==================== block 1
Fig. 1: block 1, the clock network
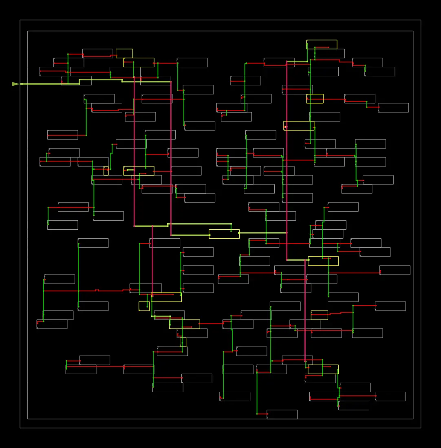
Fig. 2: block 1, routed metal per tile
The die is cut into 24 by 25 equal tiles; white is low, dark blue is high, scaled to the fullest tile. Values are wire area over tile area, all layers added.
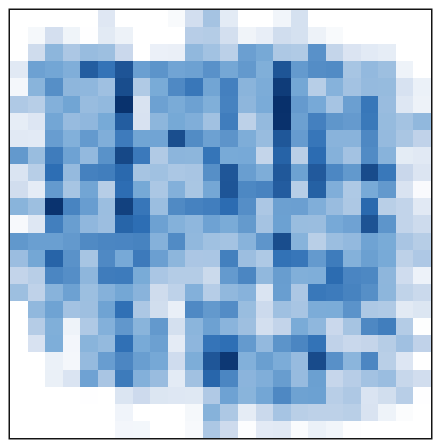
<file path="src/rtl/bch_enc_ctrl_if.sv">
// Handshake and remainder-register bundle between the BCH frame controller and its neighbours.
// Latency: none, wires only.
// Backpressure: carries in_valid/in_ready upstream and out_valid/out_ready downstream.
interface bch_enc_ctrl_if #(
    parameter int N = 64,
    parameter int K = 40
);
    localparam int P = N - K;

    logic         in_valid;
    logic [K-1:0] in_msg;
    logic         in_ready;
    logic         rem_clr;
    logic         rem_shift;
    logic         rem_bit;
    logic [P-1:0] rem_in;
    logic         out_valid;
    logic         out_bit;
    logic         out_last;
    logic         out_ready;
    logic         busy;

    modport master (
        input  in_valid, in_msg, rem_in, out_ready,
        output in_ready, rem_clr, rem_shift, rem_bit, out_valid, out_bit, out_last, busy
    );

    modport slave (
        output in_valid, in_msg, rem_in, out_ready,
        input  in_ready, rem_clr, rem_shift, rem_bit, out_valid, out_bit, out_last, busy
    );
endinterface

</file>
<file path="src/rtl/bch_enc_ctrl.sv">
// Frame controller for the systematic shortened-BCH encoder: message in, serial codeword out.
// Latency: accept -> first codeword bit K+2 cycles; N+K+2 cycles minimum frame period.
// Backpressure: accepts only in IDLE; EMIT stalls on out_ready, ENCODE never stalls.
module bch_enc_ctrl #(
    parameter int N = 64,
    parameter int K = 40
) (
    input  logic              clk,
    input  logic              rst,
    bch_enc_ctrl_if.master    bus
);
    localparam int P  = N - K;
    localparam int CW = $clog2(N);

    typedef enum logic [1:0] {IDLE, CLEAR, ENCODE, EMIT} state_t;

    state_t          state;
    state_t          state_nxt;
    logic [CW-1:0]   cnt;
    logic [K-1:0]    msg_sr;
    logic [N-1:0]    cw;
    logic            enc_done;
    logic            emit_hs;
    logic            last_hs;

    // rem_in[0] is the highest-order parity coefficient, so it must leave first
    function automatic logic [P-1:0] bit_rev(input logic [P-1:0] v);
        logic [P-1:0] r;
        for (int i = 0; i < P; i++) begin
            r[i] = v[P-1-i];
        end
        return r;
    endfunction

    assign enc_done = (state == ENCODE) && (cnt == CW'(K-1));
    assign emit_hs  = (state == EMIT) && bus.out_ready;
    assign last_hs  = emit_hs && (cnt == CW'(N-1));

    always_ff @(posedge clk or negedge rst) begin
        if (!rst) begin
            state <= IDLE;
        end else begin
            state <= state_nxt;
        end
    end

    always_comb begin
        state_nxt = state;
        case (state)
            IDLE:    if (bus.in_valid) state_nxt = CLEAR;
            CLEAR:   state_nxt = ENCODE;
            ENCODE:  if (enc_done) state_nxt = EMIT;
            EMIT:    if (last_hs) state_nxt = IDLE;
            default: state_nxt = IDLE;
        endcase
    end

    always_ff @(posedge clk or negedge rst) begin
        if (!rst) begin
            cnt    <= '0;
            msg_sr <= '0;
            cw     <= '0;
        end else begin
            case (state)
                IDLE: begin
                    if (bus.in_valid) begin
                        msg_sr <= bus.in_msg;
                        cw     <= {bus.in_msg, {P{1'b0}}};
                    end
                end
                CLEAR: begin
                    cnt <= '0;
                end
                ENCODE: begin
                    msg_sr <= {msg_sr[K-2:0], 1'b0};
                    if (enc_done) begin
                        cw[P-1:0] <= bit_rev(bus.rem_in);
                        cnt       <= '0;
                    end else begin
                        cnt <= cnt + CW'(1);
                    end
                end
                EMIT: begin
                    if (emit_hs) begin
                        cw  <= {cw[N-2:0], 1'b0};
                        cnt <= last_hs ? '0 : cnt + CW'(1);
                    end
                end
                default: ;
            endcase
        end
    end

    always_comb begin
        bus.in_ready  = (state == IDLE);
        bus.busy      = (state != IDLE);
        bus.rem_clr   = (state == CLEAR);
        bus.rem_shift = (state == ENCODE);
        bus.rem_bit   = (state == ENCODE) && msg_sr[K-1];
        bus.out_valid = (state == EMIT);
        bus.out_bit   = (state == EMIT) && cw[N-1];
        bus.out_last  = (state == EMIT) && (cnt == CW'(N-1));
    end
endmodule

</file>
<file path="src/flat_wrapper.sv">
// flat-port wrapper written by rule: the top's interface ports become plain ports
module bch_enc_ctrl_flat 
#(
    parameter int N = 64,
    parameter int K = 40
)
  (clk, rst, bus_in_valid, bus_in_msg, bus_rem_in, bus_out_ready, bus_in_ready, bus_rem_clr, bus_rem_shift, bus_rem_bit, bus_out_valid, bus_out_bit, bus_out_last, bus_busy);
  bch_enc_ctrl_if #(.N(N), .K(K)) bus_i ();
  input  logic clk;
  input  logic rst;
  input wire logic [$bits(bus_i.in_valid)-1:0] bus_in_valid;
  input wire logic [$bits(bus_i.in_msg)-1:0] bus_in_msg;
  input wire logic [$bits(bus_i.rem_in)-1:0] bus_rem_in;
  input wire logic [$bits(bus_i.out_ready)-1:0] bus_out_ready;
  output wire logic [$bits(bus_i.in_ready)-1:0] bus_in_ready;
  output wire logic [$bits(bus_i.rem_clr)-1:0] bus_rem_clr;
  output wire logic [$bits(bus_i.rem_shift)-1:0] bus_rem_shift;
  output wire logic [$bits(bus_i.rem_bit)-1:0] bus_rem_bit;
  output wire logic [$bits(bus_i.out_valid)-1:0] bus_out_valid;
  output wire logic [$bits(bus_i.out_bit)-1:0] bus_out_bit;
  output wire logic [$bits(bus_i.out_last)-1:0] bus_out_last;
  output wire logic [$bits(bus_i.busy)-1:0] bus_busy;
  assign bus_i.in_valid = bus_in_valid;
  assign bus_i.in_msg = bus_in_msg;
  assign bus_i.rem_in = bus_rem_in;
  assign bus_i.out_ready = bus_out_ready;
  assign bus_in_ready = bus_i.in_ready;
  assign bus_rem_clr = bus_i.rem_clr;
  assign bus_rem_shift = bus_i.rem_shift;
  assign bus_rem_bit = bus_i.rem_bit;
  assign bus_out_valid = bus_i.out_valid;
  assign bus_out_bit = bus_i.out_bit;
  assign bus_out_last = bus_i.out_last;
  assign bus_busy = bus_i.busy;
  bch_enc_ctrl #(.N(N), .K(K)) u_core (.clk(clk), .rst(rst), .bus(bus_i));
endmodule
</file>
<file path="config.mk">
export PLATFORM = sky130hd
export DESIGN_NAME = bch_enc_ctrl_flat
export DESIGN_NICKNAME = d
export VERILOG_FILES = /design/src/rtl/bch_enc_ctrl_if.sv /design/src/rtl/bch_enc_ctrl.sv /design/src/flat_wrapper.sv
export SDC_FILE = /design/constraint.sdc
export NUM_CORES = 1
export LEC_CHECK = 0
export ABC_AREA = 1
export CAP_MARGIN = 10
export CELL_PAD_IN_SITES_DETAIL_PLACEMENT = 1
export CELL_PAD_IN_SITES_GLOBAL_PLACEMENT = 1
export CORE_AREA = 2 2 119 121
export DETAILED_ROUTE_END_ITERATION = 8
export DIE_AREA = 0 0 121 123
export PLACE_DENSITY = 0.82
export SLEW_MARGIN = 20
export SYNTH_ARGS = -nofsm -noshare
export SYNTH_HDL_FRONTEND = slang
export SYNTH_SLANG_ARGS = --single-unit
</file>
<file path="constraint.sdc">
create_clock -name clk -period 2.2 [get_ports clk]
set_input_delay 0.44 -clock clk [delete_from_list [all_inputs] [get_ports clk]]
set_output_delay 0.44 -clock clk [all_outputs]
set_load 0.02 [all_outputs]
</file>
==> reports/metrics.yaml <==
synthesis:
  aoi_oai_family_share_of_the_synthesized_area_pct: 16.7
  synth.logic.top_family: "simple AND/OR/NAND/NOR gates"
  async_flop_share_pct: 100
  yosys-stat-cells: 698
  synth_cell_type_count: 26
  ys_sh_adder_pct: 1.36
  total_of_warnings_raised_by_yosys: 0
  area_leaders: "sky130_fd_sc_hd__dfrtp_1 51%, sky130_fd_sc_hd__nand2_1 16%, sky130_fd_sc_hd__a31oi_1 4.4%"
critical_path:
  worst_path_largest_cell_delay_ps: 410
  rr_startpoint: "u_core.state[0]"
  critical_path.startpoint: "u_core.state[1]"
  cp_slowest_cell: "sky130_fd_sc_hd__dfrtp_1"
  worstPathMaxFanout: 4
drt:
  via_per_inst: 5.26
  detail_route.first_pass.iterations: 5
  m1WireLength_um: 7110
  routed-wl-met3_um: 513
  detail_route.iter0.violations: 206
clock_network:
  worst_setup_hold_path_clk_slew_ps: 70
final_timing:
  timing.final.setup_violations: 0
  report.final.slew_viol_count: 0
floorplanning:
  core_area_sq_um: 13600
  die_w_um: 121
  die_h_um: 123
  floorplan.io_pins: 76
  initial_core_util_pct: 40.5
power_and_ir_drop:
  vdd.ir_drop.worst_v: 0.000637
  sequentialPowerShare_pct: 33.7
  largestPowerGroup: "combinational logic"
  pwr.group.combinational_w: 0.00505
  cellPowerDensity_nw_per_um2: 1460
final_layout:
  largestClassByArea: "sequential cells"
  clock_tree_area_fraction_pct: 4.13
  filler_cell_count: 1641
  regArea_sq_um: 2800
  num-multi-input-gates: 481
global_route:
  grt.met3_usage_pct: 3.27
  grt_pass1_wl_um: 25300
  number_of_antenna_violations_at_the_first_check_in_global_routing: 0
  global_route.peak_usage_layer: "met2"
  pin_count_of_the_biggest_net_entering_global_routing: 81
status:
  run_status: "complete, no violations"
job:
  drv.max_cap_violation_count: 0
About Fig. 1:
number of sequential cells in the layout: 112
number of clock buffer instances in the layout: 13
clock network power: 0.00161 W
# clock sinks: 112

About Fig. 2:
12% of the tiles are nearly empty. The emptiest ninth of the die: bottom left. The fullest tile reaches 0.42. The mean over all tiles is 0.16. 34% of the tiles are over half the peak.
Global Route Usage Sum: 21.3%
Post-Route WL: 15,700 um
vias post-DR: 4,996
per-cell routed wire length: 16.5 um

-- stage by stage --
stage / instance area, sq um / util (%)
after floorplan: 5520 / -
after global placement: 6510 / 47.8
after detailed placement: 6510 / 47.8
after CTS: 6800 / 50.0
after global routing: 6880 / 50.6
final: 6880 / 50.6
-- what timing repair did --
item / in CTS / in global routing
endpoints found under the hold margin: 20 / 0
cloned: 0 / 2
buffers inserted: 0 / 4
gates resized: 19 / 4
pin swaps: 0 / 0
hold buffers: 1 / 0
endpoints found under the setup margin: 33 / 38
-- worst min-delay path: cells and delay by family (launching register included) --
kind	cells	cell delay, ps
DFF	1	350
and+or+nand+nor	2	110

==================== block 2
`config.mk`:
```
export PLATFORM = sky130hd
export DESIGN_NAME = issue_scoreboard_flat
export DESIGN_NICKNAME = d
export VERILOG_FILES = /design/src/rtl/issue_scoreboard_if.sv /design/src/rtl/issue_scoreboard.sv /design/src/flat_wrapper.sv
export SDC_FILE = /design/constraint.sdc
export NUM_CORES = 1
export LEC_CHECK = 0
export CELL_PAD_IN_SITES_DETAIL_PLACEMENT = 0
export CELL_PAD_IN_SITES_GLOBAL_PLACEMENT = 1
export CORE_MARGIN = 5
export CORE_UTILIZATION = 48
export DETAILED_ROUTE_END_ITERATION = 8
export DONT_BUFFER_PORTS = 1
export PLACE_DENSITY_LB_ADDON = 0.1
export SYNTH_ARGS = -nofsm -noshare
export SYNTH_HDL_FRONTEND = slang
export SYNTH_SLANG_ARGS = --single-unit
export TNS_END_PERCENT = 5
```
`constraint.sdc`:
```
create_clock -name clk -period 4.7 [get_ports clk]
set_clock_uncertainty 0.05 [all_clocks]
set_input_delay 0.94 -clock clk [delete_from_list [all_inputs] [get_ports clk]]
set_output_delay 0.94 -clock clk [all_outputs]
set_load 0.005 [all_outputs]
```
`src/rtl/issue_scoreboard_if.sv`:
```
// Decode/writeback/resolve handshake bundle between the core pipeline and issue_scoreboard.
// The master side is the pipeline; the slave side is the scoreboard.
interface issue_scoreboard_if #(
  parameter int unsigned REGNOBITS = 5,
  parameter int unsigned NUMREGS   = 32
);
  logic                 dec_valid;
  logic [REGNOBITS-1:0] dec_src1;
  logic [REGNOBITS-1:0] dec_src2;
  logic                 dec_uses_src2;
  logic [REGNOBITS-1:0] dec_dst;
  logic                 dec_wb;
  logic                 dec_ctrl;
  logic                 wb_valid;
  logic [REGNOBITS-1:0] wb_reg;
  logic                 resolve;
  logic                 redirect;
  logic                 issue;
  logic                 stall;
  logic                 flush;
  logic [NUMREGS-1:0]   busy;
  logic [1:0]           state;
  logic                 err;

  modport master (
    output dec_valid, dec_src1, dec_src2, dec_uses_src2, dec_dst, dec_wb, dec_ctrl,
    output wb_valid, wb_reg, resolve, redirect,
    input  issue, stall, flush, busy, state, err
  );

  modport slave (
    input  dec_valid, dec_src1, dec_src2, dec_uses_src2, dec_dst, dec_wb, dec_ctrl,
    input  wb_valid, wb_reg, resolve, redirect,
    output issue, stall, flush, busy, state, err
  );
endinterface

```
`src/rtl/issue_scoreboard.sv`:
```
// Issue/hazard controller: per-register busy bits, control-transfer sequencer, writeback counter.
// Optional macro SCOREBOARD_R0_ZERO_EN: register 0 is never tracked and never causes a hazard.
module issue_scoreboard #(
  parameter int unsigned REGNOBITS   = 5,
  parameter int unsigned NUMREGS     = 32,
  parameter int unsigned MAXINFLIGHT = 2,
  parameter int unsigned FLUSHCYCLES = 1
) (
  input logic              clk,
  input logic              reset,
  issue_scoreboard_if.slave sb
);

  localparam int unsigned CntW = $clog2(MAXINFLIGHT + 1);

  typedef enum logic [1:0] {
    StRun      = 2'd0,
    StCtrlWait = 2'd1,
    StFlush    = 2'd2
  } state_e;

  state_e             state_q, state_d;
  logic [NUMREGS-1:0] busy_q, busy_d;
  logic [CntW-1:0]    inflight_q, inflight_d;
  logic [1:0]         flush_cnt_q, flush_cnt_d;
  logic               err_q, err_d;

  logic src1_busy, src2_busy, trk_dst, wb_trk;
  logic full, hz, issue, inc, dec, wb_err;

`ifdef SCOREBOARD_R0_ZERO_EN
  assign src1_busy = (sb.dec_src1 != '0) & busy_q[sb.dec_src1];
  assign src2_busy = (sb.dec_src2 != '0) & busy_q[sb.dec_src2];
  assign trk_dst   = sb.dec_wb & (sb.dec_dst != '0);
  assign wb_trk    = sb.wb_valid & (sb.wb_reg != '0);
`else
  assign src1_busy = busy_q[sb.dec_src1];
  assign src2_busy = busy_q[sb.dec_src2];
  assign trk_dst   = sb.dec_wb;
  assign wb_trk    = sb.wb_valid;
`endif

  // Hazard sees registered busy only: a register written back this cycle still stalls.
  assign full = (inflight_q == CntW'(MAXINFLIGHT));
  assign hz   = src1_busy | (sb.dec_uses_src2 & src2_busy) |
                (trk_dst & busy_q[sb.dec_dst]) | (trk_dst & full);

  always_comb begin
    issue    = 1'b0;
    sb.stall = 1'b1;
    sb.flush = 1'b0;
    if (reset) begin
      unique case (state_q)
        StRun: begin
          issue    = sb.dec_valid & ~hz;
          sb.stall = sb.dec_valid & hz;
        end
        StCtrlWait: sb.stall = 1'b1;
        StFlush: begin
          sb.stall = 1'b0;
          sb.flush = 1'b1;
        end
        default: ;
      endcase
    end
  end

  assign sb.issue = issue;
  assign sb.busy  = busy_q;
  assign sb.state = state_q;
  assign sb.err   = err_q;

  assign inc    = issue & trk_dst;
  assign dec    = wb_trk & (inflight_q != '0);
  assign wb_err = wb_trk & (inflight_q == '0);

  always_comb begin
    busy_d = busy_q;
    if (dec) busy_d[sb.wb_reg] = 1'b0;
    // Set after clear so a same-edge issue to the retiring register stays busy.
    if (inc) busy_d[sb.dec_dst] = 1'b1;

    inflight_d = inflight_q;
    unique case ({inc, dec})
      2'b10:   inflight_d = inflight_q + CntW'(1);
      2'b01:   inflight_d = inflight_q - CntW'(1);
      default: ;
    endcase
  end

  always_comb begin
    state_d     = state_q;
    flush_cnt_d = flush_cnt_q;
    err_d       = err_q | wb_err | (sb.redirect & ~sb.resolve);
    unique case (state_q)
      StRun: begin
        if (sb.resolve) err_d = 1'b1;
        if (issue & sb.dec_ctrl) state_d = StCtrlWait;
      end
      StCtrlWait: begin
        if (sb.resolve & sb.redirect) begin
          flush_cnt_d = 2'(FLUSHCYCLES);
          state_d     = StFlush;
        end else if (sb.resolve) begin
          state_d = StRun;
        end
      end
      StFlush: begin
        if (sb.resolve) err_d = 1'b1;
        flush_cnt_d = flush_cnt_q - 2'd1;
        if (flush_cnt_q <= 2'd1) state_d = StRun;
      end
      default: state_d = StRun;
    endcase
  end

  always_ff @(posedge clk) begin
    if (!reset) begin
      state_q     <= StRun;
      busy_q      <= '0;
      inflight_q  <= '0;
      flush_cnt_q <= '0;
      err_q       <= 1'b0;
    end else begin
      state_q     <= state_d;
      busy_q      <= busy_d;
      inflight_q  <= inflight_d;
      flush_cnt_q <= flush_cnt_d;
      err_q       <= err_d;
    end
  end

endmodule

```
`src/flat_wrapper.sv`:
```
// flat-port wrapper written by rule: the top's interface ports become plain ports
module issue_scoreboard_flat 
#(
  parameter int unsigned REGNOBITS   = 5,
  parameter int unsigned NUMREGS     = 32,
  parameter int unsigned MAXINFLIGHT = 2,
  parameter int unsigned FLUSHCYCLES = 1
)
  (clk, reset, sb_dec_valid, sb_dec_src1, sb_dec_src2, sb_dec_uses_src2, sb_dec_dst, sb_dec_wb, sb_dec_ctrl, sb_wb_valid, sb_wb_reg, sb_resolve, sb_redirect, sb_issue, sb_stall, sb_flush, sb_busy, sb_state, sb_err);
  issue_scoreboard_if #(.REGNOBITS(REGNOBITS), .NUMREGS(NUMREGS)) sb_i ();
  input logic clk;
  input logic reset;
  input wire logic [$bits(sb_i.dec_valid)-1:0] sb_dec_valid;
  input wire logic [$bits(sb_i.dec_src1)-1:0] sb_dec_src1;
  input wire logic [$bits(sb_i.dec_src2)-1:0] sb_dec_src2;
  input wire logic [$bits(sb_i.dec_uses_src2)-1:0] sb_dec_uses_src2;
  input wire logic [$bits(sb_i.dec_dst)-1:0] sb_dec_dst;
  input wire logic [$bits(sb_i.dec_wb)-1:0] sb_dec_wb;
  input wire logic [$bits(sb_i.dec_ctrl)-1:0] sb_dec_ctrl;
  input wire logic [$bits(sb_i.wb_valid)-1:0] sb_wb_valid;
  input wire logic [$bits(sb_i.wb_reg)-1:0] sb_wb_reg;
  input wire logic [$bits(sb_i.resolve)-1:0] sb_resolve;
  input wire logic [$bits(sb_i.redirect)-1:0] sb_redirect;
  output wire logic [$bits(sb_i.issue)-1:0] sb_issue;
  output wire logic [$bits(sb_i.stall)-1:0] sb_stall;
  output wire logic [$bits(sb_i.flush)-1:0] sb_flush;
  output wire logic [$bits(sb_i.busy)-1:0] sb_busy;
  output wire logic [$bits(sb_i.state)-1:0] sb_state;
  output wire logic [$bits(sb_i.err)-1:0] sb_err;
  assign sb_i.dec_valid = sb_dec_valid;
  assign sb_i.dec_src1 = sb_dec_src1;
  assign sb_i.dec_src2 = sb_dec_src2;
  assign sb_i.dec_uses_src2 = sb_dec_uses_src2;
  assign sb_i.dec_dst = sb_dec_dst;
  assign sb_i.dec_wb = sb_dec_wb;
  assign sb_i.dec_ctrl = sb_dec_ctrl;
  assign sb_i.wb_valid = sb_wb_valid;
  assign sb_i.wb_reg = sb_wb_reg;
  assign sb_i.resolve = sb_resolve;
  assign sb_i.redirect = sb_redirect;
  assign sb_issue = sb_i.issue;
  assign sb_stall = sb_i.stall;
  assign sb_flush = sb_i.flush;
  assign sb_busy = sb_i.busy;
  assign sb_state = sb_i.state;
  assign sb_err = sb_i.err;
  issue_scoreboard #(.REGNOBITS(REGNOBITS), .NUMREGS(NUMREGS), .MAXINFLIGHT(MAXINFLIGHT), .FLUSHCYCLES(FLUSHCYCLES)) u_core (.clk(clk), .reset(reset), .sb(sb_i));
endmodule
```
Fig. 3: block 2, pin map
Bar = 20 um. Pins as bars across the die edge, other pins in grey.
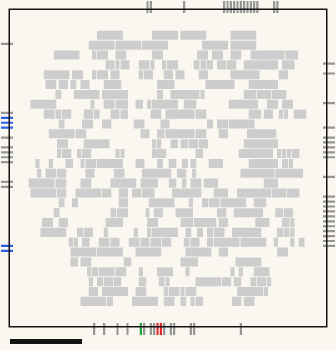
Key: sb_state = red [pins 2, direction output, edge bottom]; sb_wb_reg = blue [pins 5, direction input, edge left]; sb_dec_ctrl = green [pins 1, direction input, edge bottom]
count of port buffers added during placement: 0
height of the die: 87.2 um
horizontal die size: 87.2 um

Fig. 4: block 2, gate families picked out
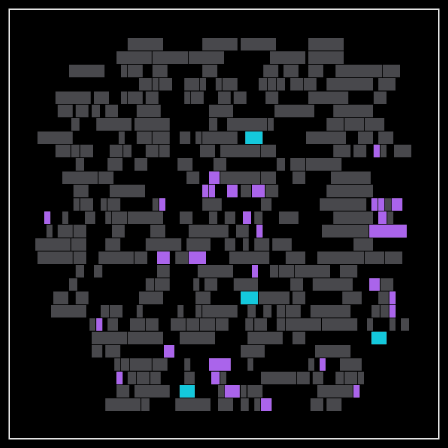
Key: non-inverting ao/oa cells = cyan [cells 4]; nor cells = purple [cells 30]
combinational fraction of the cell area: 66.1%
top logic cell by instance count in the layout: sky130_fd_sc_hd__dfxtp_1
final instance count without filler cells: 361

==> reports/metrics.yaml <==
job:
  number_of_openroad_warnings: 26
synthesis:
  synth-seq-cells: 39
  mux_share_pct: 21.3
  yosys_most_used_dff: "sky130_fd_sc_hd__dfxtp_1"
  enable_flop_cells: 0
  synth_chip_area_sq_um: 2860
  synth.logic.top_family: "AND-OR/OR-AND gates"
final_timing:
  setup_total_negative_slack_ps: 0
  hold_viol: 0
  period_minus_slack_ps: 3720
  fmax_ghz: 0.269
  timing_worst_slew_pin_value_ps: 964
place:
  dpl-instance-area_sq_um: 2850
  dpl.cell_count: 354
power_and_ir_drop:
  largestPowerGroup: "registers"
  cellPowerDensity_nw_per_um2: 229
  switching_share_pct: 27.5
  vdd.ir_drop.worst_v: 0.000141
  cell_int_power_w: 0.000488
  p_leak_nw: 1.01
drt:
  detail_route.iter0.violations: 199
  m1WireLength_um: 3760
floorplanning:
  floorplan.io_pins: 67
critical_path:
  worst_setup_path_end_kind: "output pin"
  r2r_setup_slack_ps: 1630
  cp_top_family: "multiplexers"
clock_network:
  clock_tree.buffer_depth: 2
  tritoncts: "yes"
  cts.sinks: 39
final_layout:
  logic_area_sq_um: 1940
status:
  run_status: "complete, no violations"
global_route:
  gr_met1_demand_resource_pct: 34.6
  grt_ovf: 0
-- path summary, 6_finish.rpt --
kind                                            start  cells after the start              endpoint
worst min register to register  u_core.flush_cnt_q[1]                      2    u_core.sb.state[1]
worst min-delay path            u_core.flush_cnt_q[1]                      2    u_core.sb.state[1]
worst max register to register      u_core.sb.busy[9]                      9  u_core.inflight_q[1]
worst max-delay path                   sb_dec_src1[0]                      6              sb_issue
-- flip-flops by register name, indices dropped and copies added, names as in the netlist --
signal	flops
u_core.sb.busy	32
u_core.flush_cnt_q	2
u_core.inflight_q	2
u_core.sb.state	2
u_core.sb.err	1

==================== block 3
Fig. 5: block 3, pin map
Bar = 100 um. Pins as bars across the die edge, other pins in grey.
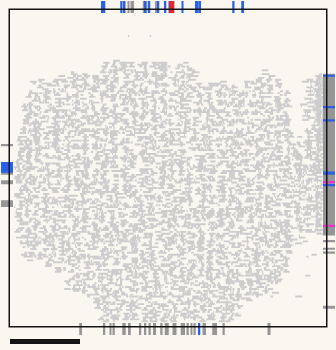
==> src/rtl/r200_pkg.sv <==
// Shared decode constants, control-select enums and the ID/EX control payload
// for the r200 instruction-decode stage.
package r200_pkg;

  localparam logic [6:0] OPC_R      = 7'b0110011;
  localparam logic [6:0] OPC_IALU   = 7'b0010011;
  localparam logic [6:0] OPC_LOAD   = 7'b0000011;
  localparam logic [6:0] OPC_STORE  = 7'b0100011;
  localparam logic [6:0] OPC_BRANCH = 7'b1100011;
  localparam logic [6:0] OPC_LUI    = 7'b0110111;
  localparam logic [6:0] OPC_AUIPC  = 7'b0010111;
  localparam logic [6:0] OPC_JAL    = 7'b1101111;
  localparam logic [6:0] OPC_JALR   = 7'b1100111;

  localparam logic [3:0] ALU_ADD = 4'b0000;

  typedef enum logic [1:0] {OP2_RS2 = 2'd0, OP2_IMM = 2'd1, OP2_FOUR = 2'd2} op2sel_e;
  typedef enum logic [1:0] {WB_ALU = 2'd0, WB_MEM = 2'd1, WB_PC4 = 2'd2} wbsel_e;
  typedef enum logic [1:0] {PC_PLUS4 = 2'd0, PC_BRANCH = 2'd1, PC_JAL = 2'd2, PC_JALR = 2'd3} pcsel_e;

  // Control half of the ID/EX payload; XLEN-wide data fields live beside it.
  typedef struct packed {
    logic [4:0] rd;
    logic [3:0] alu_op;
    logic       op1sel;
    op2sel_e    op2sel;
    wbsel_e     wbsel;
    pcsel_e     pcsel;
    logic       illegal;
  } id_ex_t;

endpackage

==> src/rtl/r200_id_stage_if.sv <==
// Fetch->ID and ID->EX channels. Handshake: a transfer happens on a rising edge
// where valid and ready are both 1; the master holds its payload while valid & ~ready.
interface r200_fetch_if #(parameter int XLEN = 32);
  logic            valid;
  logic            ready;
  logic [XLEN-1:0] pc;
  logic [31:0]     instr;
  modport master (output valid, pc, instr, input ready);
  modport slave  (input valid, pc, instr, output ready);
endinterface

interface r200_ex_if #(parameter int XLEN = 32);
  logic            valid;
  logic            ready;
  logic [XLEN-1:0] pc, rs1, rs2, imm;
  logic [4:0]      rd;
  logic [3:0]      alu_op;
  logic            op1sel;
  logic [1:0]      op2sel, wbsel, pcsel;
  logic            memrd, memwr, regwr, illegal;
  modport master (output valid, pc, rs1, rs2, imm, rd, alu_op, op1sel, op2sel, wbsel,
                  pcsel, memrd, memwr, regwr, illegal, input ready);
  modport slave  (input valid, pc, rs1, rs2, imm, rd, alu_op, op1sel, op2sel, wbsel,
                  pcsel, memrd, memwr, regwr, illegal, output ready);
endinterface

==> src/rtl/r200_gpr.sv <==
// NREG x XLEN register file, two combinational read ports, one write port.
// Macro R200_ID_BYPASS_EN adds write-before-read forwarding on the read ports.
module r200_gpr #(
  parameter int XLEN = 32,
  parameter int NREG = 32
) (
  input  logic            clk,
  input  logic            rst_n,
  input  logic [4:0]      i_ra1,
  input  logic [4:0]      i_ra2,
  output logic [XLEN-1:0] o_rd1,
  output logic [XLEN-1:0] o_rd2,
  input  logic            i_we,
  input  logic [4:0]      i_wa,
  input  logic [XLEN-1:0] i_wd
);
  localparam int AW = (NREG > 1) ? $clog2(NREG) : 1;

  logic [XLEN-1:0] r_mem [NREG];
  logic            w_we;
  logic [XLEN-1:0] w_rd1, w_rd2;

  function automatic logic in_range(input logic [4:0] a);
    return ({27'd0, a} < 32'(NREG));
  endfunction

  assign w_we = i_we && (i_wa != 5'd0) && in_range(i_wa);

  always_ff @(posedge clk or negedge rst_n) begin
    if (!rst_n) begin
      for (int i = 0; i < NREG; i++) r_mem[i] <= '0;
    end else if (w_we) begin
      r_mem[i_wa[AW-1:0]] <= i_wd;
    end
  end

  // Out-of-range indices read 0; the decoder flags them illegal anyway.
  assign w_rd1 = (i_ra1 == 5'd0 || !in_range(i_ra1)) ? '0 : r_mem[i_ra1[AW-1:0]];
  assign w_rd2 = (i_ra2 == 5'd0 || !in_range(i_ra2)) ? '0 : r_mem[i_ra2[AW-1:0]];

`ifdef R200_ID_BYPASS_EN
  assign o_rd1 = (i_we && i_ra1 != 5'd0 && i_wa == i_ra1) ? i_wd : w_rd1;
  assign o_rd2 = (i_we && i_ra2 != 5'd0 && i_wa == i_ra2) ? i_wd : w_rd2;
`else
  assign o_rd1 = w_rd1;
  assign o_rd2 = w_rd2;
`endif

endmodule

==> src/rtl/r200_id_stage.sv <==
// r200 decode stage: decode, immediates, register read, load-use stall, flush,
// ID/EX register. Optional R200_ID_BYPASS_EN enables write-back forwarding.
module r200_id_stage
  import r200_pkg::*;
#(
  parameter int XLEN = 32,
  parameter int NREG = 32
) (
  input  logic            clk,
  input  logic            rst_n,
  r200_fetch_if.slave     fetch,
  r200_ex_if.master       ex,
  input  logic            i_flush,
  input  logic            i_wb_en,
  input  logic [4:0]      i_wb_addr,
  input  logic [XLEN-1:0] i_wb_data
);
  logic [6:0]      w_opc;
  logic [2:0]      w_f3;
  logic [4:0]      w_rs1f, w_rs2f, w_rdf, w_rs1, w_rs2;
  logic            w_use1, w_use2, w_has_rd, w_known, w_illegal;
  logic            w_memrd, w_memwr, w_regwr, w_hazard, w_load;
  logic [31:0]     w_imm32;
  logic [XLEN-1:0] w_rd1, w_rd2;
  id_ex_t          w_ctl;

  logic            r_valid, r_memrd, r_memwr, r_regwr;
  logic [XLEN-1:0] r_pc, r_rs1, r_rs2, r_imm;
  id_ex_t          r_ctl;

  function automatic logic idx_ok(input logic [4:0] a);
    return ({27'd0, a} < 32'(NREG));
  endfunction

  assign w_opc  = fetch.instr[6:0];
  assign w_f3   = fetch.instr[14:12];
  assign w_rs1f = fetch.instr[19:15];
  assign w_rs2f = fetch.instr[24:20];
  assign w_rdf  = fetch.instr[11:7];

  always_comb begin
    w_ctl    = '0;
    w_use1   = 1'b0;
    w_use2   = 1'b0;
    w_has_rd = 1'b0;
    w_memrd  = 1'b0;
    w_memwr  = 1'b0;
    w_known  = 1'b1;
    w_imm32  = '0;
    case (w_opc)
      OPC_R: begin
        w_use1 = 1'b1; w_use2 = 1'b1; w_has_rd = 1'b1;
        w_ctl.alu_op = {fetch.instr[30], w_f3};
      end
      OPC_IALU: begin
        // Only SRAI carries funct7[5]; for other I-ALU ops bit 30 is immediate.
        w_use1 = 1'b1; w_has_rd = 1'b1;
        w_ctl.alu_op = {(w_f3 == 3'b101) & fetch.instr[30], w_f3};
        w_ctl.op2sel = OP2_IMM;
        w_imm32 = {{20{fetch.instr[31]}}, fetch.instr[31:20]};
      end
      OPC_LOAD: begin
        w_use1 = 1'b1; w_has_rd = 1'b1; w_memrd = 1'b1;
        w_ctl.op2sel = OP2_IMM; w_ctl.wbsel = WB_MEM;
        w_imm32 = {{20{fetch.instr[31]}}, fetch.instr[31:20]};
      end
      OPC_STORE: begin
        w_use1 = 1'b1; w_use2 = 1'b1; w_memwr = 1'b1;
        w_ctl.op2sel = OP2_IMM;
        w_imm32 = {{20{fetch.instr[31]}}, fetch.instr[31:25], fetch.instr[11:7]};
      end
      OPC_BRANCH: begin
        w_use1 = 1'b1; w_use2 = 1'b1;
        w_ctl.alu_op = {fetch.instr[30], w_f3};
        w_ctl.pcsel  = PC_BRANCH;
        w_imm32 = {{19{fetch.instr[31]}}, fetch.instr[31], fetch.instr[7],
                   fetch.instr[30:25], fetch.instr[11:8], 1'b0};
      end
      OPC_LUI: begin
        w_has_rd = 1'b1; w_ctl.op2sel = OP2_IMM;
        w_imm32 = {fetch.instr[31:12], 12'd0};
      end
      OPC_AUIPC: begin
        w_has_rd = 1'b1; w_ctl.op1sel = 1'b1; w_ctl.op2sel = OP2_IMM;
        w_imm32 = {fetch.instr[31:12], 12'd0};
      end
      OPC_JAL: begin
        w_has_rd = 1'b1; w_ctl.op1sel = 1'b1; w_ctl.op2sel = OP2_FOUR;
        w_ctl.wbsel = WB_PC4; w_ctl.pcsel = PC_JAL;
        w_imm32 = {{11{fetch.instr[31]}}, fetch.instr[31], fetch.instr[19:12],
                   fetch.instr[20], fetch.instr[30:21], 1'b0};
      end
      OPC_JALR: begin
        w_use1 = 1'b1; w_has_rd = 1'b1; w_ctl.op1sel = 1'b1; w_ctl.op2sel = OP2_FOUR;
        w_ctl.wbsel = WB_PC4; w_ctl.pcsel = PC_JALR;
        w_imm32 = {{20{fetch.instr[31]}}, fetch.instr[31:20]};
      end
      default: w_known = 1'b0;
    endcase
    w_illegal = !w_known || (w_use1 && !idx_ok(w_rs1f)) ||
                (w_use2 && !idx_ok(w_rs2f)) || (w_has_rd && !idx_ok(w_rdf));
    w_ctl.illegal = w_illegal;
    w_ctl.rd      = (w_has_rd && !w_illegal) ? w_rdf : 5'd0;
    w_regwr       = w_has_rd && !w_illegal;
  end

  // Unused source fields are read as x0 so their operands come out as zero.
  assign w_rs1 = w_use1 ? w_rs1f : 5'd0;
  assign w_rs2 = w_use2 ? w_rs2f : 5'd0;

  r200_gpr #(.XLEN(XLEN), .NREG(NREG)) u_gpr (
    .clk(clk), .rst_n(rst_n),
    .i_ra1(w_rs1), .i_ra2(w_rs2), .o_rd1(w_rd1), .o_rd2(w_rd2),
    .i_we(i_wb_en), .i_wa(i_wb_addr), .i_wd(i_wb_data)
  );

  assign w_hazard = r_valid && r_memrd && (r_ctl.rd != 5'd0) &&
                    ((w_use1 && r_ctl.rd == w_rs1f) || (w_use2 && r_ctl.rd == w_rs2f));
  assign w_load   = ex.ready || !r_valid;
  assign fetch.ready = i_flush || (w_load && !w_hazard);

  always_ff @(posedge clk or negedge rst_n) begin
    if (!rst_n) begin
      r_valid <= 1'b0; r_memrd <= 1'b0; r_memwr <= 1'b0; r_regwr <= 1'b0;
      r_pc <= '0; r_rs1 <= '0; r_rs2 <= '0; r_imm <= '0; r_ctl <= '0;
    end else if (i_flush || (w_load && w_hazard)) begin
      r_valid <= 1'b0; r_memrd <= 1'b0; r_memwr <= 1'b0; r_regwr <= 1'b0;
    end else if (w_load) begin
      r_valid <= fetch.valid;
      r_memrd <= fetch.valid && w_memrd && !w_illegal;
      r_memwr <= fetch.valid && w_memwr && !w_illegal;
      r_regwr <= fetch.valid && w_regwr;
      if (fetch.valid) begin
        r_pc  <= fetch.pc;
        r_rs1 <= w_rd1;
        r_rs2 <= w_rd2;
        r_imm <= XLEN'($signed(w_imm32));
        r_ctl <= w_ctl;
      end
    end
  end

  assign ex.valid   = r_valid;
  assign ex.pc      = r_pc;
  assign ex.rs1     = r_rs1;
  assign ex.rs2     = r_rs2;
  assign ex.imm     = r_imm;
  assign ex.rd      = r_ctl.rd;
  assign ex.alu_op  = r_ctl.alu_op;
  assign ex.op1sel  = r_ctl.op1sel;
  assign ex.op2sel  = r_ctl.op2sel;
  assign ex.wbsel   = r_ctl.wbsel;
  assign ex.pcsel   = r_ctl.pcsel;
  assign ex.illegal = r_ctl.illegal;
  assign ex.memrd   = r_memrd;
  assign ex.memwr   = r_memwr;
  assign ex.regwr   = r_regwr;

endmodule
==> src/flat_wrapper.sv <==
// flat-port wrapper written by rule: the top's interface ports become plain ports
module r200_id_stage_flat import r200_pkg::*;
#(
  parameter int XLEN = 32,
  parameter int NREG = 32
)
  (clk, rst_n, i_flush, i_wb_en, i_wb_addr, i_wb_data, fetch_valid, fetch_pc, fetch_instr, fetch_ready, ex_valid, ex_pc, ex_rs1, ex_rs2, ex_imm, ex_rd, ex_alu_op, ex_op1sel, ex_op2sel, ex_wbsel, ex_pcsel, ex_memrd, ex_memwr, ex_regwr, ex_illegal, ex_ready);
  r200_fetch_if #(.XLEN(XLEN)) fetch_i ();
  r200_ex_if #(.XLEN(XLEN)) ex_i ();
  input  logic clk;
  input  logic rst_n;
  input  logic i_flush;
  input  logic i_wb_en;
  input  logic [4:0] i_wb_addr;
  input  logic [XLEN-1:0] i_wb_data;
  input wire logic [$bits(fetch_i.valid)-1:0] fetch_valid;
  input wire logic [$bits(fetch_i.pc)-1:0] fetch_pc;
  input wire logic [$bits(fetch_i.instr)-1:0] fetch_instr;
  output wire logic [$bits(fetch_i.ready)-1:0] fetch_ready;
  output wire logic [$bits(ex_i.valid)-1:0] ex_valid;
  output wire logic [$bits(ex_i.pc)-1:0] ex_pc;
  output wire logic [$bits(ex_i.rs1)-1:0] ex_rs1;
  output wire logic [$bits(ex_i.rs2)-1:0] ex_rs2;
  output wire logic [$bits(ex_i.imm)-1:0] ex_imm;
  output wire logic [$bits(ex_i.rd)-1:0] ex_rd;
  output wire logic [$bits(ex_i.alu_op)-1:0] ex_alu_op;
  output wire logic [$bits(ex_i.op1sel)-1:0] ex_op1sel;
  output wire logic [$bits(ex_i.op2sel)-1:0] ex_op2sel;
  output wire logic [$bits(ex_i.wbsel)-1:0] ex_wbsel;
  output wire logic [$bits(ex_i.pcsel)-1:0] ex_pcsel;
  output wire logic [$bits(ex_i.memrd)-1:0] ex_memrd;
  output wire logic [$bits(ex_i.memwr)-1:0] ex_memwr;
  output wire logic [$bits(ex_i.regwr)-1:0] ex_regwr;
  output wire logic [$bits(ex_i.illegal)-1:0] ex_illegal;
  input wire logic [$bits(ex_i.ready)-1:0] ex_ready;
  assign fetch_i.valid = fetch_valid;
  assign fetch_i.pc = fetch_pc;
  assign fetch_i.instr = fetch_instr;
  assign fetch_ready = fetch_i.ready;
  assign ex_valid = ex_i.valid;
  assign ex_pc = ex_i.pc;
  assign ex_rs1 = ex_i.rs1;
  assign ex_rs2 = ex_i.rs2;
  assign ex_imm = ex_i.imm;
  assign ex_rd = ex_i.rd;
  assign ex_alu_op = ex_i.alu_op;
  assign ex_op1sel = ex_i.op1sel;
  assign ex_op2sel = ex_i.op2sel;
  assign ex_wbsel = ex_i.wbsel;
  assign ex_pcsel = ex_i.pcsel;
  assign ex_memrd = ex_i.memrd;
  assign ex_memwr = ex_i.memwr;
  assign ex_regwr = ex_i.regwr;
  assign ex_illegal = ex_i.illegal;
  assign ex_i.ready = ex_ready;
  r200_id_stage #(.XLEN(XLEN), .NREG(NREG)) u_core (.clk(clk), .rst_n(rst_n), .fetch(fetch_i), .ex(ex_i), .i_flush(i_flush), .i_wb_en(i_wb_en), .i_wb_addr(i_wb_addr), .i_wb_data(i_wb_data));
endmodule
==> config.mk <==
export PLATFORM = sky130hd
export DESIGN_NAME = r200_id_stage_flat
export DESIGN_NICKNAME = d
export VERILOG_FILES = /design/src/rtl/r200_pkg.sv /design/src/rtl/r200_id_stage_if.sv /design/src/rtl/r200_gpr.sv /design/src/rtl/r200_id_stage.sv /design/src/flat_wrapper.sv
export SDC_FILE = /design/constraint.sdc
export NUM_CORES = 2
export LEC_CHECK = 0
export CAP_MARGIN = 20
export CORE_MARGIN = 4
export CORE_UTILIZATION = 31
export DETAILED_ROUTE_END_ITERATION = 12
export DONT_BUFFER_PORTS = 1
export PLACE_DENSITY_LB_ADDON = 0.2
export SLEW_MARGIN = 30
export SYNTH_ARGS = -nofsm -noshare
export SYNTH_HDL_FRONTEND = slang
export SYNTH_SLANG_ARGS = --single-unit
==> constraint.sdc <==
create_clock -name clk -period 2.9 [get_ports clk]
set_input_delay 0.58 -clock clk [delete_from_list [all_inputs] [get_ports clk]]
set_output_delay 0.58 -clock clk [all_outputs]
set_load 0.05 [all_outputs]
==> reports/metrics.yaml <==
final_timing:
  setup_ws_ps: -97.1
  timing.final.setup_violations: 1
  hold_viol: 0
  rsz0062_at_grt: "yes"
drt:
  via_per_inst: 5.91
  detail_route.first_pass.iterations: 7
  routed_wire_length_per_instance_um: 31.8
critical_path:
  r2r_setup_slack_ps: 60
  cp_top_family: "flip-flops"
  length_in_cells_of_the_worst_reg_to_reg_path: 9
  worst_path_largest_cell_delay_ps: 410
  worstPathMaxFanout: 4
  timing.critical_path.to: "fetch_ready"
final_layout:
  areaGrowthSynthToFinish_pct: 20.4
  logic_area_sq_um: 29900
  clock_tree_area_fraction_pct: 6.31
  sh_seq_area_pct: 39.9
  post_route_cell_area_sq_um: 73600
  net_count_reported_at_finish: 5688
clock_network:
  number_of_buffers_inserted_during_clock_tree_synthesis: 140
  post-cts-setup-buffer-count: 2
  cts_resized: 15
power_and_ir_drop:
  cellPowerDensity_nw_per_um2: 642
global_route:
  grt_ovf: 0
synthesis:
  async_flop_share_pct: 100
  synth_top_cell_by_count: "sky130_fd_sc_hd__dfrtp_1"
status:
  violations: "negative setup slack"
  run_status: "complete, but fails checks"
## Picture notes: Fig. 5
Key: ex_op2sel = magenta [pins 2, direction output, edge right]; ex_rs2 = blue [pins 32, direction output, edge 16 top, 9 left, 6 right, 1 bottom]; i_wb_addr = red [pins 5, direction input, edge top]
All pins by edge: 173 right, 34 bottom, 30 top, 20 left.
horizontal die size: 452 um
height of the die: 452 um

metrics by stage:
stage               TNS [ps]  instances
finish                 -97.1       8304
global route            -191       8303
CTS                     -128       8297
detailed placement   -812800       7946
global placement     -764810       7945
floorplan                  0       5513
metal layers:
layer	vias to the layer above	routed length (um)	global-route usage (%)
li1	20600	-	-
met1	25800	113000	33.8
met2	2212	120000	39.3
met3	499	19300	4.58
met4	0	11500	9.76
met5	-	0	0
power breakdown:
group	internal [W]	switching [W]
Combinational	0.00406	0.00321
Clock	0.0106	0.00755
Sequential	0.0192	0.00262
Total	0.0339	0.0134

==================== block 4
Fig. 6: block 4, routed metal per tile
The die is cut into 20 by 20 equal tiles; white is low, dark blue is high, scaled to the fullest tile. Values are wire area over tile area, all layers added.
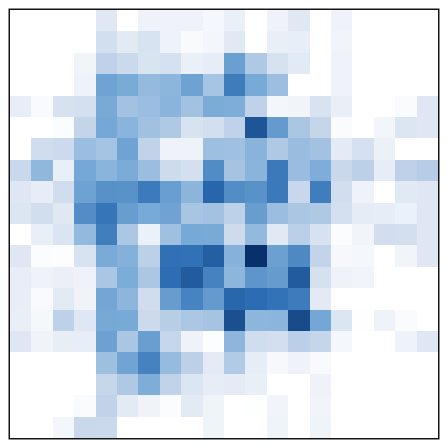
Fig. 7: block 4, gate families picked out
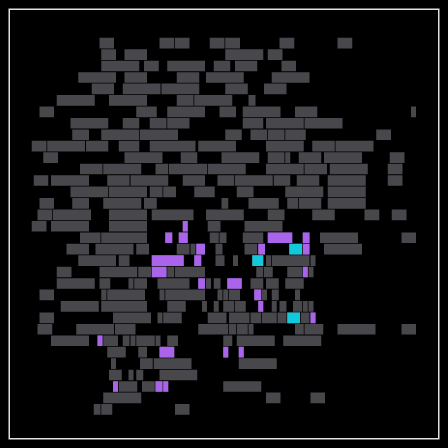
[src/rtl/mux_scan_pkg.sv]
// Shared types and constants for the multiplexed display scan capture.
// Digit count, BCD width, FSM state type, digit index type, dwell bundle.
package mux_scan_pkg;

  localparam int NUM_DIGITS = 5;
  localparam int DIGIT_W    = 4;
  localparam int BCD_MAX    = 9;

  typedef enum logic {
    SYNC,
    COLLECT
  } scan_state_e;

  typedef logic [2:0] digit_idx_t;

  typedef struct packed {
    logic [NUM_DIGITS-1:0] anodos;
    logic [DIGIT_W-1:0]    bcd;
  } dwell_t;

  // Position of the set bit; only meaningful for a one-hot strobe.
  function automatic digit_idx_t onehot_idx(
    input logic [NUM_DIGITS-1:0] a
  );
    digit_idx_t idx;
    idx = '0;
    for (int i = 0; i < NUM_DIGITS; i++) begin
      if (a[i]) idx = digit_idx_t'(i);
    end
    return idx;
  endfunction

endpackage

[src/rtl/scan_stable_filter.sv]
// Input register plus stability counter for the scanned {anodos,bcd} pair.
// Ports: clk, rst_n, anodos_in, bcd_in in; accept pulse and captured dwell out.
module scan_stable_filter
  import mux_scan_pkg::*;
#(
  parameter int STABLE_CYCLES = 16
) (
  input  logic                  clk,
  input  logic                  rst_n,
  input  logic [NUM_DIGITS-1:0] anodos_in,
  input  logic [DIGIT_W-1:0]    bcd_in,
  output logic                  accept,
  output dwell_t                dwell
);

  localparam int CW = $clog2(STABLE_CYCLES + 1);

  dwell_t        pair_q, pair_d;
  dwell_t        prev_q, prev_d;
  logic [CW-1:0] cnt_q, cnt_d;
  logic          same;

  always_comb begin
    pair_d = '{anodos: anodos_in, bcd: bcd_in};
    prev_d = pair_q;
    same   = (pair_q == prev_q);
    cnt_d  = cnt_q;
    accept = 1'b0;
    // A change always restarts the count, even on the threshold cycle.
    if (!same) begin
      cnt_d = '0;
    end else if (cnt_q != CW'(STABLE_CYCLES)) begin
      cnt_d  = cnt_q + CW'(1);
      accept = (cnt_q == CW'(STABLE_CYCLES - 1));
    end
  end

  assign dwell = pair_q;

  always_ff @(posedge clk or negedge rst_n) begin
    if (!rst_n) begin
      pair_q <= '0;
      prev_q <= '0;
      cnt_q  <= '0;
    end else begin
      pair_q <= pair_d;
      prev_q <= prev_d;
      cnt_q  <= cnt_d;
    end
  end

endmodule

[src/rtl/mux_scan_capture.sv]
// Rebuilds the 5-digit M:SS:tt frame from a multiplexed BCD scan.
// Ports: clk, rst_n, anodos_in, bcd_in in; digits_out, frame_valid,
// err_onehot, err_bcd, seq_err, scan_lost out.
// Optional idle watchdog enabled by defining SCAN_TIMEOUT_EN.
module mux_scan_capture
  import mux_scan_pkg::*;
#(
  parameter int STABLE_CYCLES  = 16,
  parameter int TIMEOUT_CYCLES = 150_000
) (
  input  logic                          clk,
  input  logic                          rst_n,
  input  logic [NUM_DIGITS-1:0]         anodos_in,
  input  logic [DIGIT_W-1:0]            bcd_in,
  output logic [NUM_DIGITS*DIGIT_W-1:0] digits_out,
  output logic                          frame_valid,
  output logic                          err_onehot,
  output logic                          err_bcd,
  output logic                          seq_err,
  output logic                          scan_lost
);

  logic   accept;
  dwell_t dwell;

  scan_stable_filter #(
    .STABLE_CYCLES(STABLE_CYCLES)
  ) u_filt (
    .clk      (clk),
    .rst_n    (rst_n),
    .anodos_in(anodos_in),
    .bcd_in   (bcd_in),
    .accept   (accept),
    .dwell    (dwell)
  );

  typedef logic [NUM_DIGITS-1:0][DIGIT_W-1:0] shadow_t;

  scan_state_e                   state_q, state_d;
  digit_idx_t                    exp_q, exp_d;
  shadow_t                       shadow_q, shadow_d;
  logic [NUM_DIGITS*DIGIT_W-1:0] digits_q, digits_d;
  logic                          fv_q, fv_d;
  logic                          eoh_q, eoh_d;
  logic                          ebcd_q, ebcd_d;
  logic                          seq_q, seq_d;
  logic                          lost_q, lost_d;
  logic                          valid_dig;
  digit_idx_t                    idx;

`ifdef SCAN_TIMEOUT_EN
  localparam int TW = $clog2(TIMEOUT_CYCLES + 1);
  logic [TW-1:0] to_q, to_d;
`else
  logic unused_cfg;
  assign unused_cfg = ^TIMEOUT_CYCLES;
`endif

  always_comb begin
    state_d   = state_q;
    exp_d     = exp_q;
    shadow_d  = shadow_q;
    digits_d  = digits_q;
    fv_d      = 1'b0;
    eoh_d     = 1'b0;
    ebcd_d    = 1'b0;
    seq_d     = 1'b0;
    lost_d    = lost_q;
    valid_dig = 1'b0;
    idx       = onehot_idx(dwell.anodos);
    if (accept) begin
      if (dwell.anodos == '0) begin
        // blank dwell between digits: ignored
      end else if (!$onehot(dwell.anodos)) begin
        eoh_d   = 1'b1;
        state_d = SYNC;
      end else if (dwell.bcd > DIGIT_W'(BCD_MAX)) begin
        ebcd_d  = 1'b1;
        state_d = SYNC;
      end else begin
        valid_dig     = 1'b1;
        shadow_d[idx] = dwell.bcd;
        if (state_q == SYNC) begin
          if (idx == 3'd0) begin
            state_d = COLLECT;
            exp_d   = 3'd1;
          end
        end else if (idx == exp_q) begin
          if (exp_q == 3'd4) begin
            digits_d = {dwell.bcd, shadow_q[3:0]};
            fv_d     = 1'b1;
            state_d  = SYNC;
          end else begin
            exp_d = exp_q + 3'd1;
          end
        end else begin
          seq_d = 1'b1;
          if (idx == 3'd0) begin
            state_d = COLLECT;
            exp_d   = 3'd1;
          end else begin
            state_d = SYNC;
          end
        end
      end
    end
`ifdef SCAN_TIMEOUT_EN
    to_d = to_q;
    if (valid_dig) begin
      to_d   = '0;
      lost_d = 1'b0;
    end else if (to_q != TW'(TIMEOUT_CYCLES)) begin
      to_d = to_q + TW'(1);
      if (to_q == TW'(TIMEOUT_CYCLES - 1)) begin
        lost_d  = 1'b1;
        state_d = SYNC;
      end
    end
`endif
  end

  always_ff @(posedge clk or negedge rst_n) begin
    if (!rst_n) begin
      state_q  <= SYNC;
      exp_q    <= '0;
      shadow_q <= '0;
      digits_q <= '0;
      fv_q     <= 1'b0;
      eoh_q    <= 1'b0;
      ebcd_q   <= 1'b0;
      seq_q    <= 1'b0;
      lost_q   <= 1'b0;
    end else begin
      state_q  <= state_d;
      exp_q    <= exp_d;
      shadow_q <= shadow_d;
      digits_q <= digits_d;
      fv_q     <= fv_d;
      eoh_q    <= eoh_d;
      ebcd_q   <= ebcd_d;
      seq_q    <= seq_d;
      lost_q   <= lost_d;
    end
  end

`ifdef SCAN_TIMEOUT_EN
  always_ff @(posedge clk or negedge rst_n) begin
    if (!rst_n) to_q <= '0;
    else        to_q <= to_d;
  end
`endif

  assign digits_out  = digits_q;
  assign frame_valid = fv_q;
  assign err_onehot  = eoh_q;
  assign err_bcd     = ebcd_q;
  assign seq_err     = seq_q;
  assign scan_lost   = lost_q;

endmodule

[config.mk]
export PLATFORM = sky130hd
export DESIGN_NAME = mux_scan_capture
export DESIGN_NICKNAME = d
export VERILOG_FILES = /design/src/rtl/mux_scan_pkg.sv /design/src/rtl/scan_stable_filter.sv /design/src/rtl/mux_scan_capture.sv
export SDC_FILE = /design/constraint.sdc
export NUM_CORES = 1
export LEC_CHECK = 0
export CAP_MARGIN = 25
export CORE_MARGIN = 5
export CORE_UTILIZATION = 35
export CTS_CLUSTER_DIAMETER = 30
export CTS_CLUSTER_SIZE = 25
export DETAILED_ROUTE_END_ITERATION = 10
export PLACE_DENSITY = 0.61
export SYNTH_ARGS = -nofsm -noshare
export SYNTH_HDL_FRONTEND = slang
export SYNTH_SLANG_ARGS = --single-unit
[constraint.sdc]
create_clock -name clk -period 3.54 [get_ports clk]
set_clock_uncertainty 0.1 [all_clocks]
set_input_delay 0.708 -clock clk [delete_from_list [all_inputs] [get_ports clk]]
set_output_delay 0.708 -clock clk [all_outputs]
set_load 0.01 [all_outputs]
==> reports/metrics.yaml <==
status:
  run_status: "complete, no violations"
drt:
  via_count: 1727
  drcViolationCount: 0
  routed-wl-met3_um: 184
  maxUsedRoutingLayer: "met4"
  detail_route.first_pass.iterations: 3
critical_path:
  timing.critical_path.from_type: "register"
  worst_path_depth: 11
  worstPathMaxFanout: 7
  cp_slowest_cell: "sky130_fd_sc_hd__dfrtp_2"
power_and_ir_drop:
  cell_int_power_w: 0.00128
  switching_share_pct: 21.7
synthesis:
  area_leaders: "sky130_fd_sc_hd__dfrtp_1 57%, sky130_fd_sc_hd__mux2_4 10%, sky130_fd_sc_hd__mux2_2 6.1%"
  synthSimpleGateAreaFrac_pct: 9.86
  ys_top_cells_by_count: "67 x sky130_fd_sc_hd__dfrtp_1, 20 x sky130_fd_sc_hd__mux2_4, 16 x sky130_fd_sc_hd__mux2_2"
  ys_sh_adder_pct: 4.33
  number_of_nets_at_floorplan: 232
clock_network:
  cts_resized: 0
  worst_skew_pair.late_latency_ps: 340
  cts.sinks: 67
final_layout:
  regArea_sq_um: 1680
  mostFrequentLayoutCells: "66 x sky130_fd_sc_hd__dfrtp_1, 33 x sky130_fd_sc_hd__clkdlybuf4s50_1, 20 x sky130_fd_sc_hd__mux2_4, 16 x sky130_fd_sc_hd__mux2_2, 14 x sky130_fd_sc_hd__inv_1"
  nonClockBufferCount: 42
  n_clock_buffer: 10
global_route:
  vias_in_the_first_global_route: 1771
floorplanning:
  initial_core_util_pct: 35.8
  row_count: 33
final_timing:
  rsz0062_at_grt: "no"
  setup_total_negative_slack_ps: 0
About Fig. 6:
14% of the tiles are over half the peak. The fullest tile reaches 0.37. The mean over all tiles is 0.080.
per-cell routed wire length: 14.4 um
Global Route Usage Sum: 11.6%

About Fig. 7:
Key: non-inverting ao/oa cells = cyan [cells 3]; nor cells = purple [cells 24]
top logic cell by instance count in the layout: sky130_fd_sc_hd__dfrtp_1
combinational fraction of the cell area: 31.7%

per-stage QoR:
stage                     cells  util, %  setup slack [ps]
final                       369     44.8               216
after global routing        369     44.8              34.0
after CTS                   368     44.6              67.3
after detailed placement    352     41.7              98.9
after global placement      352     41.7               199
after floorplan             212        -               195
power groups by stage:
stage	Sequential [W]	Combinational, W	Clock, W
finish	0.000788	0.0000845	0.000761
detailed placement	0.000803	0.0000805	0
global placement	0.000803	0.0000790	0
floorplan	0.000799	0.0000423	0
global route	0.000790	0.0000948	0.000815
CTS	0.000788	0.0000818	0.000778

==================== block 5
Fig. 8: block 5, close-up of the layout
Bar = 5 um. Window x 64 to 84, y 62 to 82 um. Cells in grey, sequential cells in the stronger grey; small squares are vias.
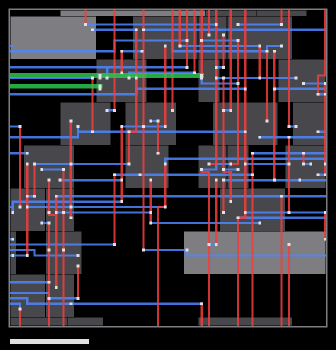
Fig. 9: block 5, the clock network
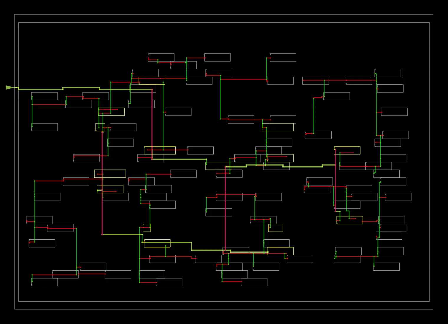
**config.mk**
```make
export PLATFORM = sky130hd
export DESIGN_NAME = f2i_fsm_flat
export DESIGN_NICKNAME = d
export VERILOG_FILES = /design/src/rtl/f2i_fsm_if.sv /design/src/rtl/f2i_fsm.sv /design/src/flat_wrapper.sv
export SDC_FILE = /design/constraint.sdc
export NUM_CORES = 1
export LEC_CHECK = 0
export CAP_MARGIN = 10
export CORE_ASPECT_RATIO = 0.7
export CORE_UTILIZATION = 33
export CTS_CLUSTER_SIZE = 8
export DETAILED_ROUTE_END_ITERATION = 12
export GPL_ROUTABILITY_DRIVEN = 0
export SYNTH_ARGS = -nofsm -noshare
export SYNTH_HDL_FRONTEND = slang
export SYNTH_SLANG_ARGS = --single-unit
export TNS_END_PERCENT = 20
```
**constraint.sdc**
```tcl
create_clock -name clk -period 6.31 [get_ports clk]
set_clock_uncertainty 0.1 [all_clocks]
set_input_delay 0.631 -clock clk [delete_from_list [all_inputs] [get_ports clk]]
set_output_delay 0.631 -clock clk [all_outputs]
set_load 0.05 [all_outputs]
```
**src/rtl/f2i_fsm_if.sv**
```systemverilog
// Handshake bundle between the divider result stage and the float-to-int converter.
// The master drives the operand and strobe; the slave returns the result, done pulse and status.
interface f2i_fsm_if;
   logic [31:0] f;
   logic        r_i;
   logic [31:0] q;
   logic        r_o;
   logic        busy;
   logic        ovf;

   modport master (
      output f, r_i,
      input  q, r_o, busy, ovf
   );

   modport slave (
      input  f, r_i,
      output q, r_o, busy, ovf
   );
endinterface

```
**src/rtl/f2i_fsm.sv**
```systemverilog
// Multi-cycle IEEE-754 single to 32-bit signed integer converter, one bit of shift per cycle.
// Define F2I_ROUND_EN for round-to-nearest-even; by default the result truncates toward zero.
module f2i_fsm (
   input  logic     clk,
   input  logic     rst,
   f2i_fsm_if.slave bus
);

   typedef enum logic [2:0] {
      IDLE,
      CLASS,
      SHIFT,
      SIGN,
      DONE
   } state_t;

`ifdef F2I_ROUND_EN
   localparam logic [7:0] MIN_E = 8'd126;
`else
   localparam logic [7:0] MIN_E = 8'd127;
`endif
   // Exponent at which the mantissa LSB has weight 1; k is always below 32, so 5-bit math suffices.
   localparam logic [7:0] UNIT_E  = 8'd150;
   localparam logic [4:0] UNIT_LO = UNIT_E[4:0];
   localparam logic [7:0] SAT_E   = 8'd158;
   localparam logic [31:0] INT_MAX = 32'h7FFF_FFFF;
   localparam logic [31:0] INT_MIN = 32'h8000_0000;

   state_t      state_q, state_d;
   logic        s_q, s_d;
   logic [7:0]  e_q, e_d;
   logic [31:0] mag_q, mag_d;
   logic [4:0]  k_q, k_d;
   logic        left_q, left_d;
   logic        bypass_q, bypass_d;
   logic        ovf_pend_q, ovf_pend_d;
   logic [31:0] q_q, q_d;
   logic        ovf_q, ovf_d;
   logic        r_o_q, r_o_d;
   logic [31:0] mag_rnd;
`ifdef F2I_ROUND_EN
   logic        guard_q, guard_d;
   logic        sticky_q, sticky_d;
`endif

   always_ff @(posedge clk or posedge rst) begin
      if (rst) begin
         state_q    <= IDLE;
         s_q        <= 1'b0;
         e_q        <= 8'd0;
         mag_q      <= 32'd0;
         k_q        <= 5'd0;
         left_q     <= 1'b0;
         bypass_q   <= 1'b0;
         ovf_pend_q <= 1'b0;
         q_q        <= 32'd0;
         ovf_q      <= 1'b0;
         r_o_q      <= 1'b0;
`ifdef F2I_ROUND_EN
         guard_q    <= 1'b0;
         sticky_q   <= 1'b0;
`endif
      end else begin
         state_q    <= state_d;
         s_q        <= s_d;
         e_q        <= e_d;
         mag_q      <= mag_d;
         k_q        <= k_d;
         left_q     <= left_d;
         bypass_q   <= bypass_d;
         ovf_pend_q <= ovf_pend_d;
         q_q        <= q_d;
         ovf_q      <= ovf_d;
         r_o_q      <= r_o_d;
`ifdef F2I_ROUND_EN
         guard_q    <= guard_d;
         sticky_q   <= sticky_d;
`endif
      end
   end

   always_comb begin
      state_d    = state_q;
      s_d        = s_q;
      e_d        = e_q;
      mag_d      = mag_q;
      k_d        = k_q;
      left_d     = left_q;
      bypass_d   = bypass_q;
      ovf_pend_d = ovf_pend_q;
      q_d        = q_q;
      ovf_d      = ovf_q;
      r_o_d      = 1'b0;
      mag_rnd    = mag_q;
`ifdef F2I_ROUND_EN
      guard_d    = guard_q;
      sticky_d   = sticky_q;
`endif

      case (state_q)
         IDLE: begin
            if (bus.r_i) begin
               s_d        = bus.f[31];
               e_d        = bus.f[30:23];
               mag_d      = {8'h00, 1'b1, bus.f[22:0]};
               k_d        = 5'd0;
               left_d     = 1'b0;
               bypass_d   = 1'b0;
               ovf_pend_d = 1'b0;
`ifdef F2I_ROUND_EN
               guard_d    = 1'b0;
               sticky_d   = 1'b0;
`endif
               state_d    = CLASS;
            end
         end

         CLASS: begin
            if (e_q >= SAT_E) begin
               // Only exactly -2^31 is representable; everything else here saturates.
               bypass_d   = 1'b1;
               mag_d      = s_q ? INT_MIN : INT_MAX;
               ovf_pend_d = !(s_q && (e_q == SAT_E) && (mag_q[22:0] == 23'd0));
               state_d    = SIGN;
            end else if (e_q < MIN_E) begin
               mag_d   = 32'd0;
               state_d = SIGN;
            end else if (e_q > UNIT_E) begin
               k_d     = e_q[4:0] - UNIT_LO;
               left_d  = 1'b1;
               state_d = SHIFT;
            end else begin
               k_d     = UNIT_LO - e_q[4:0];
               left_d  = 1'b0;
               state_d = (e_q == UNIT_E) ? SIGN : SHIFT;
            end
         end

         SHIFT: begin
            if (left_q) begin
               mag_d = {mag_q[30:0], 1'b0};
            end else begin
               mag_d = {1'b0, mag_q[31:1]};
`ifdef F2I_ROUND_EN
               guard_d  = mag_q[0];
               sticky_d = sticky_q | guard_q;
`endif
            end
            k_d = k_q - 5'd1;
            if (k_q == 5'd1) begin
               state_d = SIGN;
            end
         end

         SIGN: begin
`ifdef F2I_ROUND_EN
            mag_rnd = mag_q + {31'd0, guard_q & (sticky_q | mag_q[0])};
`endif
            if (bypass_q) begin
               q_d = mag_q;
            end else begin
               q_d = s_q ? (32'd0 - mag_rnd) : mag_rnd;
            end
            ovf_d   = ovf_pend_q;
            r_o_d   = 1'b1;
            state_d = DONE;
         end

         DONE: begin
            state_d = IDLE;
         end

         default: begin
            state_d = IDLE;
         end
      endcase
   end

   assign bus.q    = q_q;
   assign bus.r_o  = r_o_q;
   assign bus.ovf  = ovf_q;
   assign bus.busy = (state_q != IDLE);

endmodule

```
**src/flat_wrapper.sv**
```systemverilog
// flat-port wrapper written by rule: the top's interface ports become plain ports
module f2i_fsm_flat 
  (clk, rst, bus_f, bus_r_i, bus_q, bus_r_o, bus_busy, bus_ovf);
  f2i_fsm_if bus_i ();
  input  logic clk;
  input  logic rst;
  input wire logic [$bits(bus_i.f)-1:0] bus_f;
  input wire logic [$bits(bus_i.r_i)-1:0] bus_r_i;
  output wire logic [$bits(bus_i.q)-1:0] bus_q;
  output wire logic [$bits(bus_i.r_o)-1:0] bus_r_o;
  output wire logic [$bits(bus_i.busy)-1:0] bus_busy;
  output wire logic [$bits(bus_i.ovf)-1:0] bus_ovf;
  assign bus_i.f = bus_f;
  assign bus_i.r_i = bus_r_i;
  assign bus_q = bus_i.q;
  assign bus_r_o = bus_i.r_o;
  assign bus_busy = bus_i.busy;
  assign bus_ovf = bus_i.ovf;
  f2i_fsm u_core (.clk(clk), .rst(rst), .bus(bus_i));
endmodule
```
==> reports/metrics.yaml <==
synthesis:
  synth.cell_area_sq_um: 4860
  syn_area_per_cell_sq_um: 9.30
  xor_share_pct: 5.77
  synth_top_cell_by_count: "sky130_fd_sc_hd__dfrtp_1"
  mux_share_pct: 8.17
  total_of_warnings_raised_by_yosys: 0
  enable_flop_cells: 0
  synth_cell_type_count: 53
  async_flop_share_pct: 100
  synth.logic.top_family: "AND-OR/OR-AND gates"
  synth-seq-cells: 86
clock_network:
  htree_num_levels: 3
  cts_resized: 0
  number_of_buffers_inserted_during_clock_tree_synthesis: 9
  hold_buffers: 0
  cts.root.buffer_cell: "sky130_fd_sc_hd__clkbuf_16"
  worst_setup_hold_path_clk_slew_ps: 60
drt:
  detail-route-antenna-nets: 0
  wl_um: 12200
final_timing:
  timing.final.setup_violations: 0
  report.final.slew_viol_count: 0
  timing_worst_slew_pin_value_ps: 1110
global_route:
  pin_count_of_the_biggest_net_entering_global_routing: 87
floorplanning:
  die_area_sq_um: 15200
  floorplan.io_pins: 70
critical_path:
  worst_path_depth: 2
  cp_top_family: "buffers and inverters"
  critical_path_arrival_ps: 2000
hold_path:
  hold-path-endpoint: "u_core.bus.q[27]"
  class_of_the_tightest_hold_or_removal_check: "register to register"
  hold_depth: 2
  worst_hold_startpoint: "u_core.bus.q[27]"
final_layout:
  areaGrowthSynthToFinish_pct: 24.8
  net_count_reported_at_finish: 615
  filler_cell_count: 1413
job:
  drv.max_cap_violation_count: 0
status:
  run_status: "complete, no violations"
place:
  detailed_place_hpwl_um: 8410
power_and_ir_drop:
  clock_power_share_pct: 16.4
  vdd.ir_drop.worst_v: 0.000271
About Fig. 8:
Key: M1 = blue; M2 = red; M3 = green
23 logic cells have their middle in the window. Sequential cells in the window: 2. Most frequent: xor2_1 (3), o21ai_0 (3), mux2_2 (3). Netlist names of flops here include u_core.mag_q (2).

About Fig. 9:
# clock sinks: 86
number of sequential cells in the layout: 86

layout make-up:
type,count,area [sq um],share of cell area (%)
timing repair buffer,76,743,12.3
multi-input combinational,381,2510,41.5
sequential,86,2150,35.5
clock inverter,5,106,1.75
inverter,18,68.8,1.14
clock buffer,10,239,3.94
tap,190,238,3.92
layer usage:
layer	GRT usage, %	routed length (um)	part of all wire [%]
met5	0	0	0
met4	4.79	111	0.91
met3	3.88	628	5.1
met2	22.7	4940	40
met1	25.6	6530	54

==================== block 6
Fig. 10: block 6, gate families picked out
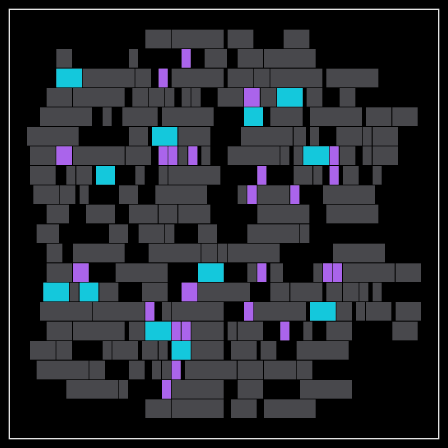
Fig. 11: block 6, routed metal per tile
The die is cut into 12 by 12 equal tiles; white is low, dark blue is high, scaled to the fullest tile. Values are wire area over tile area, all layers added.
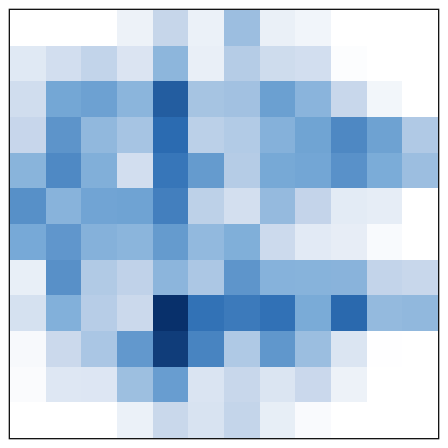
Fig. 12: block 6, pin map
Bar = 20 um. Pins as bars across the die edge, other pins in grey.
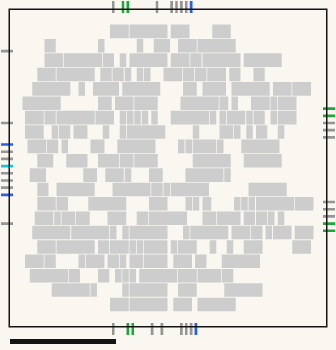
===== config.mk =====
export PLATFORM = sky130hd
export DESIGN_NAME = multi_edge_det
export DESIGN_NICKNAME = d
export VERILOG_FILES = /design/src/rtl/multi_edge_det.sv
export SDC_FILE = /design/constraint.sdc
export NUM_CORES = 1
export LEC_CHECK = 0
export CORE_MARGIN = 2
export CORE_UTILIZATION = 46
export CTS_CLUSTER_SIZE = 30
export DETAILED_ROUTE_END_ITERATION = 16
export PLACE_DENSITY = 0.77
export RECOVER_POWER = 50
export SYNTH_ARGS = -nofsm -noshare
export SYNTH_HDL_FRONTEND = slang
export SYNTH_SLANG_ARGS = --single-unit

===== constraint.sdc =====
create_clock -name i_Clk -period 1.65 [get_ports i_Clk]
set_clock_uncertainty 0.1 [all_clocks]
set_input_delay 0.165 -clock i_Clk [delete_from_list [all_inputs] [get_ports i_Clk]]
set_output_delay 0.165 -clock i_Clk [all_outputs]
set_load 0.02 [all_outputs]

===== src/rtl/multi_edge_det.sv =====
// rtl/multi_edge_det.sv - multi-channel synchronised, glitch-filtered edge detector with sticky flags
module multi_edge_det #(
    parameter int   N_CH        = 4,
    parameter int   SYNC_STAGES = 2,
    parameter int   FILT_LEN    = 4,
    parameter int   CNT_W       = $clog2(FILT_LEN + 1),
    parameter logic RST_LVL     = 1'b1
) (
    input  logic              i_Clk,
    input  logic              i_reset_n,
    input  logic [N_CH-1:0]   i_sig,
    input  logic [2*N_CH-1:0] i_mode,
    input  logic [N_CH-1:0]   i_clear,
    output logic [N_CH-1:0]   o_sig,
    output logic [N_CH-1:0]   o_rise,
    output logic [N_CH-1:0]   o_fall,
    output logic [N_CH-1:0]   o_flag,
    output logic [N_CH-1:0]   o_ovf,
    output logic              o_irq
);

    localparam logic [CNT_W-1:0] CNT_MAX = CNT_W'(FILT_LEN - 1);

    logic [N_CH-1:0][SYNC_STAGES-1:0] sync_q, sync_d;
    logic [N_CH-1:0][CNT_W-1:0]       cnt_q, cnt_d;
    logic [N_CH-1:0]                  sig_q, sig_d;
    logic [N_CH-1:0]                  rise_q, rise_d;
    logic [N_CH-1:0]                  fall_q, fall_d;
    logic [N_CH-1:0]                  flag_q, flag_d;
    logic [N_CH-1:0]                  ovf_q, ovf_d;
    logic [N_CH-1:0]                  sync_s;
    logic [N_CH-1:0]                  evt;

    always_comb begin
        sync_d = sync_q;
        cnt_d  = cnt_q;
        sig_d  = sig_q;
        rise_d = '0;
        fall_d = '0;
        flag_d = flag_q;
        ovf_d  = ovf_q;
        sync_s = '0;
        evt    = '0;
        for (int c = 0; c < N_CH; c++) begin
            sync_d[c] = {sync_q[c][SYNC_STAGES-2:0], i_sig[c]};
            sync_s[c] = sync_q[c][SYNC_STAGES-1];

            // A matching sample restarts the count, so glitches shorter than FILT_LEN vanish.
            if (sync_s[c] == sig_q[c]) begin
                cnt_d[c] = '0;
            end else if (cnt_q[c] == CNT_MAX) begin
                cnt_d[c]  = '0;
                sig_d[c]  = sync_s[c];
                rise_d[c] = sync_s[c];
                fall_d[c] = ~sync_s[c];
            end else begin
                cnt_d[c] = cnt_q[c] + CNT_W'(1);
            end

            evt[c]    = (rise_d[c] & i_mode[2*c]) | (fall_d[c] & i_mode[2*c+1]);
            // A new event beats a simultaneous clear, but that edge is not counted as an overflow.
            flag_d[c] = (flag_q[c] & ~i_clear[c]) | evt[c];
            ovf_d[c]  = (ovf_q[c] & ~i_clear[c]) | (evt[c] & flag_q[c] & ~i_clear[c]);
        end
    end

    always_ff @(posedge i_Clk) begin
        if (!i_reset_n) begin
            sync_q <= {(N_CH*SYNC_STAGES){RST_LVL}};
            cnt_q  <= '0;
            sig_q  <= {N_CH{RST_LVL}};
            rise_q <= '0;
            fall_q <= '0;
            flag_q <= '0;
            ovf_q  <= '0;
        end else begin
            sync_q <= sync_d;
            cnt_q  <= cnt_d;
            sig_q  <= sig_d;
            rise_q <= rise_d;
            fall_q <= fall_d;
            flag_q <= flag_d;
            ovf_q  <= ovf_d;
        end
    end

    assign o_sig  = sig_q;
    assign o_rise = rise_q;
    assign o_fall = fall_q;
    assign o_flag = flag_q;
    assign o_ovf  = ovf_q;
    assign o_irq  = |flag_q;

endmodule

==> reports/metrics.yaml <==
final_layout:
  sh_seq_area_pct: 42.1
  num-multi-input-gates: 89
  non_clock_inverter_count: 13
  nonClockBufferCount: 43
  layout.nonclk_buf_share_pct: 19.8
  insertedDiodeCount: 0
place:
  gp_congestion: 0.730
global_route:
  grt.met3_usage_pct: 7.14
  global_route.peak_usage_layer: "met2"
  gr_met1_demand_resource_pct: 18.2
synthesis:
  number_of_nets_at_floorplan: 171
  top_area_cell: "sky130_fd_sc_hd__dfxtp_1"
  synth_top_cell_by_count: "sky130_fd_sc_hd__dfxtp_1"
  ys_sh_adder_pct: 6.99
  total_of_warnings_raised_by_yosys: 0
  synth_chip_area_sq_um: 1430
  ys_top_cells_by_count: "40 x sky130_fd_sc_hd__dfxtp_1, 20 x sky130_fd_sc_hd__nor2_1, 16 x sky130_fd_sc_hd__nand2_1, 16 x sky130_fd_sc_hd__nand2b_1, 12 x sky130_fd_sc_hd__inv_1"
final_timing:
  setup_ws_ps: 50.8
  maxSlewHeadroom_pct: 58.9
power_and_ir_drop:
  cell_int_power_w: 0.00123
  p_seq_w: 0.000982
  clock_power_share_pct: 31.7
  cellPowerDensity_nw_per_um2: 818
  largestPowerGroup: "registers"
critical_path:
  cp_slowest_cell: "sky130_fd_sc_hd__or4_4"
  critical_path.startpoint: "o_flag[1]"
clock_network:
  cts_resized: 7
  clock_tree.buffer_depth: 2
floorplanning:
  initial_core_util_pct: 47.7
  floorplan.io_pins: 39
status:
  run_status: "complete, no violations"
drt:
  drcViolationCount: 0
  maxUsedRoutingLayer: "met4"
  met2RoutedLength_um: 1490
hold_path:
  worst_hold_startpoint: "i_sig[1]"
Notes on Fig. 10 above:
Key: non-inverting ao/oa cells = cyan [cells 12]; nor cells = purple [cells 24]
top logic cell by instance count in the layout: sky130_fd_sc_hd__dfxtp_1
final instance count without filler cells: 226

Notes on Fig. 11 above:
24% of the tiles are over half the peak. 15% of the tiles are nearly empty. The fullest tile reaches 0.39.
Post-Route WL: 2740 um
per-cell routed wire length: 12.1 um

Notes on Fig. 12 above:
Key: i_reset_n = cyan [pins 1, direction input, edge left]; i_mode = green [pins 8, direction input, edge 4 right, 2 top, 2 bottom]; o_ovf = blue [pins 4, direction output, edge 2 left, 1 bottom, 1 top]
All pins by edge: 11 left, 10 right, 9 bottom, 9 top.
count of port buffers added during placement: 38
horizontal die size: 59.8 um

worst paths after layout:
check | slack (ps) | to | cells after the start
worst min-delay path | 290 | sync_d[3] | 2
worst min register to register | 320 | sync_q[3] | 1
worst max-delay path | 50 | o_irq | 2
worst max register to register | 220 | o_flag[2] | 5
through the flow:
step | setup TNS [ps] | utilization [%] | total power, W | hold slack (ps)
finish | 0 | 63.3 | 0.00155 | 286
global route | -10.1 | 63.3 | 0.00164 | 265
CTS | 0 | 64.3 | 0.00158 | 269
detailed placement | 0 | 62.5 | 0.00109 | 297
global placement | 0 | 62.5 | 0.00108 | 292
floorplan | 0 | - | 0.00103 | 166

==================== block 7
### config.mk
export PLATFORM = sky130hd
export DESIGN_NAME = rr_arb_32
export DESIGN_NICKNAME = d
export VERILOG_FILES = /design/src/rtl/rr_arb_32.sv
export SDC_FILE = /design/constraint.sdc
export NUM_CORES = 1
export LEC_CHECK = 0
export ABC_AREA = 1
export CORE_MARGIN = 2
export CORE_UTILIZATION = 35
export CTS_CLUSTER_SIZE = 14
export DETAILED_ROUTE_END_ITERATION = 16
export PLACE_DENSITY = 0.58
export SYNTH_ARGS = -nofsm -noshare
export SYNTH_HDL_FRONTEND = slang
export SYNTH_SLANG_ARGS = --single-unit
### constraint.sdc
create_clock -name clk -period 9.25 [get_ports clk]
set_input_delay 0.925 -clock clk [delete_from_list [all_inputs] [get_ports clk]]
set_output_delay 0.925 -clock clk [all_outputs]
set_load 0.05 [all_outputs]
### src/rtl/rr_arb_32.sv
// Round-robin arbiter for 32 requesters sharing one 32:1 mux.
// Registers a one-hot grant and a 5-bit select, held until done, request drop or hold timeout.
module rr_arb_32 #(
    parameter int unsigned MAX_HOLD = 8,
    parameter int unsigned HOLD_W   = 4
) (
    input  logic        clk,
    input  logic        rst,
    input  logic [31:0] req,
    input  logic        done,
    output logic [31:0] gnt,
    output logic        gnt_vld,
    output logic [4:0]  sel,
    output logic        timeout
);

    typedef enum logic {IDLE, BUSY} state_t;

    localparam int unsigned HOLD_LAST_I = (MAX_HOLD == 0) ? 0 : MAX_HOLD - 1;
    localparam logic [HOLD_W-1:0] HOLD_LAST = HOLD_W'(HOLD_LAST_I);

    state_t            state;
    logic [4:0]        ptr;
    logic [HOLD_W-1:0] hold_cnt;

    logic        req_cur;
    logic        at_limit;
    logic        rel;
    logic        rel_tmo;
    logic        arb_hit;
    logic [4:0]  arb_ptr;
    logic [4:0]  off;
    logic [4:0]  win;
    logic [63:0] dbl;
    logic [31:0] rot;

    always_comb begin
        req_cur  = req[sel];
        at_limit = (MAX_HOLD != 0) && (hold_cnt == HOLD_LAST);
        rel      = done | ~req_cur | at_limit;
        rel_tmo  = at_limit & ~done & req_cur;
        // On release the pointer moves past the current owner before this edge's arbitration.
        arb_ptr  = (state == BUSY) ? sel + 5'd1 : ptr;
        dbl      = {req, req} >> arb_ptr;
        rot      = dbl[31:0];
        arb_hit  = |req;
        off      = '0;
        for (int unsigned i = 32; i > 0; i--) begin
            if (rot[i-1]) off = 5'(i - 1);
        end
        win      = arb_ptr + off;
    end

    always_ff @(posedge clk) begin
        if (rst) begin
            state    <= IDLE;
            gnt      <= '0;
            gnt_vld  <= 1'b0;
            sel      <= '0;
            timeout  <= 1'b0;
            ptr      <= '0;
            hold_cnt <= '0;
        end else begin
            timeout <= 1'b0;
            case (state)
                IDLE: begin
                    if (arb_hit) begin
                        gnt      <= 32'd1 << win;
                        sel      <= win;
                        gnt_vld  <= 1'b1;
                        hold_cnt <= '0;
                        state    <= BUSY;
                    end
                end
                BUSY: begin
                    if (rel) begin
                        ptr     <= arb_ptr;
                        timeout <= rel_tmo;
                        if (arb_hit) begin
                            gnt      <= 32'd1 << win;
                            sel      <= win;
                            hold_cnt <= '0;
                        end else begin
                            gnt     <= '0;
                            gnt_vld <= 1'b0;
                            state   <= IDLE;
                        end
                    end else begin
                        hold_cnt <= hold_cnt + 1'b1;
                    end
                end
                default: state <= IDLE;
            endcase
        end
    end

endmodule
Fig. 13: block 7, pin map
Bar = 50 um. Pins as bars across the die edge, other pins in grey.
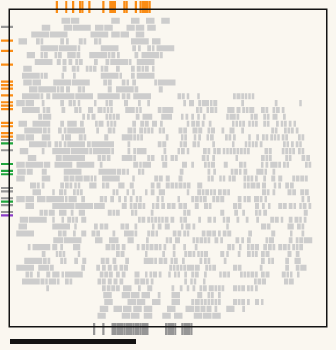
Key: done = purple [pins 1, direction input, edge left]; gnt = orange [pins 32, direction output, edge 18 top, 14 left]; sel = green [pins 5, direction output, edge left]
All pins by edge: 28 left, 28 bottom, 18 top.
height of the die: 125 um
horizontal die size: 125 um
count of port buffers added during placement: 73

Fig. 14: block 7, routed metal per tile
The die is cut into 25 by 25 equal tiles; white is low, dark blue is high, scaled to the fullest tile. Values are wire area over tile area, all layers added.
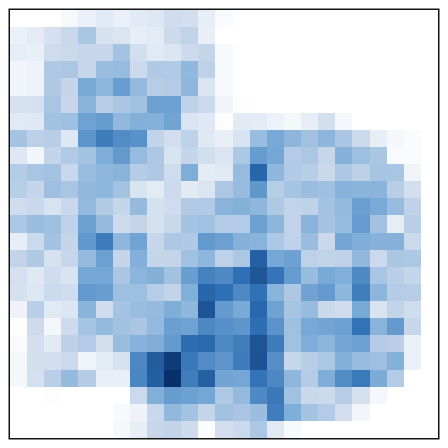
The mean over all tiles is 0.17. The fullest tile reaches 0.63. 16% of the tiles are over half the peak. The emptiest ninth of the die: top right. 21% of the tiles are nearly empty. The densest ninth of the die: bottom middle.
per-cell routed wire length: 14.9 um
Global Route Usage Sum: 22.2%
Post-Route WL: 17,300 um
vias post-DR: 5,971

Fig. 15: block 7, close-up of the layout
Bar = 5 um. Window x 53 to 73, y 78 to 98 um. Cells in grey, sequential cells in the stronger grey; small squares are vias.
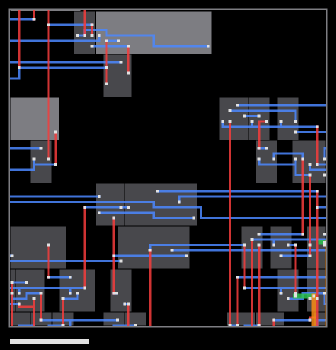
Key: M4 = orange; M1 = blue; M3 = green; M2 = red
21 logic cells have their middle in the window. Most frequent: nand2_1 (9). Netlist names of flops here include gnt (1). Sequential cells in the window: 1.

==> reports/metrics.yaml <==
clock_network:
  cts_resized: 0
drt:
  detail-route-antenna-nets: 0
  detail_route.first_pass.iterations: 8
  routed-wl-met3_um: 802
status:
  run_status: "complete, no violations"
synthesis:
  synth_chip_area_sq_um: 5150
  area_leaders: "sky130_fd_sc_hd__nand2_1 24%, sky130_fd_sc_hd__dfxtp_1 19%, sky130_fd_sc_hd__nand3_1 15%"
  synth.cell_area_sq_um: 5150
global_route:
  grt_pass1_wl_um: 29000
power_and_ir_drop:
  vdd.ir_drop.worst_v: 0.000208
final_timing:
  setup_total_negative_slack_ps: 0
place:
  dpl-instance-area_sq_um: 5860
critical_path:
  rr_startpoint: "sel[0]"
  critical_path_arrival_ps: 6610
floorplanning:
  initial_core_util_pct: 35.6
[report_power, final]
group          switching [W]  internal, W
sequential         0.0000454     0.000250
combinational        0.00112     0.000500
clock              0.0000796     0.000100
[layout make-up]
cell class,instances,area (sq um)
Sequential cell,49,981
Clock inverter,2,15.0
Tap cell,184,230
Timing Repair Buffer,77,761
Fill cell,1578,8480
Multi-Input combinational cell,740,3500
Clock buffer,6,129
Inverter,101,387
[registers in the layout, indices dropped and copies added, names as in the netlist]
| register | cells |
|---|---|
| ptr | 5 |
| gnt | 32 |
| hold_cnt | 4 |
| sel | 5 |
| state | 1 |
| gnt_vld | 1 |
| timeout | 1 |

==================== block 8
Fig. 16: block 8, the clock network
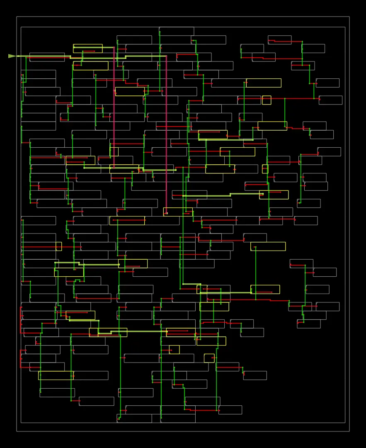
==> src/rtl/console_uart_tx_if.sv <==
// picorv32 native memory bus as seen by a single peripheral slot.
interface console_uart_tx_if;
  logic        mem_valid;
  logic [31:0] mem_addr;
  logic [31:0] mem_wdata;
  logic [3:0]  mem_wstrb;
  logic        mem_ready;
  logic [31:0] mem_rdata;

  modport master (
    output mem_valid, mem_addr, mem_wdata, mem_wstrb,
    input  mem_ready, mem_rdata
  );

  modport slave (
    input  mem_valid, mem_addr, mem_wdata, mem_wstrb,
    output mem_ready, mem_rdata
  );
endinterface

==> src/rtl/console_uart_tx.sv <==
// Console transmitter: bus-written bytes are queued in a FIFO and sent as 8N1,
// with a status register and a level TX-empty interrupt.
module console_uart_tx #(
  parameter logic [31:0] ADDR_DATA  = 32'h1000_0000,
  parameter logic [31:0] ADDR_STAT  = 32'h1000_0004,
  parameter int unsigned CLKDIV     = 16,
  parameter int unsigned FIFO_DEPTH = 16
) (
  input  logic             clk,
  input  logic             resetn,
  console_uart_tx_if.slave bus,
  output logic             irq_txe,
  output logic             uart_tx
);
  localparam int unsigned AW = $clog2(FIFO_DEPTH);
  localparam int unsigned CW = $clog2(FIFO_DEPTH + 1);
  localparam int unsigned DW = $clog2(CLKDIV);

  typedef enum logic [1:0] {S_IDLE, S_START, S_DATA, S_STOP} state_e;
  state_e state_q, state_d;

  logic [7:0]    fifo_mem [FIFO_DEPTH];
  logic [AW-1:0] wptr_q, wptr_d, rptr_q, rptr_d;
  logic [CW-1:0] count_q, count_d;
  logic [7:0]    shift_q, shift_d;
  logic [2:0]    bitcnt_q, bitcnt_d;
  logic [DW-1:0] div_q, div_d;
  logic          irq_en_q, irq_en_d;
  logic          ready_q, ready_d;
  logic [31:0]   rdata_q, rdata_d;
  logic          irq_q, irq_d;
  logic          tx_q, tx_d;

  logic hit_data, hit_stat, is_wr, full, empty, push, pop, busy, div_last;
  logic unused_ok;

  assign full     = count_q == CW'(FIFO_DEPTH);
  assign empty    = count_q == '0;
  assign busy     = state_q != S_IDLE;
  assign div_last = div_q == DW'(CLKDIV - 1);
  assign is_wr    = |bus.mem_wstrb;
  assign hit_data = bus.mem_valid && !ready_q && (bus.mem_addr == ADDR_DATA);
  assign hit_stat = bus.mem_valid && !ready_q && (bus.mem_addr == ADDR_STAT);
  // A write to a full FIFO is simply not acknowledged; the master keeps it pending.
  assign push     = hit_data && bus.mem_wstrb[0] && !full;
  assign unused_ok = ^bus.mem_wdata[31:8];

  always_comb begin
    ready_d  = 1'b0;
    rdata_d  = '0;
    irq_en_d = irq_en_q;
    if (hit_stat) begin
      ready_d = 1'b1;
      if (!is_wr)
        rdata_d = {16'h0, 8'(count_q), 4'h0, irq_en_q, busy, full, empty};
      else if (bus.mem_wstrb[0])
        irq_en_d = bus.mem_wdata[3];
    end else if (hit_data) begin
      ready_d = !(bus.mem_wstrb[0] && full);
    end
  end

  always_comb begin
    wptr_d  = wptr_q;
    rptr_d  = rptr_q;
    count_d = count_q;
    if (push) wptr_d = wptr_q + 1'b1;
    if (pop)  rptr_d = rptr_q + 1'b1;
    case ({push, pop})
      2'b10:   count_d = count_q + CW'(1);
      2'b01:   count_d = count_q - CW'(1);
      default: count_d = count_q;
    endcase
  end

  always_ff @(posedge clk) begin
    if (!resetn) state_q <= S_IDLE;
    else         state_q <= state_d;
  end

  always_comb begin
    state_d = state_q;
    case (state_q)
      S_IDLE:  if (!empty) state_d = S_START;
      S_START: if (div_last) state_d = S_DATA;
      S_DATA:  if (div_last && bitcnt_q == 3'd7) state_d = S_STOP;
      S_STOP:  if (div_last) state_d = empty ? S_IDLE : S_START;
      default: state_d = S_IDLE;
    endcase
  end

  // Line level is registered from the current state, so it trails the FSM by one edge.
  always_comb begin
    pop      = 1'b0;
    shift_d  = shift_q;
    bitcnt_d = bitcnt_q;
    div_d    = (busy && !div_last) ? div_q + 1'b1 : '0;
    tx_d     = 1'b1;
    case (state_q)
      S_IDLE:  pop = !empty;
      S_START: tx_d = 1'b0;
      S_DATA: begin
        tx_d = shift_q[0];
        if (div_last) begin
          shift_d  = shift_q >> 1;
          bitcnt_d = bitcnt_q + 1'b1;
        end
      end
      S_STOP:  pop = div_last && !empty;
      default: pop = 1'b0;
    endcase
    if (pop) shift_d = fifo_mem[rptr_q];
    irq_d = irq_en_q && empty && !busy;
  end

  always_ff @(posedge clk) begin
    if (push) fifo_mem[wptr_q] <= bus.mem_wdata[7:0];
  end

  always_ff @(posedge clk) begin
    if (!resetn) begin
      wptr_q   <= '0;
      rptr_q   <= '0;
      count_q  <= '0;
      shift_q  <= '0;
      bitcnt_q <= '0;
      div_q    <= '0;
      irq_en_q <= 1'b0;
      ready_q  <= 1'b0;
      rdata_q  <= '0;
      irq_q    <= 1'b0;
      tx_q     <= 1'b1;
    end else begin
      wptr_q   <= wptr_d;
      rptr_q   <= rptr_d;
      count_q  <= count_d;
      shift_q  <= shift_d;
      bitcnt_q <= bitcnt_d;
      div_q    <= div_d;
      irq_en_q <= irq_en_d;
      ready_q  <= ready_d;
      rdata_q  <= rdata_d;
      irq_q    <= irq_d;
      tx_q     <= tx_d;
    end
  end

  assign bus.mem_ready = ready_q;
  assign bus.mem_rdata = rdata_q;
  assign irq_txe       = irq_q;
  assign uart_tx       = tx_q;
endmodule

==> src/flat_wrapper.sv <==
// flat-port wrapper written by rule: the top's interface ports become plain ports
module console_uart_tx_flat 
#(
  parameter logic [31:0] ADDR_DATA  = 32'h1000_0000,
  parameter logic [31:0] ADDR_STAT  = 32'h1000_0004,
  parameter int unsigned CLKDIV     = 16,
  parameter int unsigned FIFO_DEPTH = 16
)
  (clk, resetn, irq_txe, uart_tx, bus_mem_valid, bus_mem_addr, bus_mem_wdata, bus_mem_wstrb, bus_mem_ready, bus_mem_rdata);
  console_uart_tx_if bus_i ();
  input  logic clk;
  input  logic resetn;
  output logic irq_txe;
  output logic uart_tx;
  input wire logic [$bits(bus_i.mem_valid)-1:0] bus_mem_valid;
  input wire logic [$bits(bus_i.mem_addr)-1:0] bus_mem_addr;
  input wire logic [$bits(bus_i.mem_wdata)-1:0] bus_mem_wdata;
  input wire logic [$bits(bus_i.mem_wstrb)-1:0] bus_mem_wstrb;
  output wire logic [$bits(bus_i.mem_ready)-1:0] bus_mem_ready;
  output wire logic [$bits(bus_i.mem_rdata)-1:0] bus_mem_rdata;
  assign bus_i.mem_valid = bus_mem_valid;
  assign bus_i.mem_addr = bus_mem_addr;
  assign bus_i.mem_wdata = bus_mem_wdata;
  assign bus_i.mem_wstrb = bus_mem_wstrb;
  assign bus_mem_ready = bus_i.mem_ready;
  assign bus_mem_rdata = bus_i.mem_rdata;
  console_uart_tx #(.ADDR_DATA(ADDR_DATA), .ADDR_STAT(ADDR_STAT), .CLKDIV(CLKDIV), .FIFO_DEPTH(FIFO_DEPTH)) u_core (.clk(clk), .resetn(resetn), .bus(bus_i), .irq_txe(irq_txe), .uart_tx(uart_tx));
endmodule
==> config.mk <==
export PLATFORM = sky130hd
export DESIGN_NAME = console_uart_tx_flat
export DESIGN_NICKNAME = d
export VERILOG_FILES = /design/src/rtl/console_uart_tx_if.sv /design/src/rtl/console_uart_tx.sv /design/src/flat_wrapper.sv
export SDC_FILE = /design/constraint.sdc
export NUM_CORES = 1
export LEC_CHECK = 0
export CAP_MARGIN = 30
export CORE_ASPECT_RATIO = 1.25
export CORE_UTILIZATION = 54
export CTS_CLUSTER_DIAMETER = 50
export DETAILED_ROUTE_END_ITERATION = 8
export PLACE_DENSITY_LB_ADDON = 0.1
export SYNTH_ARGS = -nofsm -noshare
export SYNTH_HDL_FRONTEND = slang
export SYNTH_SLANG_ARGS = --single-unit
==> constraint.sdc <==
create_clock -name clk -period 3.2 [get_ports clk]
set_input_delay 0.48 -clock clk [delete_from_list [all_inputs] [get_ports clk]]
set_output_delay 0.48 -clock clk [all_outputs]
set_load 0.01 [all_outputs]
==> reports/metrics.yaml <==
hold_path:
  hold_depth: 1
synthesis:
  synth_chip_area_sq_um: 7200
  area_leaders: "sky130_fd_sc_hd__edfxtp_1 53%, sky130_fd_sc_hd__dfxtp_1 13%, sky130_fd_sc_hd__mux4_2 10%"
  yosys-stat-cells: 469
  synthSimpleGateAreaFrac_pct: 7.61
place:
  placement.io_buffers: 58
global_route:
  grt.met3_usage_pct: 5.06
floorplanning:
  die_h_um: 131
final_layout:
  post_route_cells_drive_above_1_share_pct: 18.5
status:
  run_status: "complete, no violations"
job:
  number_of_openroad_warnings: 58
power_and_ir_drop:
  pwr-share-comb_pct: 3.9
drt:
  routed-wl-met3_um: 525
final_timing:
  min_period_over_period_pct: 92.4
  hold_viol: 0
About Fig. 16:
# clock sinks: 175
number of clock buffer instances in the layout: 17
clk ins delay skew pair: 420 ps
number of buffers inserted during clock tree synthesis: 17
number of sequential cells in the layout: 175

sequential cells by signal, summed over array words and instances, names as in the netlist, named ones only:
register and cells:
u_core.bus.mem_rdata 9, u_core.fifo_mem 128, u_core.count_q 5, u_core.div_q 4, u_core.bitcnt_q 3, u_core.bus.mem_ready 1
u_core.rptr_q 4, u_core.uart_tx 1, u_core.state_q 2, u_core.shift_q 8, u_core.wptr_q 4, u_core.irq_en_q 1
u_core.irq_txe 1

==================== block 9
--- config.mk ---
export PLATFORM = sky130hd
export DESIGN_NAME = controller_flat
export DESIGN_NICKNAME = d
export VERILOG_FILES = /design/src/rtl/controller_if.sv /design/src/rtl/controller.sv /design/src/flat_wrapper.sv
export SDC_FILE = /design/constraint.sdc
export NUM_CORES = 1
export LEC_CHECK = 0
export ABC_CLOCK_PERIOD_IN_PS = 3900
export CAP_MARGIN = 20
export CORE_AREA = 5 5 99 101
export CTS_BUF_LIST = sky130_fd_sc_hd__clkbuf_16
export DETAILED_ROUTE_END_ITERATION = 7
export DIE_AREA = 0 0 104 106
export PLACE_DENSITY = 0.64
export SYNTH_ARGS = -nofsm -noshare
export SYNTH_HDL_FRONTEND = slang
export SYNTH_SLANG_ARGS = --single-unit
--- constraint.sdc ---
create_clock -name clk -period 3.9 [get_ports clk]
set_input_delay 0.78 -clock clk [delete_from_list [all_inputs] [get_ports clk]]
set_output_delay 0.78 -clock clk [all_outputs]
set_load 0.01 [all_outputs]
--- src/rtl/controller_if.sv ---
// Handshake/bus bundle between a BIST master and the array test sequencer.
// Ports: en (start request, from the master); act/rd/wr strobes and the write-side
//        and read-side row/column address buses (from the sequencer).
interface controller_if #(
  parameter int ADDR_W = 8
);
  logic              en;
  logic              act;
  logic              rd;
  logic              wr;
  logic [ADDR_W-1:0] addr_row_w;
  logic [ADDR_W-1:0] addr_col_w;
  logic [ADDR_W-1:0] addr_row_r;
  logic [ADDR_W-1:0] addr_col_r;

  // Test master side: requests a sweep and observes the command stream.
  modport master (
    output en,
    input  act, rd, wr, addr_row_w, addr_col_w, addr_row_r, addr_col_r
  );

  // Sequencer side: consumes the request and drives the command stream.
  modport slave (
    input  en,
    output act, rd, wr, addr_row_w, addr_col_w, addr_row_r, addr_col_r
  );
endinterface

--- src/rtl/controller.sv ---
// Memory-array test sequencer: on en (sampled only in IDLE) writes every (row,col) cell,
// then reads every cell back, issuing act / wr / rd strobes with RCD and precharge gaps.
// Ports: clk, rst (async active-high), bus (controller_if.slave: en in; act/rd/wr and
//        write-side/read-side row+column addresses out, all registered).
module controller #(
  parameter int ADDR_W  = 8,
  parameter int ROW_MAX = 255,
  parameter int COL_MAX = 255,
  parameter int T_RCD   = 2,
  parameter int T_RP    = 2
) (
  input  logic        clk,
  input  logic        rst,
  controller_if.slave bus
);

  typedef enum logic [3:0] {
    IDLE, ACT_W, RCD_W, WRITE, PRE_W, ACT_R, RCD_R, READ, PRE_R, DONE
  } state_t;

  localparam logic [ADDR_W-1:0] ROW_LAST = ADDR_W'(ROW_MAX);
  localparam logic [ADDR_W-1:0] COL_LAST = ADDR_W'(COL_MAX);
  // Wait counters are loaded with (cycles - 1) and count down to zero.
  // RCD_INIT is only used when T_RCD > 1.
  localparam logic [15:0]       RCD_INIT = 16'(T_RCD - 2);
  localparam logic [15:0]       RP_INIT  = 16'(T_RP - 1);

  state_t            state_q;
  logic [ADDR_W-1:0] row_q;
  logic [ADDR_W-1:0] col_q;
  logic [15:0]       cnt_q;
  logic              act_q;
  logic              rd_q;
  logic              wr_q;
  logic [ADDR_W-1:0] addr_row_w_q;
  logic [ADDR_W-1:0] addr_col_w_q;
  logic [ADDR_W-1:0] addr_row_r_q;
  logic [ADDR_W-1:0] addr_col_r_q;

  // Outputs are computed together with the next state so every strobe and
  // address is a flop that lines up with the state it belongs to.
  always_ff @(posedge clk or posedge rst) begin
    if (rst) begin
      state_q      <= IDLE;
      row_q        <= '0;
      col_q        <= '0;
      cnt_q        <= '0;
      act_q        <= 1'b0;
      rd_q         <= 1'b0;
      wr_q         <= 1'b0;
      addr_row_w_q <= '0;
      addr_col_w_q <= '0;
      addr_row_r_q <= '0;
      addr_col_r_q <= '0;
    end else begin
      // Strobes and column buses are single-cycle unless re-asserted below;
      // row buses hold for the whole phase.
      act_q        <= 1'b0;
      rd_q         <= 1'b0;
      wr_q         <= 1'b0;
      addr_col_w_q <= '0;
      addr_col_r_q <= '0;

      case (state_q)
        IDLE: begin
          if (bus.en) begin
            state_q      <= ACT_W;
            row_q        <= '0;
            act_q        <= 1'b1;
            addr_row_w_q <= '0;
          end
        end

        ACT_W: begin
          col_q <= '0;
          if (T_RCD > 1) begin
            state_q <= RCD_W;
            cnt_q   <= RCD_INIT;
          end else begin
            state_q <= WRITE;
            wr_q    <= 1'b1;
          end
        end

        RCD_W: begin
          if (cnt_q == '0) begin
            state_q <= WRITE;
            wr_q    <= 1'b1;
          end else begin
            cnt_q <= cnt_q - 16'd1;
          end
        end

        WRITE: begin
          if (col_q == COL_LAST) begin
            state_q <= PRE_W;
            cnt_q   <= RP_INIT;
          end else begin
            col_q        <= col_q + 1'b1;
            wr_q         <= 1'b1;
            addr_col_w_q <= col_q + 1'b1;
          end
        end

        PRE_W: begin
          if (cnt_q != '0) begin
            cnt_q <= cnt_q - 16'd1;
          end else if (row_q == ROW_LAST) begin
            // Write sweep complete: drop the write row bus, start reads at row 0.
            state_q      <= ACT_R;
            row_q        <= '0;
            act_q        <= 1'b1;
            addr_row_w_q <= '0;
            addr_row_r_q <= '0;
          end else begin
            state_q      <= ACT_W;
            row_q        <= row_q + 1'b1;
            act_q        <= 1'b1;
            addr_row_w_q <= row_q + 1'b1;
          end
        end

        ACT_R: begin
          col_q <= '0;
          if (T_RCD > 1) begin
            state_q <= RCD_R;
            cnt_q   <= RCD_INIT;
          end else begin
            state_q <= READ;
            rd_q    <= 1'b1;
          end
        end

        RCD_R: begin
          if (cnt_q == '0) begin
            state_q <= READ;
            rd_q    <= 1'b1;
          end else begin
            cnt_q <= cnt_q - 16'd1;
          end
        end

        READ: begin
          if (col_q == COL_LAST) begin
            state_q <= PRE_R;
            cnt_q   <= RP_INIT;
          end else begin
            col_q        <= col_q + 1'b1;
            rd_q         <= 1'b1;
            addr_col_r_q <= col_q + 1'b1;
          end
        end

        PRE_R: begin
          if (cnt_q != '0) begin
            cnt_q <= cnt_q - 16'd1;
          end else if (row_q == ROW_LAST) begin
            state_q      <= DONE;
            row_q        <= '0;
            addr_row_r_q <= '0;
          end else begin
            state_q      <= ACT_R;
            row_q        <= row_q + 1'b1;
            act_q        <= 1'b1;
            addr_row_r_q <= row_q + 1'b1;
          end
        end

        DONE: begin
          state_q <= IDLE;
        end

        default: begin
          state_q <= IDLE;
        end
      endcase
    end
  end

  assign bus.act        = act_q;
  assign bus.rd         = rd_q;
  assign bus.wr         = wr_q;
  assign bus.addr_row_w = addr_row_w_q;
  assign bus.addr_col_w = addr_col_w_q;
  assign bus.addr_row_r = addr_row_r_q;
  assign bus.addr_col_r = addr_col_r_q;

endmodule

--- src/flat_wrapper.sv ---
// flat-port wrapper written by rule: the top's interface ports become plain ports
module controller_flat 
#(
  parameter int ADDR_W  = 8,
  parameter int ROW_MAX = 255,
  parameter int COL_MAX = 255,
  parameter int T_RCD   = 2,
  parameter int T_RP    = 2
)
  (clk, rst, bus_en, bus_act, bus_rd, bus_wr, bus_addr_row_w, bus_addr_col_w, bus_addr_row_r, bus_addr_col_r);
  controller_if #(.ADDR_W(ADDR_W)) bus_i ();
  input  logic clk;
  input  logic rst;
  input wire logic [$bits(bus_i.en)-1:0] bus_en;
  output wire logic [$bits(bus_i.act)-1:0] bus_act;
  output wire logic [$bits(bus_i.rd)-1:0] bus_rd;
  output wire logic [$bits(bus_i.wr)-1:0] bus_wr;
  output wire logic [$bits(bus_i.addr_row_w)-1:0] bus_addr_row_w;
  output wire logic [$bits(bus_i.addr_col_w)-1:0] bus_addr_col_w;
  output wire logic [$bits(bus_i.addr_row_r)-1:0] bus_addr_row_r;
  output wire logic [$bits(bus_i.addr_col_r)-1:0] bus_addr_col_r;
  assign bus_i.en = bus_en;
  assign bus_act = bus_i.act;
  assign bus_rd = bus_i.rd;
  assign bus_wr = bus_i.wr;
  assign bus_addr_row_w = bus_i.addr_row_w;
  assign bus_addr_col_w = bus_i.addr_col_w;
  assign bus_addr_row_r = bus_i.addr_row_r;
  assign bus_addr_col_r = bus_i.addr_col_r;
  controller #(.ADDR_W(ADDR_W), .ROW_MAX(ROW_MAX), .COL_MAX(COL_MAX), .T_RCD(T_RCD), .T_RP(T_RP)) u_core (.clk(clk), .rst(rst), .bus(bus_i));
endmodule
Fig. 17: block 9, close-up of the layout
Bar = 5 um. Window x 42 to 62, y 64 to 84 um. Cells in grey, sequential cells in the stronger grey; small squares are vias.
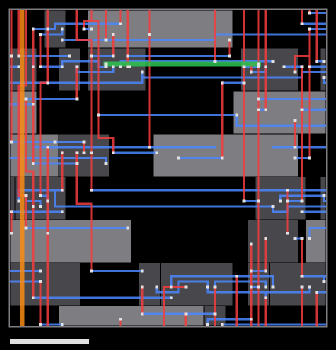
Key: M3 = green; M1 = blue; M4 = orange; M2 = red
17 logic cells have their middle in the window. Netlist names of flops here include u_core.bus.addr_row_w (2), u_core.row_q (2). Most frequent: dfrtp_1 (4), a22o_1 (3). Sequential cells in the window: 4.

==> reports/metrics.yaml <==
final_timing:
  report.final.slew_viol_count: 0
  finalClockSkew_ps: 6.33
final_layout:
  max_ffs_per_register: 16
  insertedDiodeCount: 0
  net_count_reported_at_finish: 386
  final_cell_count_no_fill: 496
  largestClassByArea: "sequential cells"
  clock_tree_area_fraction_pct: 7.66
  n_sequential_cell: 71
  logic_area_sq_um: 1550
  layout.nonclk_buf_share_pct: 9.36
  n_clock_buffer: 9
synthesis:
  async_flop_share_pct: 100
  synth-seq-cells: 71
  ys_seq_share_pct: 52.2
  ys_sh_adder_pct: 1.10
  synth_cell_type_count: 54
  enable_flop_cells: 0
  mux_share_pct: 1.03
  total_of_warnings_raised_by_yosys: 0
  area_leaders: "sky130_fd_sc_hd__dfrtp_1 52%, sky130_fd_sc_hd__nor2_1 4.6%, sky130_fd_sc_hd__o21ai_0 4.3%"
critical_path:
  cp_slowest_cell: "sky130_fd_sc_hd__and4_1"
  worstPathMaxFanout: 8
  critical_path_arrival_ps: 2550
  cp_data_required_time_ps: 4110
  worst_path_largest_cell_delay_ps: 430
clock_network:
  cts_resized: 0
  cts.sinks: 71
  clock_tree.buffer_depth: 2
  tritoncts: "yes"
  post-cts-setup-buffer-count: 0
global_route:
  grt_ovf: 0
  vias_in_the_first_global_route: 2690
  number_of_antenna_violations_at_the_first_check_in_global_routing: 0
place:
  placement.io_buffers: 37
  detailed_place_hpwl_um: 5310
status:
  run_status: "complete, no violations"
floorplanning:
  floorplan.tapcells: 111
  floorplan.io_pins: 38
  initial_core_util_pct: 38.1
drt:
  via_per_inst: 5.53
  via_count: 2744
power_and_ir_drop:
  cellPowerDensity_nw_per_um2: 390
==> per-layer routing <==
layer  GRT usage [%]  part of all wire (%)  up-vias  wire length, um
met5               0                     0        -                0
met4            6.01                   2.0        0              152
met3            3.95                   4.5       15              350
met2            23.2                    47       68             3660
met1            20.0                    46     1345             3580
li1                -                     -     1316                -
==> power breakdown <==
part            total, W  leakage, nW  switching, W  internal, W
logic          0.0000195        0.755     0.0000156   0.00000387
clock network   0.000882        0.150      0.000321     0.000561
registers       0.000737        0.867             0     0.000737

==================== block 10
Fig. 18: block 10, close-up of the layout
Bar = 5 um. Window x 100 to 120, y 144 to 164 um. Cells in grey, sequential cells in the stronger grey; small squares are vias.
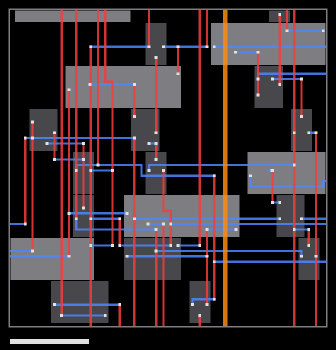
Fig. 19: block 10, pin map
Bar = 50 um. Pins as bars across the die edge, other pins in grey.
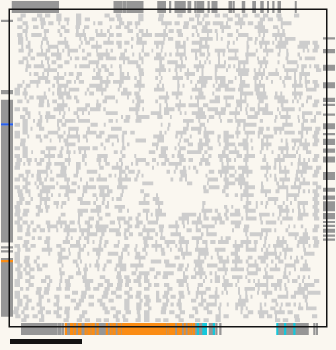
## src/rtl/dm_pkg.sv

```systemverilog
// Shared types and constants for the byte-serial data-memory access controller.
package dm_pkg;

  localparam int unsigned DEF_ADDR_W = 10;
  localparam int unsigned DEF_BEATS  = 8;
  localparam int unsigned CNT_W      = $clog2(DEF_BEATS);
  localparam int unsigned DATA_W     = 64;

  typedef logic [1:0] state_t;
  localparam state_t IDLE   = 2'd0;
  localparam state_t ACCESS = 2'd1;
  localparam state_t DRAIN  = 2'd2;
  localparam state_t DONE   = 2'd3;

  localparam logic REQ_PIPE = 1'b0;
  localparam logic REQ_LD   = 1'b1;

  function automatic logic [7:0] get_byte(input logic [DATA_W-1:0] data, input int unsigned idx);
    return data[8*idx +: 8];
  endfunction

endpackage

```

## src/rtl/dm_rr_arbiter.sv

```systemverilog
// Two-way round-robin arbiter between the pipeline and the loader port.
module dm_rr_arbiter
  import dm_pkg::*;
(
  input  logic clk,
  input  logic reset,
  input  logic req_pipe,
  input  logic req_ld,
  input  logic update,
  input  logic served,
  output logic grant_valid,
  output logic grant
);

  logic last_q;

  // Last-served starts at the loader so the pipeline wins the first tie.
  always_ff @(posedge clk) begin
    if (reset) begin
      last_q <= REQ_LD;
    end else if (update) begin
      last_q <= served;
    end
  end

  always_comb begin
    grant_valid = req_pipe | req_ld;
    if (req_pipe && req_ld) begin
      grant = (last_q == REQ_LD) ? REQ_PIPE : REQ_LD;
    end else begin
      grant = req_ld ? REQ_LD : REQ_PIPE;
    end
  end

endmodule

```

## src/rtl/dm_access_ctrl.sv

```systemverilog
// Serializes 64-bit pipeline/loader accesses into little-endian byte beats on a
// single-port, synchronous-read byte memory.
module dm_access_ctrl
  import dm_pkg::*;
#(
  parameter int unsigned ADDR_W = DEF_ADDR_W,
  parameter int unsigned BEATS  = DEF_BEATS
) (
  input  logic              clk,
  input  logic              reset,
  input  logic              MemRead,
  input  logic              MemWrite,
  input  logic [63:0]       Address,
  input  logic [63:0]       DataWrite,
  output logic [63:0]       DataRead,
  output logic              MemStall,
  input  logic              LdReq,
  input  logic              LdWe,
  input  logic [63:0]       LdAddress,
  input  logic [63:0]       LdDataWrite,
  output logic [63:0]       LdDataRead,
  output logic              LdDone,
  output logic              AddrErr,
  output logic [ADDR_W-1:0] RamAddr,
  output logic [7:0]        RamWData,
  output logic              RamWe,
  output logic              RamRe,
  input  logic [7:0]        RamRData
);

  localparam int unsigned CntW = $clog2(BEATS);

  state_t              state_q, state_d;
  logic [CntW-1:0]     cnt_q, cnt_d;
  logic                owner_q, store_q, err_q;
  logic [63:0]         wdata_q;
  logic [55:0]         rdata_q;
  logic [63:0]         data_read_q, ld_data_read_q;
  logic                ld_done_q, addr_err_q;
  logic [ADDR_W-1:0]   ram_addr_q, ram_addr_d;
  logic [7:0]          ram_wdata_q, ram_wdata_d;
  logic                ram_we_q, ram_we_d, ram_re_q, ram_re_d;

  logic                pipe_req, grant_valid, grant, arb_update;
  logic [63:0]         grant_addr, grant_wdata;
  logic                grant_store;

  assign pipe_req = MemRead | MemWrite;

  dm_rr_arbiter u_arb (
    .clk         (clk),
    .reset       (reset),
    .req_pipe    (pipe_req),
    .req_ld      (LdReq),
    .update      (arb_update),
    .served      (owner_q),
    .grant_valid (grant_valid),
    .grant       (grant)
  );

  // A pipeline request with both strobes set is treated as a store.
  assign grant_addr  = (grant == REQ_LD) ? LdAddress   : Address;
  assign grant_wdata = (grant == REQ_LD) ? LdDataWrite : DataWrite;
  assign grant_store = (grant == REQ_LD) ? LdWe        : MemWrite;

  // RAM strobes are registered one beat ahead so they line up with cnt_q.
  always_comb begin
    state_d     = state_q;
    cnt_d       = cnt_q;
    ram_addr_d  = ram_addr_q;
    ram_wdata_d = ram_wdata_q;
    ram_we_d    = 1'b0;
    ram_re_d    = 1'b0;
    arb_update  = 1'b0;
    case (state_q)
      IDLE: begin
        if (grant_valid) begin
          state_d     = ACCESS;
          cnt_d       = '0;
          ram_addr_d  = grant_addr[ADDR_W-1:0];
          ram_wdata_d = get_byte(grant_wdata, 0);
          ram_we_d    = grant_store;
          ram_re_d    = ~grant_store;
        end
      end
      ACCESS: begin
        if (cnt_q == CntW'(BEATS - 1)) begin
          state_d = DRAIN;
        end else begin
          cnt_d       = cnt_q + CntW'(1);
          ram_addr_d  = ram_addr_q + ADDR_W'(1);
          ram_wdata_d = get_byte(wdata_q, 32'(cnt_q) + 32'd1);
          ram_we_d    = store_q;
          ram_re_d    = ~store_q;
        end
      end
      DRAIN: state_d = DONE;
      DONE: begin
        state_d    = IDLE;
        arb_update = 1'b1;
      end
      default: state_d = IDLE;
    endcase
  end

  always_ff @(posedge clk) begin
    if (reset) begin
      state_q        <= IDLE;
      cnt_q          <= '0;
      owner_q        <= REQ_PIPE;
      store_q        <= 1'b0;
      err_q          <= 1'b0;
      wdata_q        <= '0;
      rdata_q        <= '0;
      data_read_q    <= '0;
      ld_data_read_q <= '0;
      ld_done_q      <= 1'b0;
      addr_err_q     <= 1'b0;
      ram_addr_q     <= '0;
      ram_wdata_q    <= '0;
      ram_we_q       <= 1'b0;
      ram_re_q       <= 1'b0;
    end else begin
      state_q     <= state_d;
      cnt_q       <= cnt_d;
      ram_addr_q  <= ram_addr_d;
      ram_wdata_q <= ram_wdata_d;
      ram_we_q    <= ram_we_d;
      ram_re_q    <= ram_re_d;
      ld_done_q   <= 1'b0;
      addr_err_q  <= 1'b0;
      if (state_q == IDLE && grant_valid) begin
        owner_q <= grant;
        store_q <= grant_store;
        wdata_q <= grant_wdata;
        err_q   <= |grant_addr[63:ADDR_W];
      end
      // RamRData carries the byte of the previous beat.
      if (state_q == ACCESS && cnt_q != '0) begin
        rdata_q[8*(32'(cnt_q) - 32'd1) +: 8] <= RamRData;
      end
      if (state_q == DRAIN) begin
        ld_done_q  <= (owner_q == REQ_LD);
        addr_err_q <= err_q;
        if (!store_q) begin
          if (owner_q == REQ_PIPE) begin
            data_read_q <= {RamRData, rdata_q};
          end else begin
            ld_data_read_q <= {RamRData, rdata_q};
          end
        end
      end
    end
  end

  assign MemStall   = pipe_req & ~(state_q == DONE && owner_q == REQ_PIPE);
  assign DataRead   = data_read_q;
  assign LdDataRead = ld_data_read_q;
  assign LdDone     = ld_done_q;
  assign AddrErr    = addr_err_q;
  assign RamAddr    = ram_addr_q;
  assign RamWData   = ram_wdata_q;
  assign RamWe      = ram_we_q;
  assign RamRe      = ram_re_q;

endmodule

```

## config.mk

```make
export PLATFORM = sky130hd
export DESIGN_NAME = dm_access_ctrl
export DESIGN_NICKNAME = d
export VERILOG_FILES = /design/src/rtl/dm_pkg.sv /design/src/rtl/dm_rr_arbiter.sv /design/src/rtl/dm_access_ctrl.sv
export SDC_FILE = /design/constraint.sdc
export NUM_CORES = 1
export LEC_CHECK = 0
export CAP_MARGIN = 25
export CELL_PAD_IN_SITES_DETAIL_PLACEMENT = 2
export CELL_PAD_IN_SITES_GLOBAL_PLACEMENT = 2
export CORE_MARGIN = 2
export CORE_UTILIZATION = 25
export DETAILED_ROUTE_END_ITERATION = 8
export PLACE_DENSITY_LB_ADDON = 0.05
export SETUP_SLACK_MARGIN = 0.3
export SKIP_LAST_GASP = 1
export SLEW_MARGIN = 20
export SYNTH_ARGS = -nofsm -noshare
export SYNTH_HDL_FRONTEND = slang
export SYNTH_SLANG_ARGS = --single-unit
```

## constraint.sdc

```tcl
create_clock -name clk -period 4.9 [get_ports clk]
set_clock_uncertainty 0.15 [all_clocks]
set_input_delay 0.49 -clock clk [delete_from_list [all_inputs] [get_ports clk]]
set_output_delay 0.49 -clock clk [all_outputs]
set_load 0.05 [all_outputs]
```

==> reports/metrics.yaml <==
synthesis:
  synth.cell_area_sq_um: 11700
  ys_top_cells_by_count: "365 x sky130_fd_sc_hd__nand2_1, 271 x sky130_fd_sc_hd__dfxtp_1, 148 x sky130_fd_sc_hd__a21oi_1"
  ys_seq_share_pct: 46.5
  xor_share_pct: 0.290
  synth-seq-cells: 271
  yosys_most_used_dff: "sky130_fd_sc_hd__dfxtp_1"
critical_path:
  r2r_setup_slack_ps: 870
  rr_endpoint: "rdata_q[6]"
  cp_top_family: "simple AND/OR/NAND/NOR gates"
  critical_path.cell_chain: "inv_1 -> ha_1 -> xnor2_1 -> nand3_1 -> ha_1 -> nor4bb_1 -> nand3_1 -> a2111oi_4 -> mux2i_1 -> nor2_1"
  worst_path_depth: 10
  critPathKind: "register to register"
  rr_startpoint: "cnt_q[1]"
place:
  placement_stage_worst_setup_slack_ps: 986
final_timing:
  timing_worst_slew_pin_value_ps: 950
  timing.final.setup_violations: 0
  hold_viol: 0
  period_minus_slack_ps: 4030
final_layout:
  areaGrowthSynthToFinish_pct: 50.1
  logic_area_sq_um: 5820
  mostFrequentLayoutCells: "418 x sky130_fd_sc_hd__clkdlybuf4s50_1, 364 x sky130_fd_sc_hd__nand2_1, 270 x sky130_fd_sc_hd__dfxtp_1, 148 x sky130_fd_sc_hd__a21oi_1, 109 x sky130_fd_sc_hd__nor2_1"
  n_sequential_cell: 271
clock_network:
  hold_buffers: 0
  cts.root.buffer_cell: "sky130_fd_sc_hd__clkbuf_16"
  worst_skew_pair.late_latency_ps: 550
  tritoncts: "yes"
  cts.sinks: 271
drt:
  detail_route.iter0.violations: 477
  detail_route.first_pass.iterations: 4
  detail-route-antenna-nets: 0
hold_path:
  class_of_the_tightest_hold_or_removal_check: "register to register"
power_and_ir_drop:
  pwr-share-comb_pct: 32.5
  largestPowerGroup: "registers"
  sequentialPowerShare_pct: 35.2
  p_seq_w: 0.00268
global_route:
  number_of_antenna_violations_at_the_first_check_in_global_routing: 4
status:
  run_status: "complete, no violations"
job:
  drv.max_cap_violation_count: 0
  number_of_openroad_warnings: 35
floorplanning:
  die_area_sq_um: 48400
  row_count: 79
About Fig. 18:
Key: M4 = orange; M2 = red; M1 = blue
Netlist names of flops here include DataRead (3), LdDataRead (2). Most frequent: nand2_1 (7), dfxtp_1 (5), a21oi_1 (4). Sequential cells in the window: 5. 18 logic cells have their middle in the window.

About Fig. 19:
Key: RamRData = cyan [pins 8, direction input, edge bottom]; reset = blue [pins 1, direction input, edge left]; LdAddress = orange [pins 64, direction input, edge 63 bottom, 1 left]
All pins by edge: 169 bottom, 108 left, 97 top, 47 right.
count of port buffers added during placement: 420
height of the die: 220 um
horizontal die size: 220 um

registers in the layout, indices dropped and copies added, names as in the netlist:
register / cells
AddrErr: 1
DataRead: 64
LdDataRead: 64
LdDone: 1
RamAddr: 10
RamRe: 1
RamWData: 8
RamWe: 1
cnt_q: 3
err_q: 1
owner_q: 1
rdata_q: 56
state_q: 2
store_q: 1
u_arb.last_q: 1
wdata_q: 56
routing by layer:
layer  wire (um)  global-route usage, %
met4         928                   5.59
met5          36                      0
met3        2270                   4.04
met2       25700                   37.1
met1       21100                   24.4

==================== block 11
==> config.mk <==
export PLATFORM = sky130hd
export DESIGN_NAME = mem_port_arbiter
export DESIGN_NICKNAME = d
export VERILOG_FILES = /design/src/rtl/mem_port_arbiter.sv
export SDC_FILE = /design/constraint.sdc
export NUM_CORES = 1
export LEC_CHECK = 0
export CORE_UTILIZATION = 38
export DETAILED_ROUTE_END_ITERATION = 6
export GPL_TIMING_DRIVEN = 0
export PLACE_DENSITY = 0.86
export SYNTH_ARGS = -nofsm -noshare
export SYNTH_HDL_FRONTEND = slang
export SYNTH_SLANG_ARGS = --single-unit
export TNS_END_PERCENT = 50
==> constraint.sdc <==
create_clock -name clk -period 4.09 [get_ports clk]
set_input_delay 0.409 -clock clk [delete_from_list [all_inputs] [get_ports clk]]
set_output_delay 0.409 -clock clk [all_outputs]
set_load 0.02 [all_outputs]
==> src/rtl/mem_port_arbiter.sv <==
// Arbiter sharing one single-port memory between the instruction-fetch (IF) and
// load/store (D) ports of the multicycle datapath; inserts the read latency and acks.
module mem_port_arbiter #(
    parameter int unsigned MEM_LAT    = 1,
    parameter int unsigned STARVE_MAX = 3,
    parameter int unsigned ADDR_W     = 32,
    parameter int unsigned DATA_W     = 32
) (
    input  logic              clk,
    input  logic              Reset,
    input  logic              if_req,
    input  logic [ADDR_W-1:0] if_addr,
    output logic              if_ack,
    output logic [DATA_W-1:0] if_rdata,
    input  logic              d_req,
    input  logic              d_we,
    input  logic [ADDR_W-1:0] d_addr,
    input  logic [DATA_W-1:0] d_wdata,
    input  logic [1:0]        d_tam,
    output logic              d_ack,
    output logic [DATA_W-1:0] d_rdata,
    output logic              mem_en,
    output logic              mem_we,
    output logic [ADDR_W-1:0] mem_addr,
    output logic [DATA_W-1:0] mem_wdata,
    output logic [1:0]        mem_tam,
    input  logic [DATA_W-1:0] mem_rdata,
    output logic              busy,
    output logic              owner
);

    localparam int unsigned CNT_W = 4;

    typedef enum logic [1:0] {
        IDLE  = 2'd0,
        ISSUE = 2'd1,
        WAIT  = 2'd2,
        DONE  = 2'd3
    } state_t;

    state_t           state_q;
    logic [CNT_W-1:0] wait_q;
    logic [CNT_W-1:0] starve_q;
    logic             we_q;

    logic             starved_c;
    logic             d_win_c;

    // IF overrides D priority only once D has won STARVE_MAX times in a row over a waiting IF
    assign starved_c = if_req && (starve_q == CNT_W'(STARVE_MAX));
    assign d_win_c   = d_req && !starved_c;

    always_ff @(posedge clk or posedge Reset) begin
        if (Reset) begin
            state_q   <= IDLE;
            wait_q    <= '0;
            starve_q  <= '0;
            we_q      <= 1'b0;
            if_ack    <= 1'b0;
            if_rdata  <= '0;
            d_ack     <= 1'b0;
            d_rdata   <= '0;
            mem_en    <= 1'b0;
            mem_we    <= 1'b0;
            mem_addr  <= '0;
            mem_wdata <= '0;
            mem_tam   <= '0;
            busy      <= 1'b0;
            owner     <= 1'b0;
        end else begin
            if_ack <= 1'b0;
            d_ack  <= 1'b0;
            mem_en <= 1'b0;
            mem_we <= 1'b0;

            case (state_q)
                IDLE: begin
                    if (if_req || d_req) begin
                        state_q <= ISSUE;
                        busy    <= 1'b1;
                        mem_en  <= 1'b1;
                        if (d_win_c) begin
                            owner     <= 1'b1;
                            mem_addr  <= d_addr;
                            mem_wdata <= d_wdata;
                            mem_tam   <= d_tam;
                            mem_we    <= d_we;
                            we_q      <= d_we;
                            if (!if_req) begin
                                starve_q <= '0;
                            end else if (starve_q < CNT_W'(STARVE_MAX)) begin
                                starve_q <= starve_q + CNT_W'(1);
                            end
                        end else begin
                            owner    <= 1'b0;
                            mem_addr <= if_addr;
                            mem_tam  <= 2'b00;
                            we_q     <= 1'b0;
                            starve_q <= '0;
                        end
                    end
                end

                ISSUE: begin
                    wait_q  <= CNT_W'(MEM_LAT - 1);
                    state_q <= WAIT;
                end

                // Read data is valid in the last WAIT cycle; capture it on the way out
                WAIT: begin
                    if (wait_q == '0) begin
                        state_q <= DONE;
                        if (owner) begin
                            d_ack <= 1'b1;
                            if (!we_q) begin
                                d_rdata <= mem_rdata;
                            end
                        end else begin
                            if_ack   <= 1'b1;
                            if_rdata <= mem_rdata;
                        end
                    end else begin
                        wait_q <= wait_q - CNT_W'(1);
                    end
                end

                DONE: begin
                    state_q <= IDLE;
                    busy    <= 1'b0;
                end

                default: begin
                    state_q <= IDLE;
                    busy    <= 1'b0;
                end
            endcase
        end
    end

endmodule
Fig. 20: block 11, the clock network
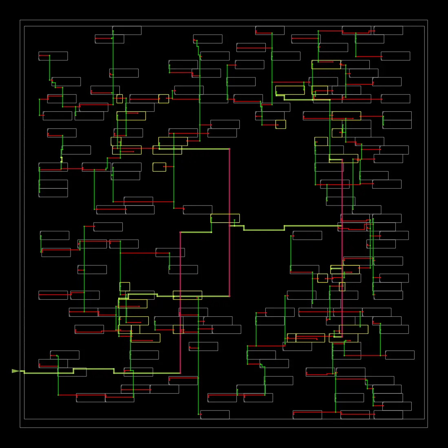
number of clock buffer instances in the layout: 18
worst clock skew on the final layout: 7.69 ps
# clock sinks: 147
clk ins delay skew pair: 420 ps

==> reports/metrics.yaml <==
power_and_ir_drop:
  design_power_total_w: 0.00815
  clock_power_share_pct: 18.1
  netSwitchingPower_w: 0.00301
  switching_share_pct: 36.9
  cellPowerDensity_nw_per_um2: 830
  largestPowerGroup: "combinational logic"
  vdd.ir_drop.worst_v: 0.000356
  p_seq_w: 0.00257
  pwr.group.combinational_w: 0.00411
status:
  run_status: "complete, no violations"
clock_network:
  tritoncts: "yes"
  number_of_buffers_inserted_during_clock_tree_synthesis: 17
  htree_num_levels: 4
  post-cts-setup-buffer-count: 0
  cts.root.buffer_cell: "sky130_fd_sc_hd__clkbuf_16"
  worst_setup_hold_path_clk_slew_ps: 60
final_timing:
  setup_total_negative_slack_ps: 0
global_route:
  grt_use_met2_pct: 36.2
  pin_count_of_the_biggest_net_entering_global_routing: 44
synthesis:
  top_area_cell: "sky130_fd_sc_hd__dfrtp_1"
  ys_top_cells_by_count: "147 x sky130_fd_sc_hd__dfrtp_1, 73 x sky130_fd_sc_hd__nand2_1, 68 x sky130_fd_sc_hd__mux2_2"
  ys_seq_share_pct: 59.3
  synth_cells: 469
  number_of_nets_at_floorplan: 610
final_layout:
  finalCoreUtilization_pct: 61.6
  layout.nonclk_buf_share_pct: 30.5
  num-multi-input-gates: 279
  mostFrequentLayoutCells: "270 x sky130_fd_sc_hd__clkdlybuf4s50_1, 147 x sky130_fd_sc_hd__dfrtp_1, 73 x sky130_fd_sc_hd__nand2_1, 68 x sky130_fd_sc_hd__mux2_2"
  post_route_cell_area_sq_um: 9820
  nonClockBufferCount: 308
  logic_area_sq_um: 2280
critical_path:
  cp_data_required_time_ps: 4380
  timing.critical_path.to: "if_rdata[4]"
  r2r_setup_slack_ps: 1970
  rr_endpoint: "if_rdata[4]"
  critical_path_arrival_ps: 2410
  timing.critical_path.from_type: "register"
drt:
  via_per_inst: 4.92
  m1WireLength_um: 6440
  via_count: 4879
  detail-route-antenna-nets: 0
  drcViolationCount: 0
floorplanning:
  floorplan.io_pins: 271
  die_area_sq_um: 16800
  die_h_um: 130
==> kinds of logic after synthesis <==
logic type / Yosys count / synth area share [%]
mux: 100 / 19.7
buf+inv: 43 / 3.99
fa+ha+maj: 6 / 1.21
xor+xnor: 2 / 0.282
compound gates: 46 / 5.50
flops: 147 / 59.3
simple gates: 125 / 10.1
==> metrics by stage <==
stage               worst slack (ps)  hold slack (ps)
finish                          1970              323
global route                    1770              324
CTS                             1940              308
detailed placement              1820              477
global placement                 523              464
floorplan                       1830              451


## Gallery

The clock network.
shot_01.png
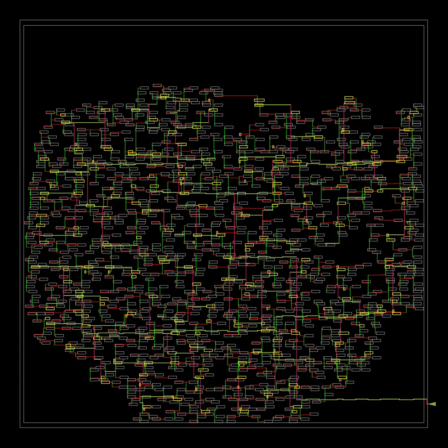
shot_02.png
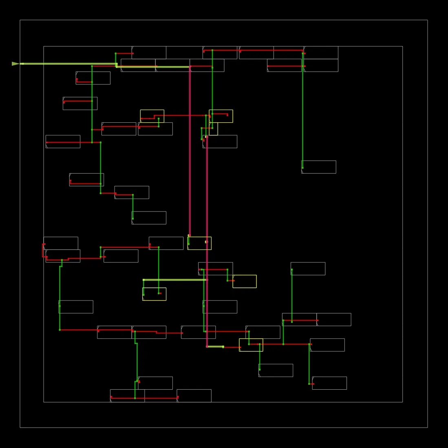
shot_03.png
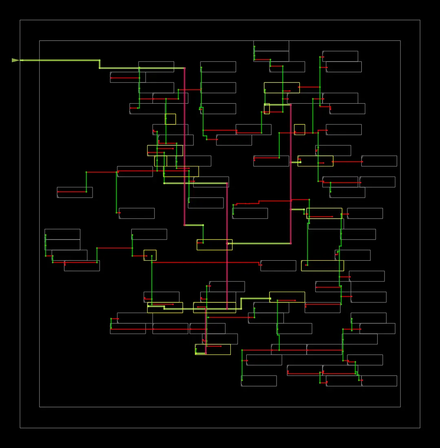
shot_04.png
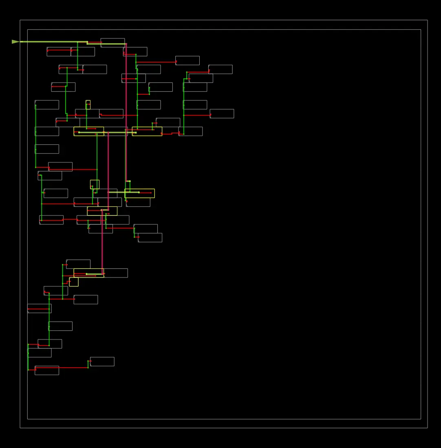
shot_05.png
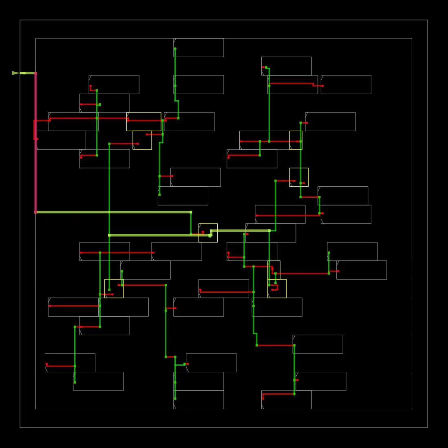
shot_06.png
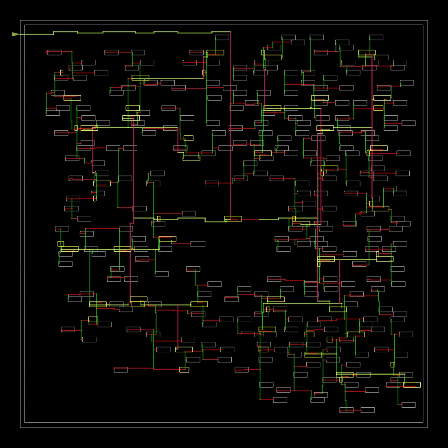
shot_02.png -> block 2
shot_03.png -> block 9
shot_06.png -> block 10
shot_01.png -> block 3
shot_04.png -> block 7
shot_05.png -> block 6
Of these, most sequential cells: shot_01.png
Of these, most clock buffers: shot_01.png


## Gallery

Gate families picked out.
panel A
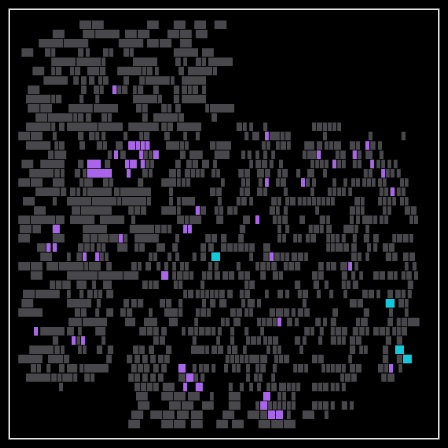
panel B
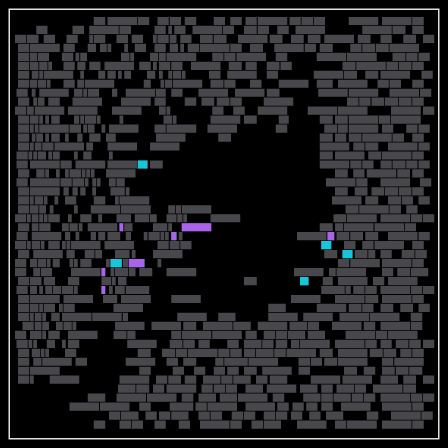
panel C
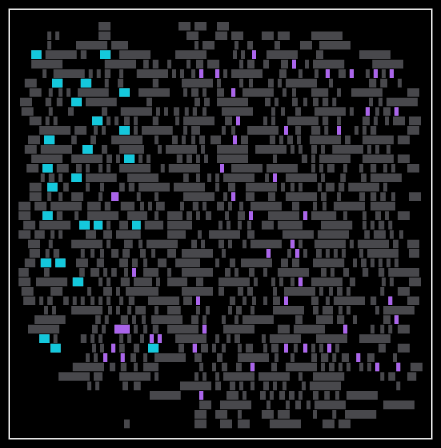
panel D
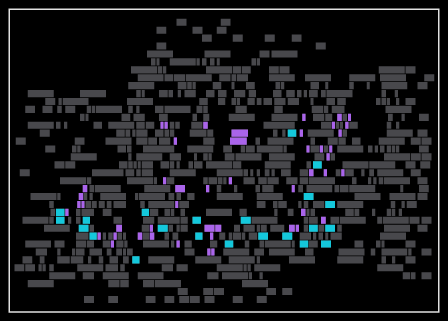
panel E
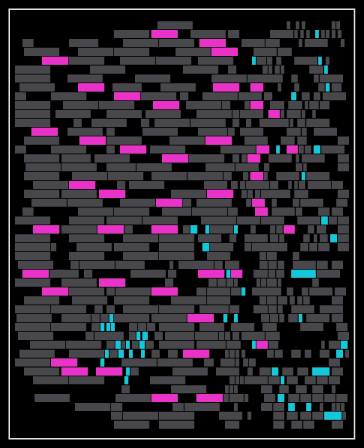
panel F
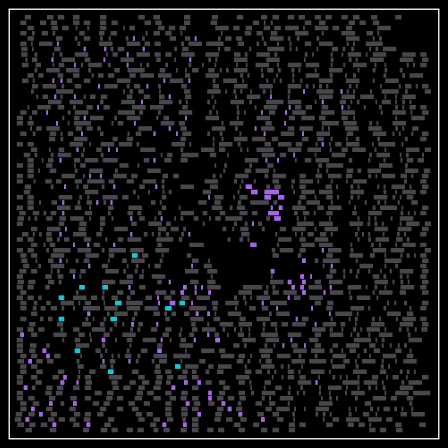
Panel A comes from block 7.
Panel E comes from block 8.
Panel F comes from block 10.
Panel C comes from block 1.
Panel B comes from block 11.
Panel D comes from block 5.
The one with the most cells is panel F.

Power is estimated from default activity; no workload was simulated.
